# ---- decoder_onehot_reg ----
decoder_onehot_reg/sizes.png
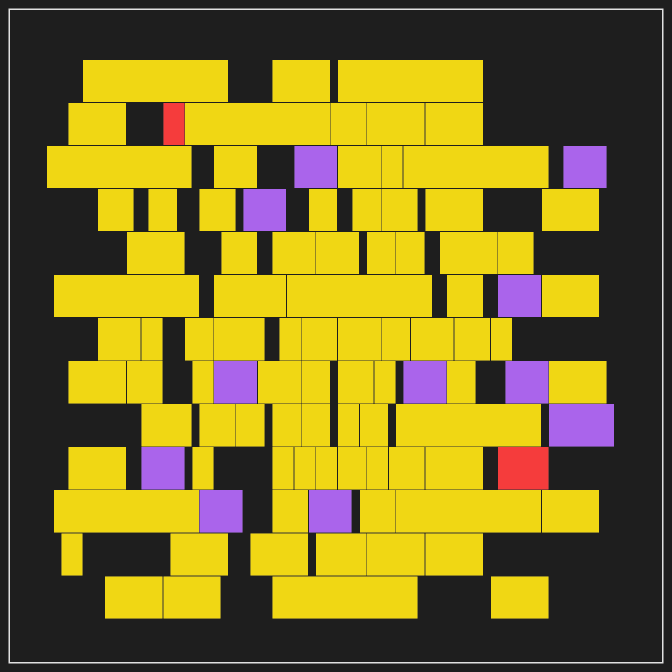

[src/rtl/decoder_onehot_reg.sv]
// -----------------------------------------------------------------------------
// decoder_onehot_reg
//
// Registered binary-to-one-hot decoder (3-to-8 by default). A select code
// accepted on a rising edge (en=1 and sel_valid=1) appears as a single active
// output line one cycle later. Downstream per-line enables (bank or lane
// selects) therefore see clean, clock-aligned levels.
//
// Parameters:
//   SEL_W      width of the select code
//   OUT_W      number of output lines, 1..2**SEL_W
//   ACTIVE_LOW 1 inverts every output line (one-cold decode)
//
// Ports:
//   clk         rising-edge clock
//   rst_n       asynchronous active-low reset
//   en          decoder enable; when low, the outputs go inactive on the next edge
//   sel_valid   sel is meaningful this cycle
//   sel         binary select code
//   dec_out     registered one-hot (or one-cold) decode
//   out_valid   dec_out reflects a sel accepted on the previous edge
//   out_changed one-cycle pulse: dec_out differs from its previous value
//   oor_err     one-cycle pulse: the accepted sel was >= OUT_W
// -----------------------------------------------------------------------------
module decoder_onehot_reg #(
    parameter int SEL_W      = 3,
    parameter int OUT_W      = 8,
    parameter bit ACTIVE_LOW = 1'b0
) (
    input  logic             clk,
    input  logic             rst_n,
    input  logic             en,
    input  logic             sel_valid,
    input  logic [SEL_W-1:0] sel,
    output logic [OUT_W-1:0] dec_out,
    output logic             out_valid,
    output logic             out_changed,
    output logic             oor_err
);

    // Value of dec_out when no line is selected.
    localparam logic [OUT_W-1:0] INACTIVE = ACTIVE_LOW ? {OUT_W{1'b1}} : {OUT_W{1'b0}};

    logic [OUT_W-1:0] dec_out_q,     dec_out_d;
    logic             out_valid_q,   out_valid_d;
    logic             out_changed_q, out_changed_d;
    logic             oor_err_q,     oor_err_d;
    logic [OUT_W-1:0] hot;           // active-high decode of sel

    always_comb begin
        // NOTE: every signal gets a default first, so no path through this
        // block leaves a value unassigned and no latch is inferred.
        hot         = '0;
        dec_out_d   = dec_out_q;     // hold while en=1 and sel_valid=0
        out_valid_d = 1'b0;
        oor_err_d   = 1'b0;

        if (!en) begin
            dec_out_d = INACTIVE;
        end else if (sel_valid) begin
            // sel is only examined here, so an X on sel while nothing is
            // accepted cannot reach any register.
            for (int i = 0; i < OUT_W; i++) begin
                if (sel == SEL_W'(i)) begin
                    hot[i] = 1'b1;
                end
            end
            dec_out_d   = ACTIVE_LOW ? ~hot : hot;
            out_valid_d = 1'b1;
            // An out-of-range code matches no line.
            oor_err_d   = ~|hot;
        end

        // This single comparison covers all three cases: a change on accept,
        // a drop to inactive when disabled (only if a line was active), and
        // never on hold, because dec_out_d equals dec_out_q then.
        out_changed_d = (dec_out_d != dec_out_q);
    end

    // NOTE: sequential state uses non-blocking assignments only, so every flop
    // samples the values from before the edge.
    always_ff @(posedge clk or negedge rst_n) begin
        if (!rst_n) begin
            dec_out_q     <= INACTIVE;
            out_valid_q   <= 1'b0;
            out_changed_q <= 1'b0;
            oor_err_q     <= 1'b0;
        end else begin
            dec_out_q     <= dec_out_d;
            out_valid_q   <= out_valid_d;
            out_changed_q <= out_changed_d;
            oor_err_q     <= oor_err_d;
        end
    end

    assign dec_out     = dec_out_q;
    assign out_valid   = out_valid_q;
    assign out_changed = out_changed_q;
    assign oor_err     = oor_err_q;

endmodule

[config.mk]
export PLATFORM = sky130hd
export DESIGN_NAME = decoder_onehot_reg
export DESIGN_NICKNAME = d
export VERILOG_FILES = /design/src/rtl/decoder_onehot_reg.sv
export SDC_FILE = /design/constraint.sdc
export NUM_CORES = 1
export LEC_CHECK = 0
export CAP_MARGIN = 25
export CORE_MARGIN = 2
export CORE_UTILIZATION = 49
export DETAILED_ROUTE_END_ITERATION = 6
export GPL_TIMING_DRIVEN = 1
export HOLD_SLACK_MARGIN = 0.1
export PLACE_DENSITY = 0.84
export SLEW_MARGIN = 5
export SYNTH_ARGS = -nofsm -noshare
export SYNTH_HDL_FRONTEND = slang
export SYNTH_SLANG_ARGS = --single-unit
[constraint.sdc]
create_clock -name clk -period 1.9 [get_ports clk]
set_clock_uncertainty 0.15 [all_clocks]
set_input_delay 0.38 -clock clk [delete_from_list [all_inputs] [get_ports clk]]
set_output_delay 0.38 -clock clk [all_outputs]
set_load 0.005 [all_outputs]
# ---- core_bus_arbiter ----
## src/rtl/core_bus_pkg.sv

```systemverilog
// Shared types and protocol widths for the core bus arbiter.
package core_bus_pkg;

  localparam int unsigned BeW  = 4;
  localparam int unsigned CntW = 4;

  typedef enum logic [1:0] {
    SEL_NONE,
    SEL_M0,
    SEL_M1
  } bus_sel_t;

endpackage

```

## src/rtl/core_bus_arbiter.sv

```systemverilog
// Two-master (instr m0, data m1) to one-slave naive-bus arbiter. The data master has
// priority, bounded by an anti-starvation counter for the instr master.
module core_bus_arbiter
  import core_bus_pkg::*;
#(
  parameter int unsigned STARVE_LIMIT = 4,
  parameter int unsigned AW           = 32,
  parameter int unsigned DW           = 32
) (
  input  logic           clk,
  input  logic           rst_n,

  input  logic           m0_rd_req,
  input  logic [AW-1:0]  m0_rd_addr,
  output logic           m0_rd_gnt,
  output logic [DW-1:0]  m0_rd_data,

  input  logic           m1_rd_req,
  input  logic [AW-1:0]  m1_rd_addr,
  output logic           m1_rd_gnt,
  output logic [DW-1:0]  m1_rd_data,
  input  logic           m1_wr_req,
  input  logic [AW-1:0]  m1_wr_addr,
  input  logic [DW-1:0]  m1_wr_data,
  input  logic [BeW-1:0] m1_wr_be,
  output logic           m1_wr_gnt,

  output logic           s_rd_req,
  output logic [AW-1:0]  s_rd_addr,
  input  logic           s_rd_gnt,
  input  logic [DW-1:0]  s_rd_data,
  output logic           s_wr_req,
  output logic [AW-1:0]  s_wr_addr,
  output logic [DW-1:0]  s_wr_data,
  output logic [BeW-1:0] s_wr_be,
  input  logic           s_wr_gnt
);

  localparam logic [CntW-1:0] CntMax = '1;

  logic [CntW-1:0] starve_q, starve_d;
  logic            rsp_vld_q, rsp_vld_d;
  bus_sel_t        rsp_sel_q;
  bus_sel_t        sel;
  logic            starved;
  logic            m0_any, m1_any;

  assign m0_any  = m0_rd_req;
  assign m1_any  = m1_rd_req | m1_wr_req;
  assign starved = (32'(starve_q) >= STARVE_LIMIT);

  always_comb begin
    sel = SEL_NONE;
    if (m1_any && !starved) begin
      sel = SEL_M1;
    end else if (m0_any && (starved || !m1_any)) begin
      sel = SEL_M0;
    end
  end

  // Slave-side forwarding; requests are held off while in reset.
  always_comb begin
    s_rd_req  = 1'b0;
    s_rd_addr = '0;
    s_wr_req  = 1'b0;
    s_wr_addr = '0;
    s_wr_data = '0;
    s_wr_be   = '0;
    unique case (sel)
      SEL_M0: begin
        s_rd_req  = m0_rd_req & rst_n;
        s_rd_addr = m0_rd_addr;
      end
      SEL_M1: begin
        s_rd_req  = m1_rd_req & rst_n;
        s_rd_addr = m1_rd_addr;
        s_wr_req  = m1_wr_req & rst_n;
        s_wr_addr = m1_wr_addr;
        s_wr_data = m1_wr_data;
        s_wr_be   = m1_wr_be;
      end
      default: ;
    endcase
  end

  // Grants follow the forwarded request, so no gnt appears without its req.
  always_comb begin
    m0_rd_gnt = 1'b0;
    m1_rd_gnt = 1'b0;
    m1_wr_gnt = 1'b0;
    unique case (sel)
      SEL_M0: m0_rd_gnt = s_rd_req & s_rd_gnt;
      SEL_M1: begin
        m1_rd_gnt = s_rd_req & s_rd_gnt;
        m1_wr_gnt = s_wr_req & s_wr_gnt;
      end
      default: ;
    endcase
  end

  always_comb begin
    starve_d = '0;
    if (m0_rd_req && !m0_rd_gnt) begin
      starve_d = (starve_q == CntMax) ? starve_q : starve_q + 1'b1;
    end
  end

  assign rsp_vld_d = s_rd_req & s_rd_gnt;

  always_ff @(posedge clk or negedge rst_n) begin
    if (!rst_n) begin
      starve_q  <= '0;
      rsp_vld_q <= 1'b0;
      rsp_sel_q <= SEL_M0;
    end else begin
      starve_q  <= starve_d;
      rsp_vld_q <= rsp_vld_d;
      rsp_sel_q <= sel;
    end
  end

  // Read data is steered to whichever master was granted in the previous cycle.
  always_comb begin
    m0_rd_data = '0;
    m1_rd_data = '0;
    if (rsp_vld_q) begin
      unique case (rsp_sel_q)
        SEL_M0:  m0_rd_data = s_rd_data;
        SEL_M1:  m1_rd_data = s_rd_data;
        default: ;
      endcase
    end
  end

endmodule

```

## config.mk

```make
export PLATFORM = sky130hd
export DESIGN_NAME = core_bus_arbiter
export DESIGN_NICKNAME = d
export VERILOG_FILES = /design/src/rtl/core_bus_pkg.sv /design/src/rtl/core_bus_arbiter.sv
export SDC_FILE = /design/constraint.sdc
export NUM_CORES = 1
export LEC_CHECK = 0
export ABC_AREA = 1
export CAP_MARGIN = 10
export CORE_AREA = 2 2 131 133
export CTS_BUF_LIST = sky130_fd_sc_hd__clkbuf_16
export DETAILED_ROUTE_END_ITERATION = 7
export DIE_AREA = 0 0 133 135
export PLACE_DENSITY = 0.51
export SETUP_SLACK_MARGIN = 0.4
export SLEW_MARGIN = 40
export SYNTH_ARGS = -nofsm -noshare
export SYNTH_HDL_FRONTEND = slang
export SYNTH_SLANG_ARGS = --single-unit
```

## constraint.sdc

```tcl
create_clock -name clk -period 2.15 [get_ports clk]
set_clock_uncertainty 0.2 [all_clocks]
set_input_delay 0.5375 -clock clk [delete_from_list [all_inputs] [get_ports clk]]
set_output_delay 0.5375 -clock clk [all_outputs]
set_load 0.05 [all_outputs]
```

# ---- seq1101_rr_sched ----
`src/rtl/seq1101_rr_sched.sv`:
```
// rtl/seq1101_rr_sched.sv - round-robin shared "1101" Mealy detector over NCH serial channels
// One granted bit per cycle runs through the shared next-state logic; per-channel contexts are saved.
module seq1101_rr_sched #(
   parameter int NCH     = 4,
   parameter int CW      = 3,
   parameter int OVERLAP = 0,
   localparam int PW     = (NCH > 1) ? $clog2(NCH) : 1
) (
   input  logic              clk,
   input  logic              rst,
   input  logic [NCH-1:0]    req,
   input  logic [NCH-1:0]    din,
   input  logic [NCH-1:0]    clr,
   output logic [NCH-1:0]    gnt,
   output logic              match,
   output logic [PW-1:0]     match_ch,
   output logic [NCH*CW-1:0] hit_cnt
);

   typedef enum logic [1:0] {S0, S1, S11, S110} ctx_t;

   ctx_t              ctx [NCH];
   logic [CW-1:0]     cnt [NCH];
   logic [PW-1:0]     ptr;
   logic [PW-1:0]     gidx;
   logic              found;
   logic [NCH-1:0]    rot;
   ctx_t              nxt;
   logic              hit;

   // State register: contexts, pointer, counters and the registered match pulse
   always_ff @(posedge clk or posedge rst) begin
      if (rst) begin
         ptr      <= '0;
         match    <= 1'b0;
         match_ch <= '0;
         for (int i = 0; i < NCH; i++) begin
            ctx[i] <= S0;
            cnt[i] <= '0;
         end
      end else begin
         match <= 1'b0;
         if (found) begin
            ptr       <= (gidx == PW'(NCH - 1)) ? '0 : gidx + 1'b1;
            ctx[gidx] <= nxt;
            if (hit && !clr[gidx]) begin
               match    <= 1'b1;
               match_ch <= gidx;
               if (cnt[gidx] != '1)
                  cnt[gidx] <= cnt[gidx] + 1'b1;
            end
         end
         // Clear wins over the grant write-back above for the same channel
         for (int i = 0; i < NCH; i++) begin
            if (clr[i]) begin
               ctx[i] <= S0;
               cnt[i] <= '0;
            end
         end
      end
   end

   // Next-state: rotate requests so the search starts at ptr, then step the shared detector
   always_comb begin
      found = 1'b0;
      gidx  = '0;
      rot   = NCH'({req, req} >> ptr);
      for (int off = 0; off < NCH; off++) begin
         if (!found && rot[off]) begin
            found = 1'b1;
            gidx  = PW'((int'(ptr) + off) % NCH);
         end
      end
      hit = 1'b0;
      nxt = ctx[gidx];
      case (ctx[gidx])
         S0:   nxt = din[gidx] ? S1  : S0;
         S1:   nxt = din[gidx] ? S11 : S0;
         S11:  nxt = din[gidx] ? S11 : S110;
         S110: begin
            nxt = S0;
            if (din[gidx]) begin
               hit = 1'b1;
               nxt = (OVERLAP != 0) ? S1 : S0;
            end
         end
         default: nxt = S0;
      endcase
   end

   // Outputs: one-hot grant, suppressed while reset is held
   always_comb begin
      gnt = '0;
      if (found && !rst)
         gnt[gidx] = 1'b1;
   end

   for (genvar i = 0; i < NCH; i++) begin : g_cnt
      assign hit_cnt[i*CW +: CW] = cnt[i];
   end

endmodule

```
`config.mk`:
```
export PLATFORM = sky130hd
export DESIGN_NAME = seq1101_rr_sched
export DESIGN_NICKNAME = d
export VERILOG_FILES = /design/src/rtl/seq1101_rr_sched.sv
export SDC_FILE = /design/constraint.sdc
export NUM_CORES = 1
export LEC_CHECK = 0
export ABC_AREA = 0
export CAP_MARGIN = 10
export CORE_ASPECT_RATIO = 1.25
export CORE_MARGIN = 4
export CORE_UTILIZATION = 50
export DETAILED_ROUTE_END_ITERATION = 16
export HOLD_SLACK_MARGIN = 0.1
export PLACE_DENSITY = 0.78
export SYNTH_ARGS = -nofsm -noshare
export SYNTH_HDL_FRONTEND = slang
export SYNTH_SLANG_ARGS = --single-unit
export TNS_END_PERCENT = 50
```
`constraint.sdc`:
```
create_clock -name clk -period 3.45 [get_ports clk]
set_input_delay 0.5175 -clock clk [delete_from_list [all_inputs] [get_ports clk]]
set_output_delay 0.5175 -clock clk [all_outputs]
set_load 0.02 [all_outputs]
```
# ---- video_display_mode_filter ----
[src/rtl/video_display_mode_filter.sv]
// rtl/video_display_mode_filter.sv - host display-mode colour filter on the video path
//
// Accepts host display-mode requests and applies the chosen per-pixel colour
// mode through a two-stage registered pipeline. A requested mode is held as
// pending and only becomes active on a rising edge of vin_vs, so a frame never
// mixes modes. Sync and control signals travel through the same two stages.
//
// Optional feature macro: DISPLAY_MODE_DIM_EN (mode 3, dim = halve each channel).
// Without it a mode-3 request resolves to normal and no dim datapath is built.
//
// Ports:
//   clk, reset                      pixel clock, async active-high reset
//   notify_valid, notify_mode       host mode request (0 normal, 1 gray, 2 invert, 3 dim)
//   notify_done, affirm_mode        one-cycle acknowledge and the resolved mode
//   active_mode                     mode currently applied to pixels
//   vin_rgb/vs/hs/de/skip           incoming pixel {R,G,B} and controls
//   vout_rgb/vs/hs/de/skip          processed pixel and controls, 2 cycles later
module video_display_mode_filter #(
    parameter int COLOR_BITS         = 8,
    parameter int SUPPORTS_GRAYSCALE = 1,
    parameter int SUPPORTS_INVERT    = 1
) (
    input  logic                      clk,
    input  logic                      reset,
    input  logic                      notify_valid,
    input  logic [1:0]                notify_mode,
    output logic                      notify_done,
    output logic [1:0]                affirm_mode,
    output logic [1:0]                active_mode,
    input  logic [3*COLOR_BITS-1:0]   vin_rgb,
    input  logic                      vin_vs,
    input  logic                      vin_hs,
    input  logic                      vin_de,
    input  logic                      vin_skip,
    output logic [3*COLOR_BITS-1:0]   vout_rgb,
    output logic                      vout_vs,
    output logic                      vout_hs,
    output logic                      vout_de,
    output logic                      vout_skip
);

    localparam int W   = 3 * COLOR_BITS;
    localparam int ACC = COLOR_BITS + 8;

    localparam logic [1:0] MODE_NORMAL = 2'd0;
    localparam logic [1:0] MODE_GRAY   = 2'd1;
    localparam logic [1:0] MODE_INVERT = 2'd2;
    localparam logic [1:0] MODE_DIM    = 2'd3;

    logic [1:0]  pending_mode;
    logic [1:0]  resolved_mode;
    logic        prev_vs;
    logic        vs_rise;

    logic [W-1:0] s1_rgb;
    logic         s1_vs, s1_hs, s1_de, s1_skip;
    logic [1:0]   s1_mode;

    logic [COLOR_BITS-1:0] s1_r, s1_g, s1_b;
    logic [ACC-1:0]        luma_acc;
    logic [COLOR_BITS-1:0] luma;
    logic [W-1:0]          s2_next;

    // Modes the build does not support fall back to normal.
    always_comb begin
        resolved_mode = MODE_NORMAL;
        case (notify_mode)
            MODE_GRAY:   resolved_mode = (SUPPORTS_GRAYSCALE != 0) ? MODE_GRAY : MODE_NORMAL;
            MODE_INVERT: resolved_mode = (SUPPORTS_INVERT != 0) ? MODE_INVERT : MODE_NORMAL;
`ifdef DISPLAY_MODE_DIM_EN
            MODE_DIM:    resolved_mode = MODE_DIM;
`endif
            default:     resolved_mode = MODE_NORMAL;
        endcase
    end

    assign vs_rise = vin_vs & ~prev_vs;

    // Request handling and frame-boundary mode switch. On a coincident request
    // and vs rise, active_mode takes the old pending_mode (nonblocking read).
    always_ff @(posedge clk or posedge reset) begin
        if (reset) begin
            notify_done  <= 1'b0;
            affirm_mode  <= MODE_NORMAL;
            pending_mode <= MODE_NORMAL;
            active_mode  <= MODE_NORMAL;
            prev_vs      <= 1'b0;
        end else begin
            notify_done <= notify_valid;
            if (notify_valid) begin
                pending_mode <= resolved_mode;
                affirm_mode  <= resolved_mode;
            end
            if (vs_rise) begin
                active_mode <= pending_mode;
            end
            prev_vs <= vin_vs;
        end
    end

    // Stage 1: capture inputs and the mode in effect.
    always_ff @(posedge clk or posedge reset) begin
        if (reset) begin
            s1_rgb  <= '0;
            s1_vs   <= 1'b0;
            s1_hs   <= 1'b0;
            s1_de   <= 1'b0;
            s1_skip <= 1'b0;
            s1_mode <= MODE_NORMAL;
        end else begin
            s1_rgb  <= vin_rgb;
            s1_vs   <= vin_vs;
            s1_hs   <= vin_hs;
            s1_de   <= vin_de;
            s1_skip <= vin_skip;
            s1_mode <= active_mode;
        end
    end

    assign s1_r = s1_rgb[W-1 -: COLOR_BITS];
    assign s1_g = s1_rgb[2*COLOR_BITS-1 -: COLOR_BITS];
    assign s1_b = s1_rgb[COLOR_BITS-1:0];

    // Weights sum to 256, so the accumulator never exceeds 256*max.
    assign luma_acc = ACC'(s1_r) * ACC'(77) + ACC'(s1_g) * ACC'(150) + ACC'(s1_b) * ACC'(29);
    assign luma     = luma_acc[ACC-1:8];

    always_comb begin
        s2_next = s1_rgb;
        case (s1_mode)
            MODE_GRAY:   s2_next = {luma, luma, luma};
            MODE_INVERT: s2_next = ~s1_rgb;
`ifdef DISPLAY_MODE_DIM_EN
            MODE_DIM:    s2_next = {1'b0, s1_r[COLOR_BITS-1:1],
                                    1'b0, s1_g[COLOR_BITS-1:1],
                                    1'b0, s1_b[COLOR_BITS-1:1]};
`endif
            default:     s2_next = s1_rgb;
        endcase
        if (!s1_de) begin
            s2_next = '0;
        end
    end

    // Stage 2: registered result.
    always_ff @(posedge clk or posedge reset) begin
        if (reset) begin
            vout_rgb  <= '0;
            vout_vs   <= 1'b0;
            vout_hs   <= 1'b0;
            vout_de   <= 1'b0;
            vout_skip <= 1'b0;
        end else begin
            vout_rgb  <= s2_next;
            vout_vs   <= s1_vs;
            vout_hs   <= s1_hs;
            vout_de   <= s1_de;
            vout_skip <= s1_skip;
        end
    end

endmodule

[config.mk]
export PLATFORM = sky130hd
export DESIGN_NAME = video_display_mode_filter
export DESIGN_NICKNAME = d
export VERILOG_FILES = /design/src/rtl/video_display_mode_filter.sv
export SDC_FILE = /design/constraint.sdc
export NUM_CORES = 1
export LEC_CHECK = 0
export CAP_MARGIN = 5
export CORE_MARGIN = 2
export CORE_UTILIZATION = 55
export CTS_BUF_LIST = sky130_fd_sc_hd__clkbuf_16
export CTS_CLUSTER_DIAMETER = 80
export DETAILED_ROUTE_END_ITERATION = 16
export GPL_ROUTABILITY_DRIVEN = 0
export PLACE_DENSITY = 0.85
export SYNTH_ARGS = -nofsm -noshare
export SYNTH_HDL_FRONTEND = slang
export SYNTH_SLANG_ARGS = --single-unit
[constraint.sdc]
create_clock -name clk -period 8.9 [get_ports clk]
set_input_delay 1.335 -clock clk [delete_from_list [all_inputs] [get_ports clk]]
set_output_delay 1.335 -clock clk [all_outputs]
set_load 0.03 [all_outputs]
video_display_mode_filter/metal_density.png
The die is cut into 21 by 21 equal tiles; dark blue is low, red is high, scaled to the fullest tile. Values are wire area over tile area, all layers added.
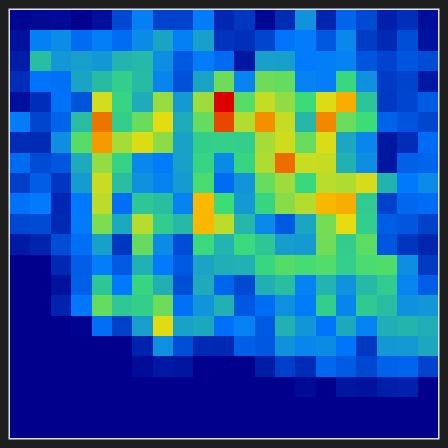
fullest tile = 0.74
mean over tiles = 0.20
emptiest ninth of the die = lower left
tiles over half the peak = 15%

==> flow_metrics.env, video_display_mode_filter <==
# implementation run metrics
export IMPL_outcome="complete, no violations"
export IMPL_highest_layer="met4"
export IMPL_max_cap_viol_count=0
export IMPL_postLayoutCoreUtil_pct=66.96
export IMPL_num_multi_input_gates=357
export IMPL_stdcell_area_um2=6545
export IMPL_rows=36
export IMPL_synth_cell_types=51
export IMPL_cts_hold_buf=0
export IMPL_cts_made_buffers=9
export IMPL_max_freq_mhz=147.4
export IMPL_syn_instance_count=529
export IMPL_drc=0
## video_display_mode_filter: flip-flops by register name, indices dropped and copies added (netlist names), 2 cells and up
| signal | count |
|---|---|
| pending_mode | 2 |
| active_mode | 2 |
| s1_rgb | 24 |
| s1_mode | 2 |
| vout_rgb | 24 |
## video_display_mode_filter: kinds of logic after synthesis
| logic type | synth area share [%] |
|---|---|
| fa+ha+maj | 39.35 |
| simple gates | 9.679 |
| buf+inv | 7.531 |
| compound gates | 11.92 |
| xor+xnor | 1.741 |
| mux | 1.289 |
| flops | 28.49 |
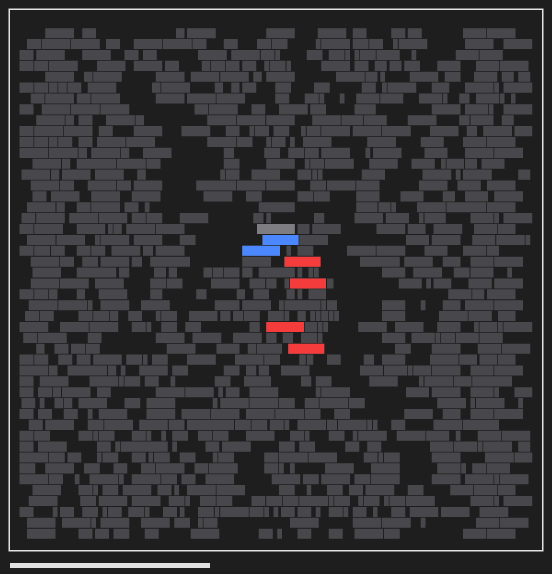
core_bus_arbiter/flops_by_reg.png
Bar = 50 um.
blue -> `rsp_sel_q`  # placed flops 2
red -> `starve_q`  # placed flops 4, where center
not colored = 1

core_bus_arbiter/placement.png
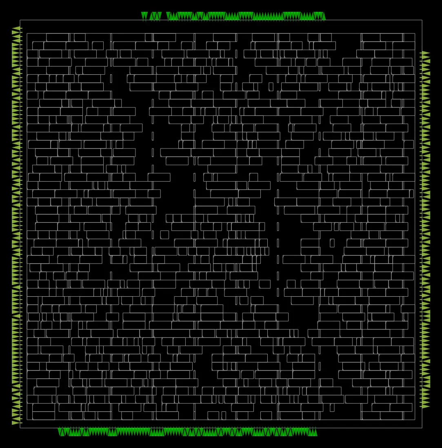
final core occ: 66.32%
Post-Layout Cell Count: 1021

==> flow_metrics.env, core_bus_arbiter <==
# implementation run metrics
export IMPL_outcome="complete, but fails checks"
export IMPL_violations="setup timing"
export IMPL_clkbuf_count=3
export IMPL_finalCritPeriodShare_pct=110.7
export IMPL_clock_path_buffers=2
export IMPL_synth_warnings=0
export IMPL_grt_ovfl_total=0
export IMPL_route_antenna_remaining_nets=0
export IMPL_worst_ep_arrival_time_ns=1.64
export IMPL_synthFlopType="dfrtp_1"
export IMPL_netlist_top_cell_by_area="inv_1"
export IMPL_finalWorstSetupSlack_ns=-0.2292
export IMPL_finalSetupViolCount=134
export IMPL_n_fill_cell=1208
export IMPL_bufAreaShareNonClock_pct=57.84
export IMPL_ys_sh_aoi_pct=1.066
export IMPL_sh_seq_area_pct=1.644
export IMPL_chip_area_um2=17960
-- core_bus_arbiter: critical path, stage by stage, from the launching register on --
cell	delay, ns
dfstp_2	0.51
inv_2	0.04
or2_4	0.32
buf_12	0.18
nor3_4	0.20
buf_12	0.16
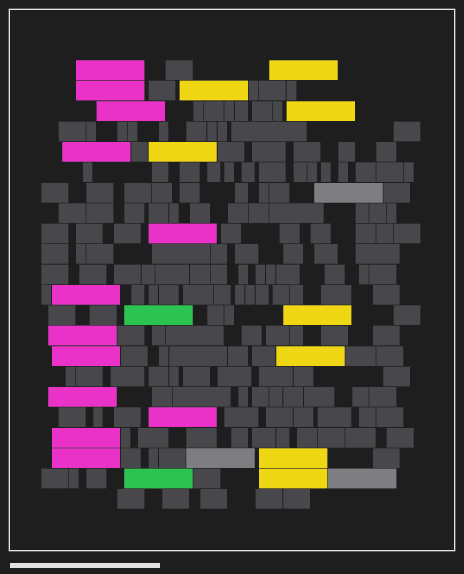
seq1101_rr_sched/flops_by_reg.png
Bar = 20 um.
magenta -> `hit_cnt`  # placed flops 12
green -> `match_ch`  # placed flops 2
yellow -> `ctx`  # placed flops 8
not colored = 3

==> flow_metrics.env, seq1101_rr_sched <==
# implementation run metrics
export IMPL_bufAreaShareNonClock_pct=20.52
export IMPL_synth_cell_types=33
export IMPL_outcome="complete, no violations"
export IMPL_whs_ns=0.4172
export IMPL_final_max_slew_viol_count=0
export IMPL_warning_count=29
export IMPL_netlist_top_cell_by_area="dfrtp_1"
export IMPL_flops=25
export IMPL_io_pin_count=33
export IMPL_clock_path_buffers=2
export IMPL_max_freq_mhz=299.9
export IMPL_finalNetCount=224
export IMPL_cp_startpoint="req[2]"
export IMPL_cp_num_buf_inv=3
export IMPL_setup_tns_ns=0
export IMPL_route_antenna_remaining_nets=0
export IMPL_dp_slack_ns=-0.1082
export IMPL_largest_reg_flops=12
export IMPL_inv_count=6
export IMPL_fp_util_pct=54.01
export IMPL_crit_type="in -> out"
export IMPL_grt_met3_usage_pct=2.313
export IMPL_drt_iter0_drc=86
export IMPL_met2_wirelength_um=2297
export IMPL_grt_ovfl_total=0
==> seq1101_rr_sched: worst min path at each step <==
stage	from	to	slack, ns	cells past startpoint
floorplan	ctx[0]	ctx[0]	0.50	2
global placement	match_ch[0]	match_ch[0]	0.47	1
detailed placement	match_ch[0]	match_ch[0]	0.49	1
CTS	rst	ctx[5]	0.41	2
global route	rst	ptr[1]	0.42	2
finish	rst	ctx[5]	0.42	2
decoder_onehot_reg/placement.png
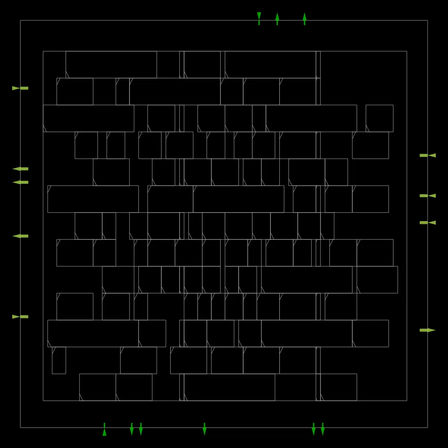
Tap Count: 15
floorplan row count: 13
fill count: 113

## Picture notes: decoder_onehot_reg/sizes.png
red -> _2 cells  # cells 2
yellow -> _0 and _1 cells  # cells 86
purple -> _3 and _4 cells  # cells 11

==> flow_metrics.env, decoder_onehot_reg <==
# implementation run metrics
export IMPL_outcome="complete, no violations"
export IMPL_insertion_delay_ns=0.27
export IMPL_cp_cell_sequence="clkdlybuf4s50_1"
export IMPL_clkbuf_count=4
export IMPL_final_max_slew_viol_count=0
export IMPL_finalSetupViolCount=0
export IMPL_drc=0
export IMPL_die_h_um=41.20
export IMPL_max_cap_viol_count=0
export IMPL_rr_endpoint="out_changed"
export IMPL_whs_ns=0.2972
export IMPL_min_period_ns=1.824
export IMPL_n_all_buffers=24
export IMPL_worst_r2r_startpoint="dec_out[0]"
export IMPL_warning_count=26
export IMPL_root_buffer="clkbuf_4"
export IMPL_ys_top_cells_by_count="dfrtp_1, nand2_1, and2_1, o21ai_0"
export IMPL_vias_per_cell=5.825
export IMPL_crit_path_start_kind="register"
export IMPL_grt_pass1_vias=607
export IMPL_yosysCellCount=76
export IMPL_inv_count=2
export IMPL_edf_count=0
export IMPL_finalNetCount=107
export IMPL_max_slew_worst_pin_slew_ns=0.5208
-- decoder_onehot_reg: routing by layer --
layer  track usage [%]  routed length, um
met1             29.57                732
met4             15.32                 63
met3             6.522                125
met5                 0                  0
met2             40.23                829

# ---- led_step_decoder_flat ----
led_step_decoder_flat/placement.png
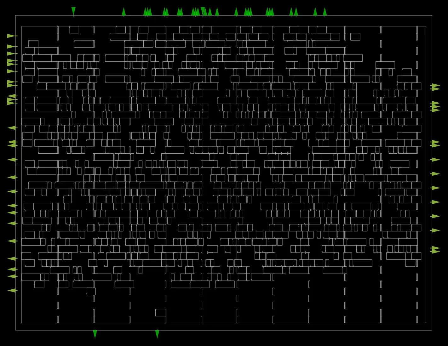

**config.mk**
```make
export PLATFORM = sky130hd
export DESIGN_NAME = led_step_decoder_flat
export DESIGN_NICKNAME = d
export VERILOG_FILES = /design/src/rtl/led_step_decoder_if.sv /design/src/rtl/led_step_decoder.sv /design/src/flat_wrapper.sv
export SDC_FILE = /design/constraint.sdc
export NUM_CORES = 1
export LEC_CHECK = 0
export CAP_MARGIN = 15
export CORE_ASPECT_RATIO = 0.75
export CORE_MARGIN = 2
export CORE_UTILIZATION = 35
export DETAILED_ROUTE_END_ITERATION = 6
export GPL_TIMING_DRIVEN = 0
export PLACE_DENSITY = 0.56
export SLEW_MARGIN = 20
export SYNTH_ARGS = -nofsm -noshare
export SYNTH_HDL_FRONTEND = slang
export SYNTH_SLANG_ARGS = --single-unit
```
**constraint.sdc**
```tcl
create_clock -name clk -period 6 [get_ports clk]
set_input_delay 0.6 -clock clk [delete_from_list [all_inputs] [get_ports clk]]
set_output_delay 0.6 -clock clk [all_outputs]
set_load 0.05 [all_outputs]
```
**src/rtl/led_step_decoder_if.sv**
```systemverilog
// ---------------------------------------------------------------------------
// led_step_decoder_if
// Bundles the observed LED bus and the monitor's status outputs.
//   master : the side that owns led_in (LED driver / testbench)
//   slave  : the led_step_decoder monitor, which owns all status outputs
// Signals:
//   led_in      one-hot LED bus under observation
//   idx_out     decoded index of the lit LED
//   valid       registered LED vector is exactly one-hot
//   step_pulse  one-cycle pulse per accepted index change
//   step_count  number of accepted steps (wraps)
//   dwell_last  length of the previous dwell in clk cycles (saturating)
//   seq_err     sticky: a step was not +1 mod N_LEDS
//   time_err    sticky: a checked dwell was outside tolerance
//   onehot_err  sticky: LED vector was zero or had several bits set
// ---------------------------------------------------------------------------
interface led_step_decoder_if #(
  parameter int N_LEDS = 10,
  parameter int IDX_W  = 4
);
  logic [N_LEDS-1:0] led_in;
  logic [IDX_W-1:0]  idx_out;
  logic              valid;
  logic              step_pulse;
  logic [15:0]       step_count;
  logic [31:0]       dwell_last;
  logic              seq_err;
  logic              time_err;
  logic              onehot_err;

  modport master (
    output led_in,
    input  idx_out, valid, step_pulse, step_count, dwell_last,
           seq_err, time_err, onehot_err
  );

  modport slave (
    input  led_in,
    output idx_out, valid, step_pulse, step_count, dwell_last,
           seq_err, time_err, onehot_err
  );
endinterface

```
**src/rtl/led_step_decoder.sv**
```systemverilog
// ---------------------------------------------------------------------------
// led_step_decoder
// Receive-side monitor for a one-hot stepping LED bus. The LED vector is
// registered, decoded to a binary index and every index change is checked for
// a +1 (mod N_LEDS) advance and a dwell of EXPECT_CYCLES +/- TOL_CYCLES.
// Ports:
//   clk  : system clock, all logic on posedge
//   rst  : synchronous reset, active-high, overrides everything
//   bus  : led_step_decoder_if.slave (led_in in, status outputs out)
// Outputs appear two clocks after led_in (register stage + decode stage).
// ---------------------------------------------------------------------------
module led_step_decoder #(
  parameter int          N_LEDS        = 10,
  parameter int          IDX_W         = 4,
  parameter int unsigned EXPECT_CYCLES = 50000001,
  parameter int unsigned TOL_CYCLES    = 2
) (
  input logic               clk,
  input logic               rst,
  led_step_decoder_if.slave bus
);

  localparam logic [31:0] DWELL_MAX = 32'hFFFF_FFFF;

  typedef enum logic {
    ST_ACQ,
    ST_TRACK
  } state_e;

  state_e state_q, state_d;

  logic [N_LEDS-1:0] led_q, led_d;
  logic              primed_q, primed_d;
  logic [IDX_W-1:0]  idx_q, idx_d;
  logic              valid_q, valid_d;
  logic              step_pulse_q, step_pulse_d;
  logic [15:0]       step_count_q, step_count_d;
  logic [31:0]       dwell_last_q, dwell_last_d;
  logic [31:0]       dwell_q, dwell_d;
  logic              first_dwell_q, first_dwell_d;
  logic              seq_err_q, seq_err_d;
  logic              time_err_q, time_err_d;
  logic              onehot_err_q, onehot_err_d;

  logic              legal;
  logic [IDX_W-1:0]  idx_new;
  logic [IDX_W-1:0]  idx_succ;
  logic              same_idx;
  logic              dwell_bad;
  logic signed [32:0] dwell_diff;
  logic signed [32:0] dwell_abs;

  // Decode of the registered LED vector. A vector is one-hot when it is
  // non-zero and clearing its lowest set bit leaves nothing behind.
  // The dwell difference is taken in 33-bit signed form so it never wraps.
  always_comb begin
    legal    = (led_q != '0) && ((led_q & (led_q - N_LEDS'(1))) == '0);
    idx_new  = '0;
    for (int i = 0; i < N_LEDS; i++) begin
      if (led_q[i]) idx_new = IDX_W'(i);
    end
    idx_succ   = (idx_q == IDX_W'(N_LEDS - 1)) ? '0 : idx_q + IDX_W'(1);
    same_idx   = (idx_new == idx_q);
    dwell_diff = $signed({1'b0, dwell_q}) - $signed({1'b0, EXPECT_CYCLES});
    dwell_abs  = dwell_diff[32] ? -dwell_diff : dwell_diff;
    dwell_bad  = (dwell_q == DWELL_MAX) ||
                 (dwell_abs > $signed({1'b0, TOL_CYCLES}));
  end

  // State register and all datapath flops. led_q samples every cycle, even in
  // reset; primed_q marks that led_q holds a post-reset sample, so the value
  // captured during reset is never judged.
  always_ff @(posedge clk) begin
    led_q <= led_d;
    if (rst) begin
      state_q       <= ST_ACQ;
      primed_q      <= 1'b0;
      idx_q         <= '0;
      valid_q       <= 1'b0;
      step_pulse_q  <= 1'b0;
      step_count_q  <= '0;
      dwell_last_q  <= '0;
      dwell_q       <= '0;
      first_dwell_q <= 1'b1;
      seq_err_q     <= 1'b0;
      time_err_q    <= 1'b0;
      onehot_err_q  <= 1'b0;
    end else begin
      state_q       <= state_d;
      primed_q      <= primed_d;
      idx_q         <= idx_d;
      valid_q       <= valid_d;
      step_pulse_q  <= step_pulse_d;
      step_count_q  <= step_count_d;
      dwell_last_q  <= dwell_last_d;
      dwell_q       <= dwell_d;
      first_dwell_q <= first_dwell_d;
      seq_err_q     <= seq_err_d;
      time_err_q    <= time_err_d;
      onehot_err_q  <= onehot_err_d;
    end
  end

  // Next state: any illegal vector drops back to acquisition, any legal
  // vector leaves us (or keeps us) tracking.
  always_comb begin
    state_d = state_q;
    if (primed_q) begin
      state_d = legal ? ST_TRACK : ST_ACQ;
    end
  end

  // Output / datapath: acquisition loads the index without checks, tracking
  // counts the dwell and validates every index change.
  always_comb begin
    led_d         = bus.led_in;
    primed_d      = 1'b1;
    idx_d         = idx_q;
    valid_d       = valid_q;
    step_pulse_d  = 1'b0;
    step_count_d  = step_count_q;
    dwell_last_d  = dwell_last_q;
    dwell_d       = dwell_q;
    first_dwell_d = first_dwell_q;
    seq_err_d     = seq_err_q;
    time_err_d    = time_err_q;
    onehot_err_d  = onehot_err_q;
    if (primed_q) begin
      valid_d = legal;
      if (!legal) begin
        onehot_err_d = 1'b1;
      end else if (state_q == ST_ACQ) begin
        idx_d         = idx_new;
        dwell_d       = 32'd1;
        first_dwell_d = 1'b1;
      end else if (same_idx) begin
        if (dwell_q != DWELL_MAX) dwell_d = dwell_q + 32'd1;
      end else begin
        step_pulse_d = 1'b1;
        step_count_d = step_count_q + 16'd1;
        idx_d        = idx_new;
        dwell_last_d = dwell_q;
        dwell_d      = 32'd1;
        if (idx_new != idx_succ) seq_err_d = 1'b1;
        // The dwell right after acquisition started mid-position, so skip it.
        if (!first_dwell_q && dwell_bad) time_err_d = 1'b1;
        first_dwell_d = 1'b0;
      end
    end
  end

  assign bus.idx_out    = idx_q;
  assign bus.valid      = valid_q;
  assign bus.step_pulse = step_pulse_q;
  assign bus.step_count = step_count_q;
  assign bus.dwell_last = dwell_last_q;
  assign bus.seq_err    = seq_err_q;
  assign bus.time_err   = time_err_q;
  assign bus.onehot_err = onehot_err_q;

endmodule

```
**src/flat_wrapper.sv**
```systemverilog
// flat-port wrapper written by rule: the top's interface ports become plain ports
module led_step_decoder_flat 
#(
  parameter int          N_LEDS        = 10,
  parameter int          IDX_W         = 4,
  parameter int unsigned EXPECT_CYCLES = 50000001,
  parameter int unsigned TOL_CYCLES    = 2
)
  (clk, rst, bus_led_in, bus_idx_out, bus_valid, bus_step_pulse, bus_step_count, bus_dwell_last, bus_seq_err, bus_time_err, bus_onehot_err);
  led_step_decoder_if #(.N_LEDS(N_LEDS), .IDX_W(IDX_W)) bus_i ();
  input logic clk;
  input logic rst;
  input wire logic [$bits(bus_i.led_in)-1:0] bus_led_in;
  output wire logic [$bits(bus_i.idx_out)-1:0] bus_idx_out;
  output wire logic [$bits(bus_i.valid)-1:0] bus_valid;
  output wire logic [$bits(bus_i.step_pulse)-1:0] bus_step_pulse;
  output wire logic [$bits(bus_i.step_count)-1:0] bus_step_count;
  output wire logic [$bits(bus_i.dwell_last)-1:0] bus_dwell_last;
  output wire logic [$bits(bus_i.seq_err)-1:0] bus_seq_err;
  output wire logic [$bits(bus_i.time_err)-1:0] bus_time_err;
  output wire logic [$bits(bus_i.onehot_err)-1:0] bus_onehot_err;
  assign bus_i.led_in = bus_led_in;
  assign bus_idx_out = bus_i.idx_out;
  assign bus_valid = bus_i.valid;
  assign bus_step_pulse = bus_i.step_pulse;
  assign bus_step_count = bus_i.step_count;
  assign bus_dwell_last = bus_i.dwell_last;
  assign bus_seq_err = bus_i.seq_err;
  assign bus_time_err = bus_i.time_err;
  assign bus_onehot_err = bus_i.onehot_err;
  led_step_decoder #(.N_LEDS(N_LEDS), .IDX_W(IDX_W), .EXPECT_CYCLES(EXPECT_CYCLES), .TOL_CYCLES(TOL_CYCLES)) u_core (.clk(clk), .rst(rst), .bus(bus_i));
endmodule
```
# ---- gamepad_reader ----
===== src/rtl/gamepad_reader.sv =====
// Host-side reader for an NES-style serial gamepad: latch/clock/data, 8 active-low bits.
// Optional two-read agreement filter on the button outputs: define GAMEPAD_FILTER_EN.
module gamepad_reader #(
    parameter int CLK_DIV = 4
) (
    input  logic clk,
    input  logic rst_n,
    input  logic i_poll,
    input  logic i_pad_data,
    output logic o_pad_latch,
    output logic o_pad_clk,
    output logic o_up,
    output logic o_down,
    output logic o_left,
    output logic o_right,
    output logic o_pause,
    output logic o_restart,
    output logic o_a,
    output logic o_b,
    output logic o_present,
    output logic o_valid,
    output logic o_busy
);

    // state    | meaning
    // S_IDLE   | waiting for i_poll
    // S_LATCH  | latch strobe high for 2*CLK_DIV cycles
    // S_SETTLE | latch low, bit0 sampled on last cycle
    // S_CLK_HI | pad clock high, pad shifts next bit out
    // S_CLK_LO | pad clock low, bit sampled on last cycle
    // S_DONE   | outputs updated, o_valid pulse
    typedef enum logic [2:0] {
        S_IDLE, S_LATCH, S_SETTLE, S_CLK_HI, S_CLK_LO, S_DONE
    } state_t;

    state_t     state, state_nx;
    logic [7:0] phase, phase_nx;
    logic [2:0] bit_cnt, bit_cnt_nx;
    logic       phase_tc;
    logic       sample, last_sample;
    logic       sync1, sync2;
    logic [7:0] shreg;
    logic [7:0] raw_word;
    logic [7:0] btn_clean;
    logic [7:0] btn_q;
    logic       present_q;
    logic       absent;

    assign phase_tc = (phase == 8'(CLK_DIV - 1));

    always_comb begin
        state_nx    = state;
        phase_nx    = phase_tc ? 8'd0 : phase + 8'd1;
        bit_cnt_nx  = bit_cnt;
        sample      = 1'b0;
        last_sample = 1'b0;
        case (state)
            S_IDLE: begin
                phase_nx   = 8'd0;
                bit_cnt_nx = 3'd0;
                if (i_poll) state_nx = S_LATCH;
            end
            S_LATCH: begin
                // two phase periods, bit_cnt marks the second one
                if (phase_tc) begin
                    if (bit_cnt == 3'd1) begin
                        bit_cnt_nx = 3'd0;
                        state_nx   = S_SETTLE;
                    end else begin
                        bit_cnt_nx = 3'd1;
                    end
                end
            end
            S_SETTLE: begin
                if (phase_tc) begin
                    sample     = 1'b1;
                    bit_cnt_nx = 3'd1;
                    state_nx   = S_CLK_HI;
                end
            end
            S_CLK_HI: begin
                if (phase_tc) state_nx = S_CLK_LO;
            end
            S_CLK_LO: begin
                if (phase_tc) begin
                    sample = 1'b1;
                    if (bit_cnt == 3'd7) begin
                        last_sample = 1'b1;
                        state_nx    = S_DONE;
                    end else begin
                        bit_cnt_nx = bit_cnt + 3'd1;
                        state_nx   = S_CLK_HI;
                    end
                end
            end
            S_DONE: begin
                phase_nx = 8'd0;
                state_nx = S_IDLE;
            end
            default: state_nx = S_IDLE;
        endcase
    end

    always_ff @(posedge clk) begin
        if (!rst_n) begin
            state   <= S_IDLE;
            phase   <= 8'd0;
            bit_cnt <= 3'd0;
        end else begin
            state   <= state_nx;
            phase   <= phase_nx;
            bit_cnt <= bit_cnt_nx;
        end
    end

    always_ff @(posedge clk) begin
        if (!rst_n) begin
            sync1 <= 1'b1;
            sync2 <= 1'b1;
        end else begin
            sync1 <= i_pad_data;
            sync2 <= sync1;
        end
    end

    // incoming bit enters at the top; after 8 samples bit0 sits at position 0
    assign raw_word = {~sync2, shreg[7:1]};
    assign absent   = &raw_word;

    always_comb begin
        btn_clean = raw_word;
        if (raw_word[4] && raw_word[5]) btn_clean[5:4] = 2'b00;
        if (raw_word[6] && raw_word[7]) btn_clean[7:6] = 2'b00;
        if (absent) btn_clean = 8'd0;
    end

    always_ff @(posedge clk) begin
        if (!rst_n) shreg <= 8'd0;
        else if (sample) shreg <= raw_word;
    end

`ifdef GAMEPAD_FILTER_EN
    logic [7:0] prev_raw;

    always_ff @(posedge clk) begin
        if (!rst_n) begin
            prev_raw  <= 8'd0;
            btn_q     <= 8'd0;
            present_q <= 1'b0;
        end else if (last_sample) begin
            prev_raw  <= raw_word;
            present_q <= ~absent;
            if (absent || (raw_word == prev_raw)) btn_q <= btn_clean;
        end
    end
`else
    always_ff @(posedge clk) begin
        if (!rst_n) begin
            btn_q     <= 8'd0;
            present_q <= 1'b0;
        end else if (last_sample) begin
            btn_q     <= btn_clean;
            present_q <= ~absent;
        end
    end
`endif

    assign o_pad_latch = (state == S_LATCH);
    assign o_pad_clk   = (state == S_CLK_HI);
    assign o_valid     = (state == S_DONE);
    assign o_busy      = (state != S_IDLE);
    assign o_present   = present_q;
    assign o_a         = btn_q[0];
    assign o_b         = btn_q[1];
    assign o_restart   = btn_q[2];
    assign o_pause     = btn_q[3];
    assign o_up        = btn_q[4];
    assign o_down      = btn_q[5];
    assign o_left      = btn_q[6];
    assign o_right     = btn_q[7];

endmodule


===== config.mk =====
export PLATFORM = sky130hd
export DESIGN_NAME = gamepad_reader
export DESIGN_NICKNAME = d
export VERILOG_FILES = /design/src/rtl/gamepad_reader.sv
export SDC_FILE = /design/constraint.sdc
export NUM_CORES = 1
export LEC_CHECK = 0
export CORE_MARGIN = 2
export CORE_UTILIZATION = 52
export CTS_BUF_LIST = sky130_fd_sc_hd__clkbuf_4
export CTS_CLUSTER_DIAMETER = 150
export CTS_CLUSTER_SIZE = 24
export DETAILED_ROUTE_END_ITERATION = 8
export GPL_TIMING_DRIVEN = 0
export PLACE_DENSITY = 0.89
export SYNTH_ARGS = -nofsm -noshare
export SYNTH_HDL_FRONTEND = slang
export SYNTH_SLANG_ARGS = --single-unit

===== constraint.sdc =====
create_clock -name clk -period 2 [get_ports clk]
set_input_delay 0.6 -clock clk [delete_from_list [all_inputs] [get_ports clk]]
set_output_delay 0.6 -clock clk [all_outputs]
set_load 0.02 [all_outputs]

# ---- fetch_stage ----
==> src/rtl/fetch_stage.sv <==
// fetch_stage: RV32I fetch stage with a single-outstanding imem interface feeding the IF/ID registers.
module fetch_stage #(
  parameter int              BITS      = 32,
  parameter logic [BITS-1:0] RESET_VEC = 32'h0000_0000,
  parameter logic [BITS-1:0] HALT_INST = 32'h0000_0073,
  parameter logic [BITS-1:0] NOP_INST  = 32'h0000_0013
) (
  input  logic            clk,
  input  logic            rst_n,
  input  logic            STALL,
  input  logic            LWCP_STALL,
  input  logic            ID_PC_SRC,
  input  logic [BITS-1:0] ID_TARGET_ADDR,
  output logic            IMEM_REQ,
  output logic [BITS-1:0] IMEM_ADDR,
  input  logic            IMEM_RVALID,
  input  logic [BITS-1:0] IMEM_RDATA,
  output logic [BITS-1:0] IF_ID_Inst,
  output logic [BITS-1:0] IF_ID_PC,
  output logic [BITS-1:0] IF_ID_PC_INC,
  output logic            IF_ID_HLT,
  output logic            IF_HALTED
);
  typedef enum logic [1:0] {S_ISSUE, S_WAIT, S_BUF, S_HALT} state_t;
  state_t          state;
  logic [BITS-1:0] req_pc, buf_q, pc_inc, data;
  logic            discard, hold, redir, accept, is_halt;
  always_comb begin
    hold      = STALL | LWCP_STALL;
    redir     = ID_PC_SRC & ~hold;
    pc_inc    = req_pc + BITS'(4);
    data      = (state == S_BUF) ? buf_q : IMEM_RDATA;
    is_halt   = (data == HALT_INST);
    accept    = ~hold & ~redir & (((state == S_WAIT) & IMEM_RVALID & ~discard) | (state == S_BUF));
    // a non-halt delivery immediately requests the next word, giving 1 inst/cycle with 1-cycle memory
    IMEM_REQ  = rst_n & (((state == S_ISSUE) & ~redir) | (accept & ~is_halt));
    IMEM_ADDR = (state == S_ISSUE) ? req_pc : pc_inc;
    IF_HALTED = (state == S_HALT);
  end
  always_ff @(posedge clk or negedge rst_n) begin
    if (!rst_n) begin
      state        <= S_ISSUE;
      req_pc       <= RESET_VEC;
      discard      <= 1'b0;
      buf_q        <= NOP_INST;
      IF_ID_Inst   <= NOP_INST;
      IF_ID_PC     <= '0;
      IF_ID_PC_INC <= BITS'(4);
      IF_ID_HLT    <= 1'b0;
    end else begin
      if (accept) begin
        IF_ID_Inst   <= data;
        IF_ID_PC     <= req_pc;
        IF_ID_PC_INC <= pc_inc;
        IF_ID_HLT    <= is_halt;
        req_pc       <= pc_inc;
        state        <= is_halt ? S_HALT : S_WAIT;
      end else if (!hold) begin
        IF_ID_Inst   <= NOP_INST;
        IF_ID_PC     <= '0;
        IF_ID_PC_INC <= BITS'(4);
        IF_ID_HLT    <= 1'b0;
      end
      if (redir) req_pc <= ID_TARGET_ADDR;
      // non-accept transitions; an in-flight response after a redirect is dropped via discard
      case (state)
        S_ISSUE: if (!redir) state <= S_WAIT;
        S_WAIT: begin
          if (IMEM_RVALID && (discard || redir)) begin
            discard <= 1'b0;
            state   <= S_ISSUE;
          end else if (IMEM_RVALID && hold) begin
            buf_q <= IMEM_RDATA;
            state <= S_BUF;
          end else if (redir) begin
            discard <= 1'b1;
          end
        end
        S_BUF, S_HALT: if (redir) state <= S_ISSUE;
        default: ;
      endcase
    end
  end
endmodule

==> config.mk <==
export PLATFORM = sky130hd
export DESIGN_NAME = fetch_stage
export DESIGN_NICKNAME = d
export VERILOG_FILES = /design/src/rtl/fetch_stage.sv
export SDC_FILE = /design/constraint.sdc
export NUM_CORES = 1
export LEC_CHECK = 0
export ABC_AREA = 1
export CAP_MARGIN = 20
export CORE_ASPECT_RATIO = 0.9
export CORE_MARGIN = 2
export CORE_UTILIZATION = 50
export DETAILED_ROUTE_END_ITERATION = 10
export PLACE_DENSITY = 0.87
export SLEW_MARGIN = 0
export SYNTH_ARGS = -nofsm -noshare
export SYNTH_HDL_FRONTEND = slang
export SYNTH_SLANG_ARGS = --single-unit
==> constraint.sdc <==
create_clock -name clk -period 3.6 [get_ports clk]
set_input_delay 0.54 -clock clk [delete_from_list [all_inputs] [get_ports clk]]
set_output_delay 0.54 -clock clk [all_outputs]
set_load 0.005 [all_outputs]

==> layout pictures side by side <==
Sequential cells colored by netlist name.
panel A
Bar = 50 um.
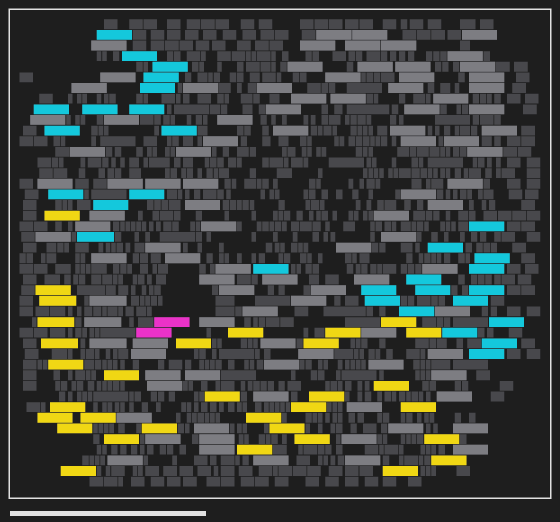
panel B
Bar = 20 um.
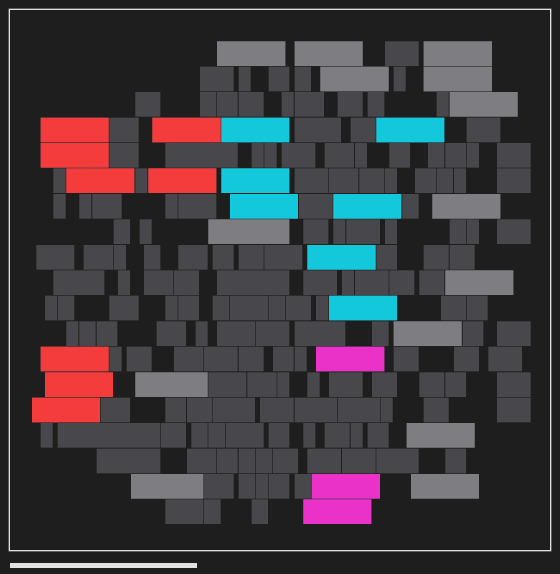
panel C
Bar = 50 um.
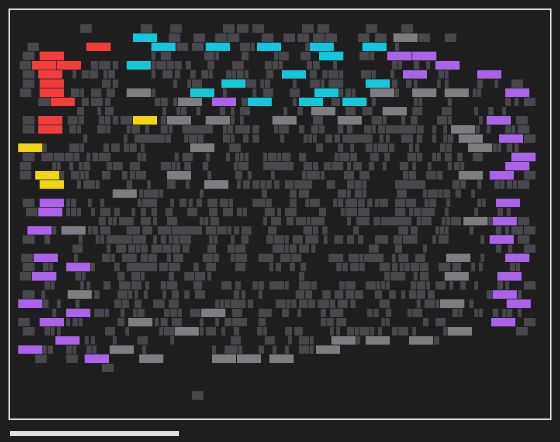
Of these, fewest cells: panel B
Of these, most sequential cells: panel A
| from | picture |
|---|---|
| fetch_stage | panel A |
| led_step_decoder_flat | panel C |
| gamepad_reader | panel B |

led_step_decoder_flat/sizes.png
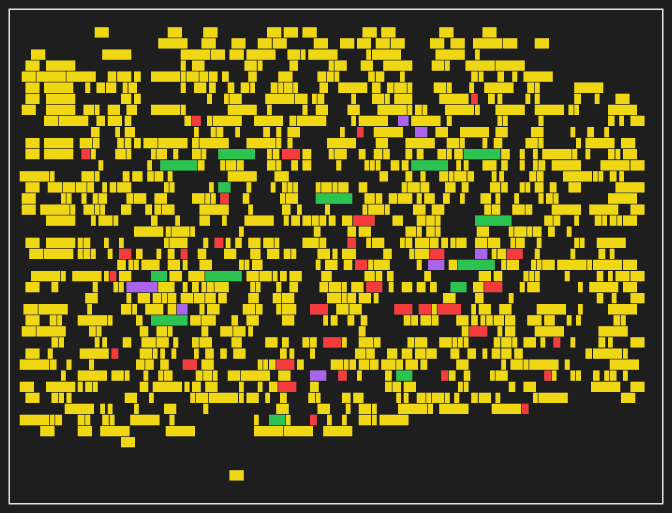
green -> _6 and larger  # cells 14
yellow -> _0 and _1 cells  # cells 889
purple -> _3 and _4 cells  # cells 7
red -> _2 cells  # cells 33

Notes on led_step_decoder_flat/placement.png above:
Core ar.: 17760 um2
Tap Count: 242

==> flow_metrics.env, led_step_decoder_flat <==
# implementation run metrics
export IMPL_p_clk_w=0.000581
export IMPL_hpwl_um=15040
export IMPL_final_hold_violation_count=0
export IMPL_cts_sinks=101
export IMPL_ys_chip_area_um2=6399
export IMPL_grt_pass1_vias=5868
export IMPL_ys_top_cells_by_count="nand2_1, nor2_1, dfxtp_1, a21oi_1, clkbuf_1"
export IMPL_postLayoutCoreUtil_pct=43.18
export IMPL_top_cell="nand2_1"
export IMPL_final_max_slew_viol_count=0
export IMPL_outcome="complete, no violations"
export IMPL_cp_depth=16
export IMPL_die_h_um=121.1
export IMPL_routed_wl_um=20250
export IMPL_drt_iter0_drc=715
export IMPL_synthArstFlopShare_pct=0
export IMPL_fp_util_pct=36.02
export IMPL_syn_area_um2=6399
export IMPL_vias_per_cell=5.505
export IMPL_clkTransAtPathRegs_ns=0.08
export IMPL_logic_area_um2=4021
export IMPL_crit_type="reg -> reg"
export IMPL_finalCritPeriodShare_pct=81.69
export IMPL_max_freq_mhz=204.0
export IMPL_num_multi_input_gates=671
export IMPL_largest_class="logic gates"
export IMPL_ir_drop_v=0.00009845
export IMPL_root_buffer="clkbuf_16"
export IMPL_syn_instance_count=860
==> led_step_decoder_flat: routing by layer <==
metal	part of all wire (%)	wire length, um	GRT usage (%)
met1	52	10630	33.11
met4	1.1	221	4.167
met5	0	0	0
met2	39	7915	28.87
met3	7.3	1487	3.964
==> led_step_decoder_flat: final timing paths <==
check	to
worst max-delay path	u_core.bus.time_err
worst min-delay path	u_core.bus.dwell_last[24]
worst max register to register	u_core.bus.time_err
worst min register to register	u_core.bus.dwell_last[24]
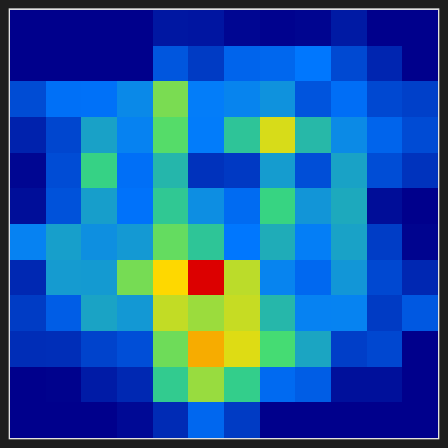
gamepad_reader/metal_density.png
The die is cut into 12 by 12 equal tiles; dark blue is low, red is high, scaled to the fullest tile. Values are wire area over tile area, all layers added.
fullest tile = 0.63
mean over tiles = 0.14
tiles over half the peak = 11%
nearly empty tiles = 21%

==> flow_metrics.env, gamepad_reader <==
# implementation run metrics
export IMPL_rr_endpoint="shreg[4]"
export IMPL_logic_area_um2=850.8
export IMPL_total_power_w=0.001648
export IMPL_n_fill_cell=227
export IMPL_switching_share_pct=29.68
export IMPL_clkPwrFrac_pct=29.7
export IMPL_simple_gate_share_pct=28.71
export IMPL_vias_per_cell=5.599
export IMPL_flops=32
export IMPL_grt_ovfl_total=0
export IMPL_inv_count=4
export IMPL_grt_max_degree=11
export IMPL_drt_iter0_drc=44
export IMPL_p_clk_w=0.000489
export IMPL_outcome="complete, no violations"
export IMPL_max_cap_viol_count=0
export IMPL_fp_util_pct=54.36
export IMPL_die_h_um=57.69
export IMPL_grt_use_met1_pct=22.62
export IMPL_p_seq_w=0.000721
export IMPL_min_path_cells=1
export IMPL_p_per_area_nw_per_um2=879.7
export IMPL_wl_met3_um=144
export IMPL_rsz0062_at_grt="yes"
export IMPL_xor_area_share_pct=4.090
export IMPL_crit_path_max_incr_delay_ns=0.39
export IMPL_insertion_delay_ns=0.33
export IMPL_layout_top_cell="dfxtp_1"
export IMPL_taps=31
export IMPL_crit_type="reg -> out"
## gamepad_reader: state kept, by name, summed over array words and instances (netlist names)
register,cells
sync1,1
bit_cnt,3
btn_q,8
o_present,1
state,3
shreg,7
phase,8
sync2,1
## gamepad_reader: worst max path at each step
| stage | cells past startpoint | to | startpoint |
|---|---|---|---|
| floorplan | 5 | shreg[1] | phase[0] |
| global placement | 5 | state[1] | i_poll |
| detailed placement | 5 | state[0] | i_poll |
| CTS | 3 | o_busy | state[0] |
| global route | 7 | o_present | phase[0] |
| finish | 3 | o_busy | state[0] |
fetch_stage/clk_routes.png
Bar = 50 um.
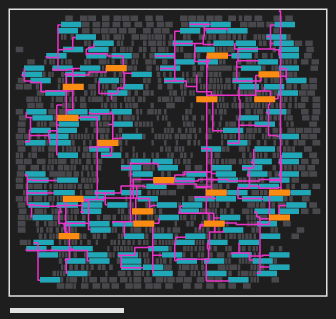
cyan -> flip-flops  # count 162
magenta -> clock wires  # length 1900 um
orange -> clock drivers  # count 17
flops lie = widely spread
routed clock nets = 18

==> flow_metrics.env, fetch_stage <==
# implementation run metrics
export IMPL_synth_cell_types=31
export IMPL_outcome="complete, no violations"
export IMPL_r2r_cells=11
export IMPL_wl_met3_um=2077
export IMPL_switching_share_pct=37.09
export IMPL_pg_comb_w=0.00326
export IMPL_worst_slew_margin_rel_pct=43.26
export IMPL_n_antenna_cell=0
export IMPL_avgRoutedWirePerCell_um=17.39
export IMPL_cts_hold_buf=1
export IMPL_comb_area_share_pct=31.18
export IMPL_syn_instance_count=1034
export IMPL_simple_gate_share_pct=20.03
export IMPL_min_from="buf_q[8]"
export IMPL_post_cts_resized=1
export IMPL_p_clk_w=0.00181
export IMPL_n_all_buffers=218
export IMPL_worst_r2r_startpoint="state[0]"
export IMPL_io_pin_count=201
export IMPL_root_buffer="clkbuf_16"
export IMPL_num_vias=7844
export IMPL_grt_pass1_wl_um=40240
export IMPL_finalSetupViolCount=0
export IMPL_cp_common_cell="nand2_1"
export IMPL_grt_antenna_before_repair=0
export IMPL_crit_path_max_incr_delay_ns=0.58
export IMPL_grt_use_met1_pct=42.05
## fetch_stage: registers in the layout, summed over array words and instances (netlist names)
signal,cells
IF_ID_PC,32
state,2
IF_ID_Inst,32
req_pc,32
discard,1
buf_q,32
IF_ID_PC_INC,30
IF_ID_HLT,1
## fetch_stage: worst min-delay path: cells and delay by family (launching register included)
family	cells	cell delay (ns)
compound gates	1	0.06
simple gates	1	0.05
flops	1	0.34

# ---- ultrasonic_ranger ----
ultrasonic_ranger/sizes.png
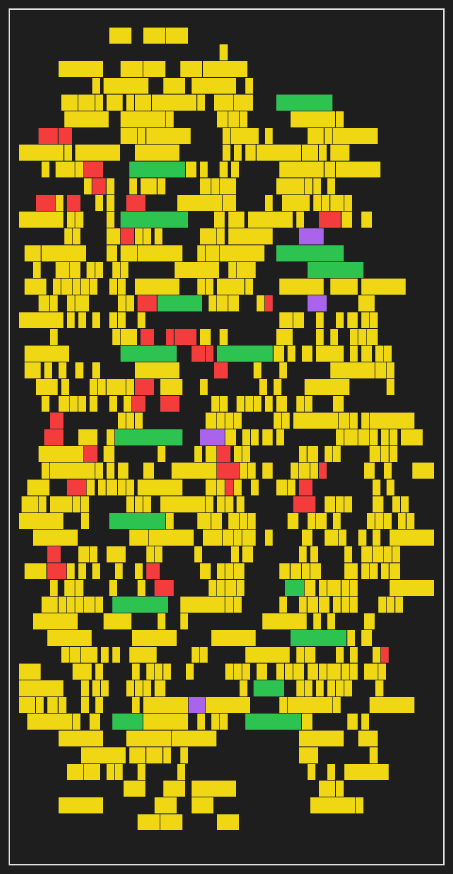

$ cat src/rtl/ultrasonic_pkg.sv
// Shared definitions for the HC-SR04 ranging front end: FSM states and distance constants.
package ultrasonic_pkg;

  typedef enum logic [2:0] {
    S_IDLE,
    S_TRIG,
    S_WAIT_HI,
    S_MEASURE,
    S_DONE_OK,
    S_DONE_TO,
    S_HOLDOFF
  } state_e;

  localparam int unsigned US_PER_CM    = 58;
  localparam logic [15:0] DIST_TIMEOUT = 16'hFFFF;
  localparam logic [15:0] DIST_MAX     = 16'hFFFE;

  function automatic int unsigned max3(input int unsigned a, input int unsigned b,
                                       input int unsigned c);
    int unsigned m;
    m = (a > b) ? a : b;
    return (m > c) ? m : c;
  endfunction

endpackage

$ cat src/rtl/ultrasonic_ranger_median3.sv
// Three-input 16-bit median, pure combinational compare network.
module median3 (
  input  logic [15:0] a,
  input  logic [15:0] b,
  input  logic [15:0] c,
  output logic [15:0] med
);

  logic [15:0] lo_ab;
  logic [15:0] hi_ab;
  logic [15:0] lo_hc;

  always_comb begin
    lo_ab = (a < b) ? a : b;
    hi_ab = (a < b) ? b : a;
    lo_hc = (hi_ab < c) ? hi_ab : c;
    med   = (lo_ab > lo_hc) ? lo_ab : lo_hc;
  end

endmodule

$ cat src/rtl/ultrasonic_ranger.sv
// HC-SR04 ranging front end: trigger, echo timing, incremental us->cm conversion.
// Optional median-of-3 output filter enabled by defining ULTRASONIC_MEDIAN_FILTER_EN.
module ultrasonic_ranger
  import ultrasonic_pkg::*;
#(
  parameter int unsigned CLK_FREQ_HZ = 50_000_000,
  parameter int unsigned TRIG_US     = 10,
  parameter int unsigned TIMEOUT_US  = 30_000,
  parameter int unsigned HOLDOFF_US  = 30_000
) (
  input  logic        clk,
  input  logic        rst,
  input  logic        enable,
  input  logic        echo,
  output logic        trig,
  output logic [15:0] distance,
  output logic        valid,
  output logic        timeout,
  output logic        busy
);

  localparam int unsigned PRESCALE = CLK_FREQ_HZ / 1_000_000;
  localparam int unsigned PS_W     = (PRESCALE > 1) ? $clog2(PRESCALE) : 1;
  localparam int unsigned US_MAX   = max3(TRIG_US, TIMEOUT_US, HOLDOFF_US);
  localparam int unsigned US_W     = $clog2(US_MAX + 1);

  state_e            state_q, state_d;
  logic [PS_W-1:0]   ps_q;
  logic              us_tick;
  logic              echo_meta_q, echo_s_q, echo_prev_q;
  logic              echo_rise, echo_fall;
  logic [US_W-1:0]   us_q, us_d;
  logic [15:0]       cm_q, cm_d;
  logic [5:0]        sub_q, sub_d;
  logic              done_ok, done_to;
  logic              raw_valid;
  logic [15:0]       raw_dist;
  logic [15:0]       dist_q;
  logic              valid_q, timeout_q;

  assign us_tick   = (ps_q == PS_W'(PRESCALE - 1));
  assign echo_rise = echo_s_q & ~echo_prev_q;
  assign echo_fall = ~echo_s_q & echo_prev_q;

  always_ff @(posedge clk) begin
    if (rst) begin
      ps_q        <= '0;
      echo_meta_q <= 1'b0;
      echo_s_q    <= 1'b0;
      echo_prev_q <= 1'b0;
      state_q     <= S_IDLE;
      us_q        <= '0;
      cm_q        <= '0;
      sub_q       <= '0;
    end else begin
      ps_q        <= us_tick ? '0 : ps_q + PS_W'(1);
      echo_meta_q <= echo;
      echo_s_q    <= echo_meta_q;
      echo_prev_q <= echo_s_q;
      state_q     <= state_d;
      us_q        <= us_d;
      cm_q        <= cm_d;
      sub_q       <= sub_d;
    end
  end

  // An echo edge wins over a coincident us_tick, so that tick is never counted.
  always_comb begin
    state_d = state_q;
    us_d    = us_q;
    cm_d    = cm_q;
    sub_d   = sub_q;
    done_ok = 1'b0;
    done_to = 1'b0;
    unique case (state_q)
      S_IDLE: begin
        us_d  = '0;
        cm_d  = '0;
        sub_d = '0;
        if (enable) state_d = S_TRIG;
      end
      S_TRIG: begin
        if (us_tick) begin
          if (us_q == US_W'(TRIG_US - 1)) begin
            state_d = S_WAIT_HI;
            us_d    = '0;
          end else begin
            us_d = us_q + US_W'(1);
          end
        end
      end
      S_WAIT_HI: begin
        if (echo_rise) begin
          state_d = S_MEASURE;
          us_d    = '0;
        end else if (us_tick) begin
          if (us_q == US_W'(TIMEOUT_US - 1)) state_d = S_DONE_TO;
          else                               us_d    = us_q + US_W'(1);
        end
      end
      S_MEASURE: begin
        if (echo_fall) begin
          state_d = S_DONE_OK;
        end else if (us_tick) begin
          if (us_q == US_W'(TIMEOUT_US - 1)) begin
            state_d = S_DONE_TO;
          end else begin
            us_d = us_q + US_W'(1);
            if (sub_q == 6'(US_PER_CM - 1)) begin
              sub_d = '0;
              cm_d  = (cm_q == DIST_MAX) ? cm_q : cm_q + 16'd1;
            end else begin
              sub_d = sub_q + 6'd1;
            end
          end
        end
      end
      S_DONE_OK: begin
        done_ok = 1'b1;
        us_d    = '0;
        state_d = S_HOLDOFF;
      end
      S_DONE_TO: begin
        done_to = 1'b1;
        us_d    = '0;
        state_d = S_HOLDOFF;
      end
      S_HOLDOFF: begin
        if (us_tick) begin
          if (us_q == US_W'(HOLDOFF_US - 1)) state_d = S_IDLE;
          else                               us_d    = us_q + US_W'(1);
        end
      end
      default: state_d = S_IDLE;
    endcase
  end

  assign raw_valid = done_ok | done_to;
  assign raw_dist  = done_to ? DIST_TIMEOUT : cm_q;

`ifdef ULTRASONIC_MEDIAN_FILTER_EN
  logic [15:0] hist0_q, hist1_q, hist2_q;
  logic        valid_p_q, to_p_q;
  logic [15:0] med;

  median3 u_median3 (
    .a   (hist0_q),
    .b   (hist1_q),
    .c   (hist2_q),
    .med (med)
  );

  // History shifts on the DONE cycle; the median is registered one cycle later.
  always_ff @(posedge clk) begin
    if (rst) begin
      hist0_q   <= DIST_TIMEOUT;
      hist1_q   <= DIST_TIMEOUT;
      hist2_q   <= DIST_TIMEOUT;
      valid_p_q <= 1'b0;
      to_p_q    <= 1'b0;
      valid_q   <= 1'b0;
      timeout_q <= 1'b0;
      dist_q    <= DIST_TIMEOUT;
    end else begin
      if (raw_valid) begin
        hist0_q <= raw_dist;
        hist1_q <= hist0_q;
        hist2_q <= hist1_q;
      end
      valid_p_q <= raw_valid;
      to_p_q    <= done_to;
      valid_q   <= valid_p_q;
      timeout_q <= to_p_q;
      if (valid_p_q) dist_q <= med;
    end
  end
`else
  always_ff @(posedge clk) begin
    if (rst) begin
      valid_q   <= 1'b0;
      timeout_q <= 1'b0;
      dist_q    <= DIST_TIMEOUT;
    end else begin
      valid_q   <= raw_valid;
      timeout_q <= done_to;
      if (raw_valid) dist_q <= raw_dist;
    end
  end
`endif

  assign trig     = (state_q == S_TRIG);
  assign busy     = (state_q != S_IDLE);
  assign distance = dist_q;
  assign valid    = valid_q;
  assign timeout  = timeout_q;

endmodule
$ cat config.mk
export PLATFORM = sky130hd
export DESIGN_NAME = ultrasonic_ranger
export DESIGN_NICKNAME = d
export VERILOG_FILES = /design/src/rtl/ultrasonic_pkg.sv /design/src/rtl/ultrasonic_ranger_median3.sv /design/src/rtl/ultrasonic_ranger.sv
export SDC_FILE = /design/constraint.sdc
export NUM_CORES = 1
export LEC_CHECK = 0
export ABC_AREA = 1
export CAP_MARGIN = 10
export CORE_ASPECT_RATIO = 2
export CORE_UTILIZATION = 40
export DETAILED_ROUTE_END_ITERATION = 7
export SKIP_LAST_GASP = 1
export SYNTH_ARGS = -nofsm -noshare
export SYNTH_HDL_FRONTEND = slang
export SYNTH_SLANG_ARGS = --single-unit
$ cat constraint.sdc
create_clock -name clk -period 4.07 [get_ports clk]
set_input_delay 0.814 -clock clk [delete_from_list [all_inputs] [get_ports clk]]
set_output_delay 0.814 -clock clk [all_outputs]
set_load 0.1 [all_outputs]
# ---- bottle_fill_seq ----
**src/rtl/bottle_pkg.sv**
```systemverilog
// Shared types for the pill-bottling sequencer: FSM states, 2-digit BCD value, BCD increment.
package bottle_pkg;

    localparam int unsigned BCD_W  = 4;
    localparam int unsigned BCD2_W = 2 * BCD_W;

    typedef enum logic [1:0] {
        IDLE = 2'd0,
        FILL = 2'd1,
        SWAP = 2'd2,
        DONE = 2'd3
    } state_t;

    typedef struct packed {
        logic [BCD_W-1:0] H;
        logic [BCD_W-1:0] L;
    } bcd2_t;

    localparam bcd2_t BCD_ZERO = bcd2_t'(8'h00);

    // Add one with ones->tens carry and 99->00 wrap.
    function automatic bcd2_t bcd2_inc(input bcd2_t v);
        bcd2_t r;
        r = v;
        if (v.L == BCD_W'(9)) begin
            r.L = '0;
            r.H = (v.H == BCD_W'(9)) ? '0 : v.H + BCD_W'(1);
        end else begin
            r.L = v.L + BCD_W'(1);
        end
        return r;
    endfunction

endpackage

```
**src/rtl/bcd2_counter.sv**
```systemverilog
// Two-digit BCD counter with synchronous clear (priority) and increment.
module bcd2_counter
    import bottle_pkg::*;
(
    input  logic             clk,
    input  logic             rst_n,
    input  logic             clr,
    input  logic             inc,
    output logic [BCD_W-1:0] q_L,
    output logic [BCD_W-1:0] q_H
);

    bcd2_t q;

    // Count register: clear wins over increment.
    always_ff @(posedge clk or negedge rst_n) begin
        if (!rst_n) begin
            q <= BCD_ZERO;
        end else if (clr) begin
            q <= BCD_ZERO;
        end else if (inc) begin
            q <= bcd2_inc(q);
        end
    end

    assign q_L = q.L;
    assign q_H = q.H;

endmodule

```
**src/rtl/bottle_fill_seq.sv**
```systemverilog
// Pill-bottling sequencer: counts pills per bottle and filled bottles in BCD, with bottle changeover.
module bottle_fill_seq
    import bottle_pkg::*;
#(
    parameter int unsigned SWAP_CYCLES = 4
) (
    input  logic             CLK,
    input  logic             RST_N,
    input  logic             isWork,
    input  logic             start,
    input  logic             pill_pulse,
    input  logic [BCD_W-1:0] pill_maxL,
    input  logic [BCD_W-1:0] pill_maxH,
    input  logic [BCD_W-1:0] bot_maxL,
    input  logic [BCD_W-1:0] bot_maxH,
    output logic [BCD_W-1:0] pill_cnt_L,
    output logic [BCD_W-1:0] pill_cnt_H,
    output logic [BCD_W-1:0] bot_seq_L,
    output logic [BCD_W-1:0] bot_seq_H,
    output logic             bot_done,
    output logic             pill_lost,
    output logic             cfg_err,
    output logic             all_done
);

    localparam int unsigned SWAP_W = 4;

    state_t            state, state_n;
    logic [SWAP_W-1:0] swap_cnt, swap_cnt_n;
    bcd2_t             pill_tgt, pill_tgt_n;
    bcd2_t             bot_tgt, bot_tgt_n;
    bcd2_t             pill_cur, bot_cur, pill_nxt, bot_nxt;
    bcd2_t             pill_cfg, bot_cfg;
    logic              pill_clr, pill_inc, bot_clr, bot_inc;
    logic              bot_done_n, pill_lost_n, cfg_err_n;

    assign pill_cur = {pill_cnt_H, pill_cnt_L};
    assign bot_cur  = {bot_seq_H, bot_seq_L};
    assign pill_nxt = bcd2_inc(pill_cur);
    assign bot_nxt  = bcd2_inc(bot_cur);
    assign pill_cfg = {pill_maxH, pill_maxL};
    assign bot_cfg  = {bot_maxH, bot_maxL};

    // Pill count in the current bottle.
    bcd2_counter u_pill_cnt (
        .clk   (CLK),
        .rst_n (RST_N),
        .clr   (pill_clr),
        .inc   (pill_inc),
        .q_L   (pill_cnt_L),
        .q_H   (pill_cnt_H)
    );

    // Filled-bottle count.
    bcd2_counter u_bot_cnt (
        .clk   (CLK),
        .rst_n (RST_N),
        .clr   (bot_clr),
        .inc   (bot_inc),
        .q_L   (bot_seq_L),
        .q_H   (bot_seq_H)
    );

    // Next-state, counter control and pulse decode; isWork low overrides everything.
    always_comb begin
        state_n     = state;
        swap_cnt_n  = swap_cnt;
        pill_tgt_n  = pill_tgt;
        bot_tgt_n   = bot_tgt;
        pill_clr    = 1'b0;
        pill_inc    = 1'b0;
        bot_clr     = 1'b0;
        bot_inc     = 1'b0;
        bot_done_n  = 1'b0;
        pill_lost_n = 1'b0;
        cfg_err_n   = 1'b0;

        if (!isWork) begin
            state_n = IDLE;
        end else begin
            case (state)
                IDLE, DONE: begin
                    pill_lost_n = pill_pulse;
                    if (start) begin
                        if (pill_cfg == BCD_ZERO || bot_cfg == BCD_ZERO) begin
                            cfg_err_n = 1'b1;
                        end else begin
                            pill_tgt_n = pill_cfg;
                            bot_tgt_n  = bot_cfg;
                            pill_clr   = 1'b1;
                            bot_clr    = 1'b1;
                            state_n    = FILL;
                        end
                    end
                end
                FILL: begin
                    if (pill_pulse) begin
                        if (pill_nxt == pill_tgt) begin
                            pill_clr   = 1'b1;
                            bot_inc    = 1'b1;
                            bot_done_n = 1'b1;
                            if (bot_nxt == bot_tgt) begin
                                state_n = DONE;
                            end else begin
                                state_n    = SWAP;
                                swap_cnt_n = SWAP_W'(SWAP_CYCLES - 1);
                            end
                        end else begin
                            pill_inc = 1'b1;
                        end
                    end
                end
                SWAP: begin
                    pill_lost_n = pill_pulse;
                    if (swap_cnt == '0) begin
                        state_n = FILL;
                    end else begin
                        swap_cnt_n = swap_cnt - SWAP_W'(1);
                    end
                end
                default: state_n = IDLE;
            endcase
        end
    end

    // State, latched targets and registered status outputs.
    always_ff @(posedge CLK or negedge RST_N) begin
        if (!RST_N) begin
            state     <= IDLE;
            swap_cnt  <= '0;
            pill_tgt  <= BCD_ZERO;
            bot_tgt   <= BCD_ZERO;
            bot_done  <= 1'b0;
            pill_lost <= 1'b0;
            cfg_err   <= 1'b0;
            all_done  <= 1'b0;
        end else begin
            state     <= state_n;
            swap_cnt  <= swap_cnt_n;
            pill_tgt  <= pill_tgt_n;
            bot_tgt   <= bot_tgt_n;
            bot_done  <= bot_done_n;
            pill_lost <= pill_lost_n;
            cfg_err   <= cfg_err_n;
            all_done  <= (state_n == DONE);
        end
    end

endmodule

```
**config.mk**
```make
export PLATFORM = sky130hd
export DESIGN_NAME = bottle_fill_seq
export DESIGN_NICKNAME = d
export VERILOG_FILES = /design/src/rtl/bottle_pkg.sv /design/src/rtl/bcd2_counter.sv /design/src/rtl/bottle_fill_seq.sv
export SDC_FILE = /design/constraint.sdc
export NUM_CORES = 1
export LEC_CHECK = 0
export ABC_AREA = 0
export CAP_MARGIN = 30
export CORE_ASPECT_RATIO = 1.75
export CORE_MARGIN = 2
export CORE_UTILIZATION = 59
export CTS_CLUSTER_DIAMETER = 30
export DETAILED_ROUTE_END_ITERATION = 8
export GPL_ROUTABILITY_DRIVEN = 0
export GPL_TIMING_DRIVEN = 0
export PLACE_DENSITY = 0.94
export SLEW_MARGIN = 10
export SYNTH_ARGS = -nofsm -noshare
export SYNTH_HDL_FRONTEND = slang
export SYNTH_SLANG_ARGS = --single-unit
```
**constraint.sdc**
```tcl
create_clock -name CLK -period 6.9 [get_ports CLK]
set_input_delay 1.38 -clock CLK [delete_from_list [all_inputs] [get_ports CLK]]
set_output_delay 1.38 -clock CLK [all_outputs]
set_load 0.005 [all_outputs]
```
bottle_fill_seq/clk_routes.png
Bar = 20 um.
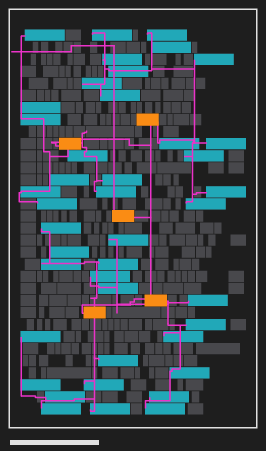
orange -> clock drivers  # count 5
magenta -> clock wires  # length 543 um
cyan -> flip-flops  # count 42
flops lie = widely spread
routed clock nets = 6

==> flow_metrics.env, bottle_fill_seq <==
# implementation run metrics
export IMPL_simple_gate_share_pct=31.87
export IMPL_drt_iter0_drc=102
export IMPL_area_growth_pct=22.82
export IMPL_grt_met3_usage_pct=5.096
export IMPL_cp_common_cell="a21oi_1"
export IMPL_stdcell_area_um2=3361
export IMPL_finalNetCount=397
export IMPL_outcome="complete, no violations"
export IMPL_instances_no_fill=420
export IMPL_comb_area_share_pct=45.90
export IMPL_p_per_area_nw_per_um2=224.9
export IMPL_highest_layer="met4"
export IMPL_grt_ovfl_total=0
export IMPL_worst_r2r_startpoint="u_pill_cnt.q_H[0]"
export IMPL_synth_warnings=0
export IMPL_largest_class="logic gates"
export IMPL_inv_count=16
export IMPL_finalCritPeriodShare_pct=49.92
export IMPL_route_antenna_remaining_nets=0
export IMPL_grt_pass1_vias=2663
export IMPL_flop_area_um2=1051
export IMPL_cts_htree_levels=2
export IMPL_drc=0
export IMPL_hold_path_endpoint="pill_tgt[7]"
export IMPL_grt_pass1_wl_um=11790
export IMPL_n_fill_cell=281
export IMPL_logic_area_um2=1543
export IMPL_synth_seq_cells=42
export IMPL_wl_met3_um=292
bottle_fill_seq: registers in the layout (all words and copies together) (netlist names):
signal and flops:
u_pill_cnt.q_L 4, all_done 1, bot_tgt 8, pill_tgt 8, u_bot_cnt.q_L 4, u_pill_cnt.q_H 4, pill_lost 1, state 2
bot_done 1, u_bot_cnt.q_H 4, cfg_err 1, swap_cnt 4
bottle_fill_seq: power by group:
group / switching [W] / total [W] / internal (W)
sequential: 0.0000425 / 0.000324 / 0.000281
combinational: 0.000100 / 0.000188 / 0.0000875
clock: 0.0000896 / 0.000244 / 0.000154
ultrasonic_ranger/flops_by_reg.png
Bar = 20 um.
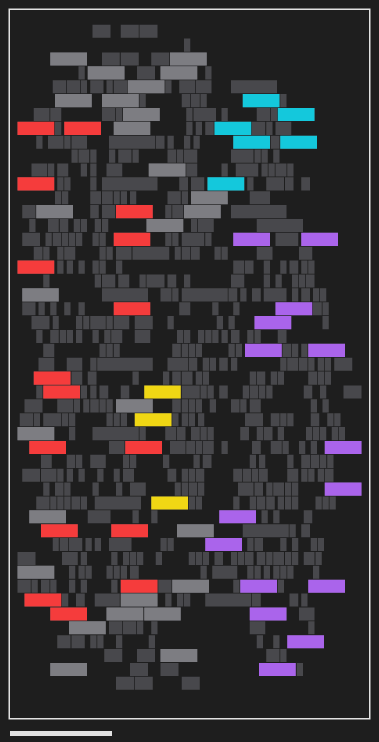
yellow -> `state_q`  # placed flops 3
purple -> `us_q`  # placed flops 15
red -> `cm_q`  # placed flops 16
cyan -> `ps_q`  # placed flops 6
not colored = 27

## Picture notes: ultrasonic_ranger/sizes.png
yellow -> _0 and _1 cells  # cells 536
red -> _2 cells  # cells 35
purple -> _3 and _4 cells  # cells 4
green -> _6 and larger  # cells 16

==> flow_metrics.env, ultrasonic_ranger <==
# implementation run metrics
export IMPL_most_common_layout_cells="nand2_1, nor2_1, inv_1"
export IMPL_switching_share_pct=35.94
export IMPL_top_cell="nand2_1"
export IMPL_dp_slack_ns=1.356
export IMPL_grt_max_degree=25
export IMPL_ys_top_cells_by_area="dfxtp_1, nand2_1, nor2_1, inv_1, nand3_1"
export IMPL_fp_util_pct=41.54
export IMPL_tritoncts="yes"
export IMPL_comb_area_share_pct=46.62
export IMPL_dp_cells=677
export IMPL_track_usage_pct=20.85
export IMPL_post_cts_resized=0
export IMPL_cts_setup_buffers=0
export IMPL_yosysCellCount=563
export IMPL_chip_area_um2=9773
export IMPL_ys_seq_share_pct=35.83
export IMPL_insertion_delay_ns=0.33
export IMPL_simple_gate_share_pct=38.64
export IMPL_p_seq_w=0.000737
export IMPL_root_buffer="clkbuf_16"
export IMPL_clock_path_buffers=2
export IMPL_ys_sh_adder_pct=2.674
export IMPL_cp_required_ns=3.26
export IMPL_hold_path_class="reg -> reg"
export IMPL_first_pass_iters=8
export IMPL_cp_endpoint="busy"
export IMPL_bufAreaShareNonClock_pct=5.404
export IMPL_cts_htree_levels=3
export IMPL_outcome="complete, no violations"
ultrasonic_ranger: routing by layer:
layer | vias up | routed length, um | global-route usage (%)
met4 | 0 | 268 | 10.74
met2 | 62 | 5644 | 40.80
met3 | 19 | 251 | 4.142
li1 | 1840 | - | -
met5 | - | 0 | 0
met1 | 1655 | 3502 | 19.37
ultrasonic_ranger: worst max-delay path, cell delays in order (launching register included):
cell and delay, ns:
dfxtp_1 0.49, nor3_1 0.08, inv_1 0.17, clkdlybuf4s50_1 1.19

## Gallery

Routed metal per tile.
(a)
The die is cut into 11 by 19 equal tiles; dark blue is low, red is high, scaled to the fullest tile. Values are wire area over tile area, all layers added.
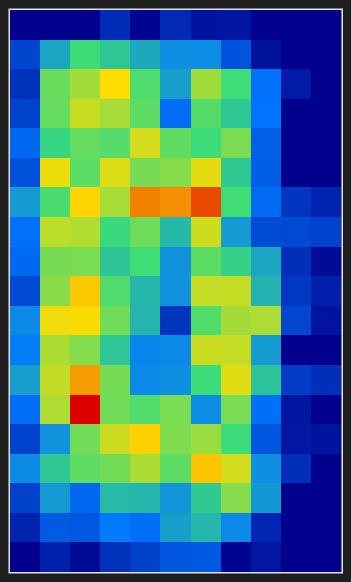
(b)
The die is cut into 14 by 28 equal tiles; dark blue is low, red is high, scaled to the fullest tile. Values are wire area over tile area, all layers added.
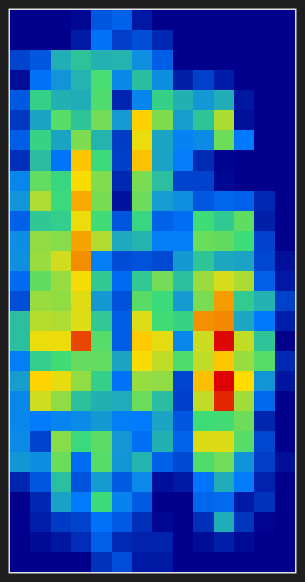
ultrasonic_ranger: (b)
bottle_fill_seq: (a)



==> notes/layouts.md <==
Pictures saved along the way, in no particular order.

Routed metal per tile.
shot_01.png
The die is cut into 27 by 27 equal tiles; dark blue is low, red is high, scaled to the fullest tile. Values are wire area over tile area, all layers added.
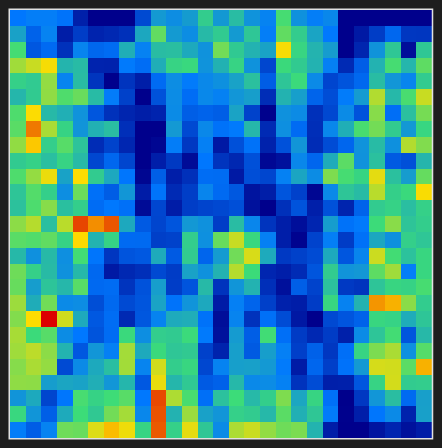
shot_02.png
The die is cut into 12 by 14 equal tiles; dark blue is low, red is high, scaled to the fullest tile. Values are wire area over tile area, all layers added.
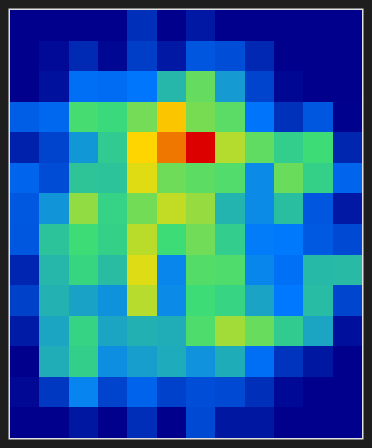
shot_03.png
The die is cut into 28 by 25 equal tiles; dark blue is low, red is high, scaled to the fullest tile. Values are wire area over tile area, all layers added.
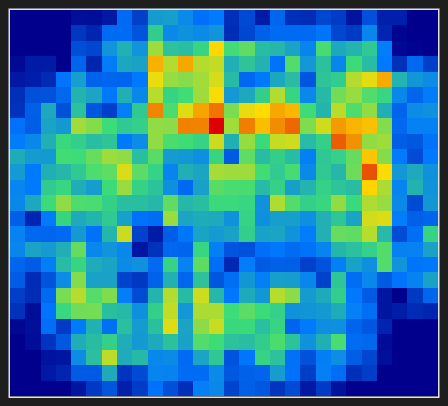
shot_04.png
The die is cut into 8 by 8 equal tiles; dark blue is low, red is high, scaled to the fullest tile. Values are wire area over tile area, all layers added.
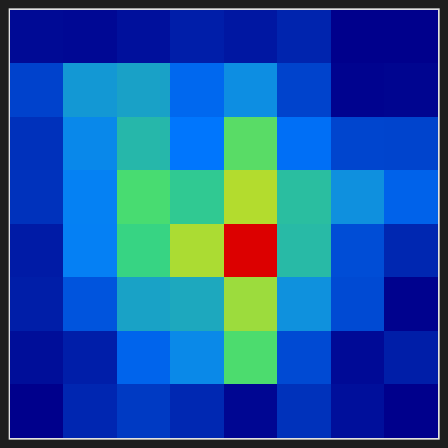
shot_05.png
The die is cut into 32 by 24 equal tiles; dark blue is low, red is high, scaled to the fullest tile. Values are wire area over tile area, all layers added.
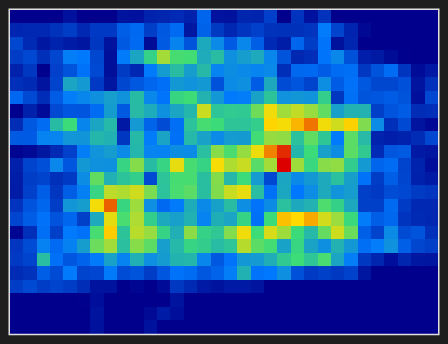
shot_04.png -> decoder_onehot_reg
shot_05.png -> led_step_decoder_flat
shot_02.png -> seq1101_rr_sched
shot_01.png -> core_bus_arbiter
shot_03.png -> fetch_stage


==> layout pictures side by side <==
Cell placement.
Plate I
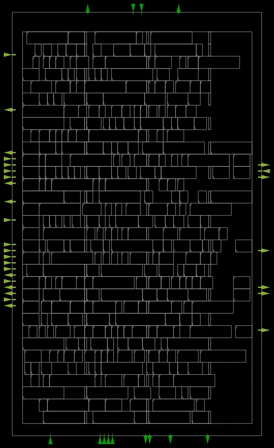
Plate II
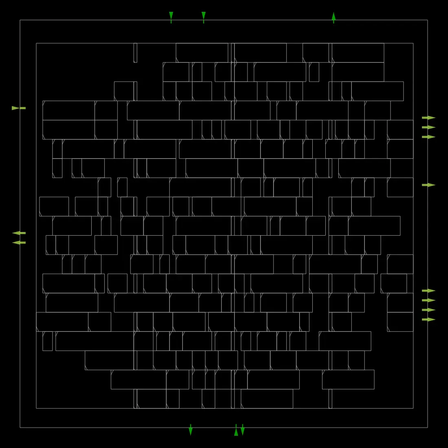
Plate III
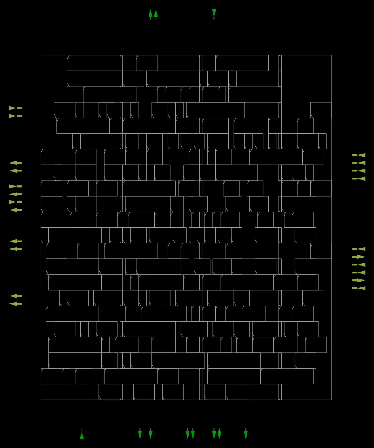
Plate IV
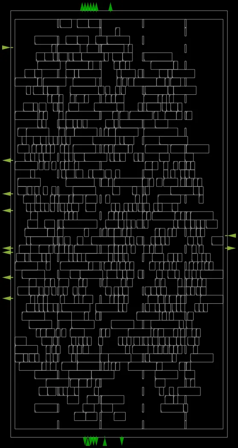
Plate V
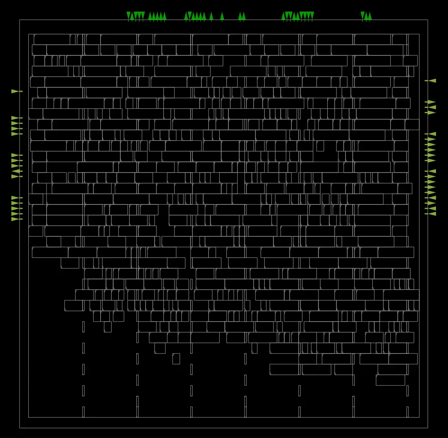
Plate VI
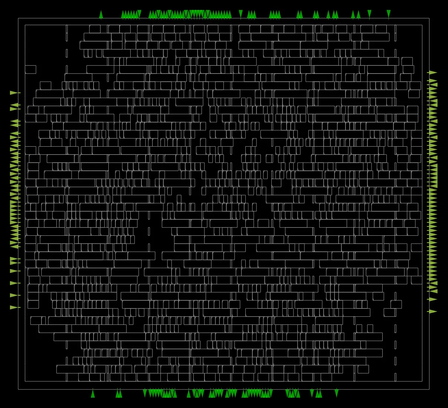
- most sequential cells: Plate VI
| from | picture |
|---|---|
| gamepad_reader | Plate II |
| seq1101_rr_sched | Plate III |
| video_display_mode_filter | Plate V |
| fetch_stage | Plate VI |
| ultrasonic_ranger | Plate IV |
| bottle_fill_seq | Plate I |

Power and IR drop assume default switching activity.
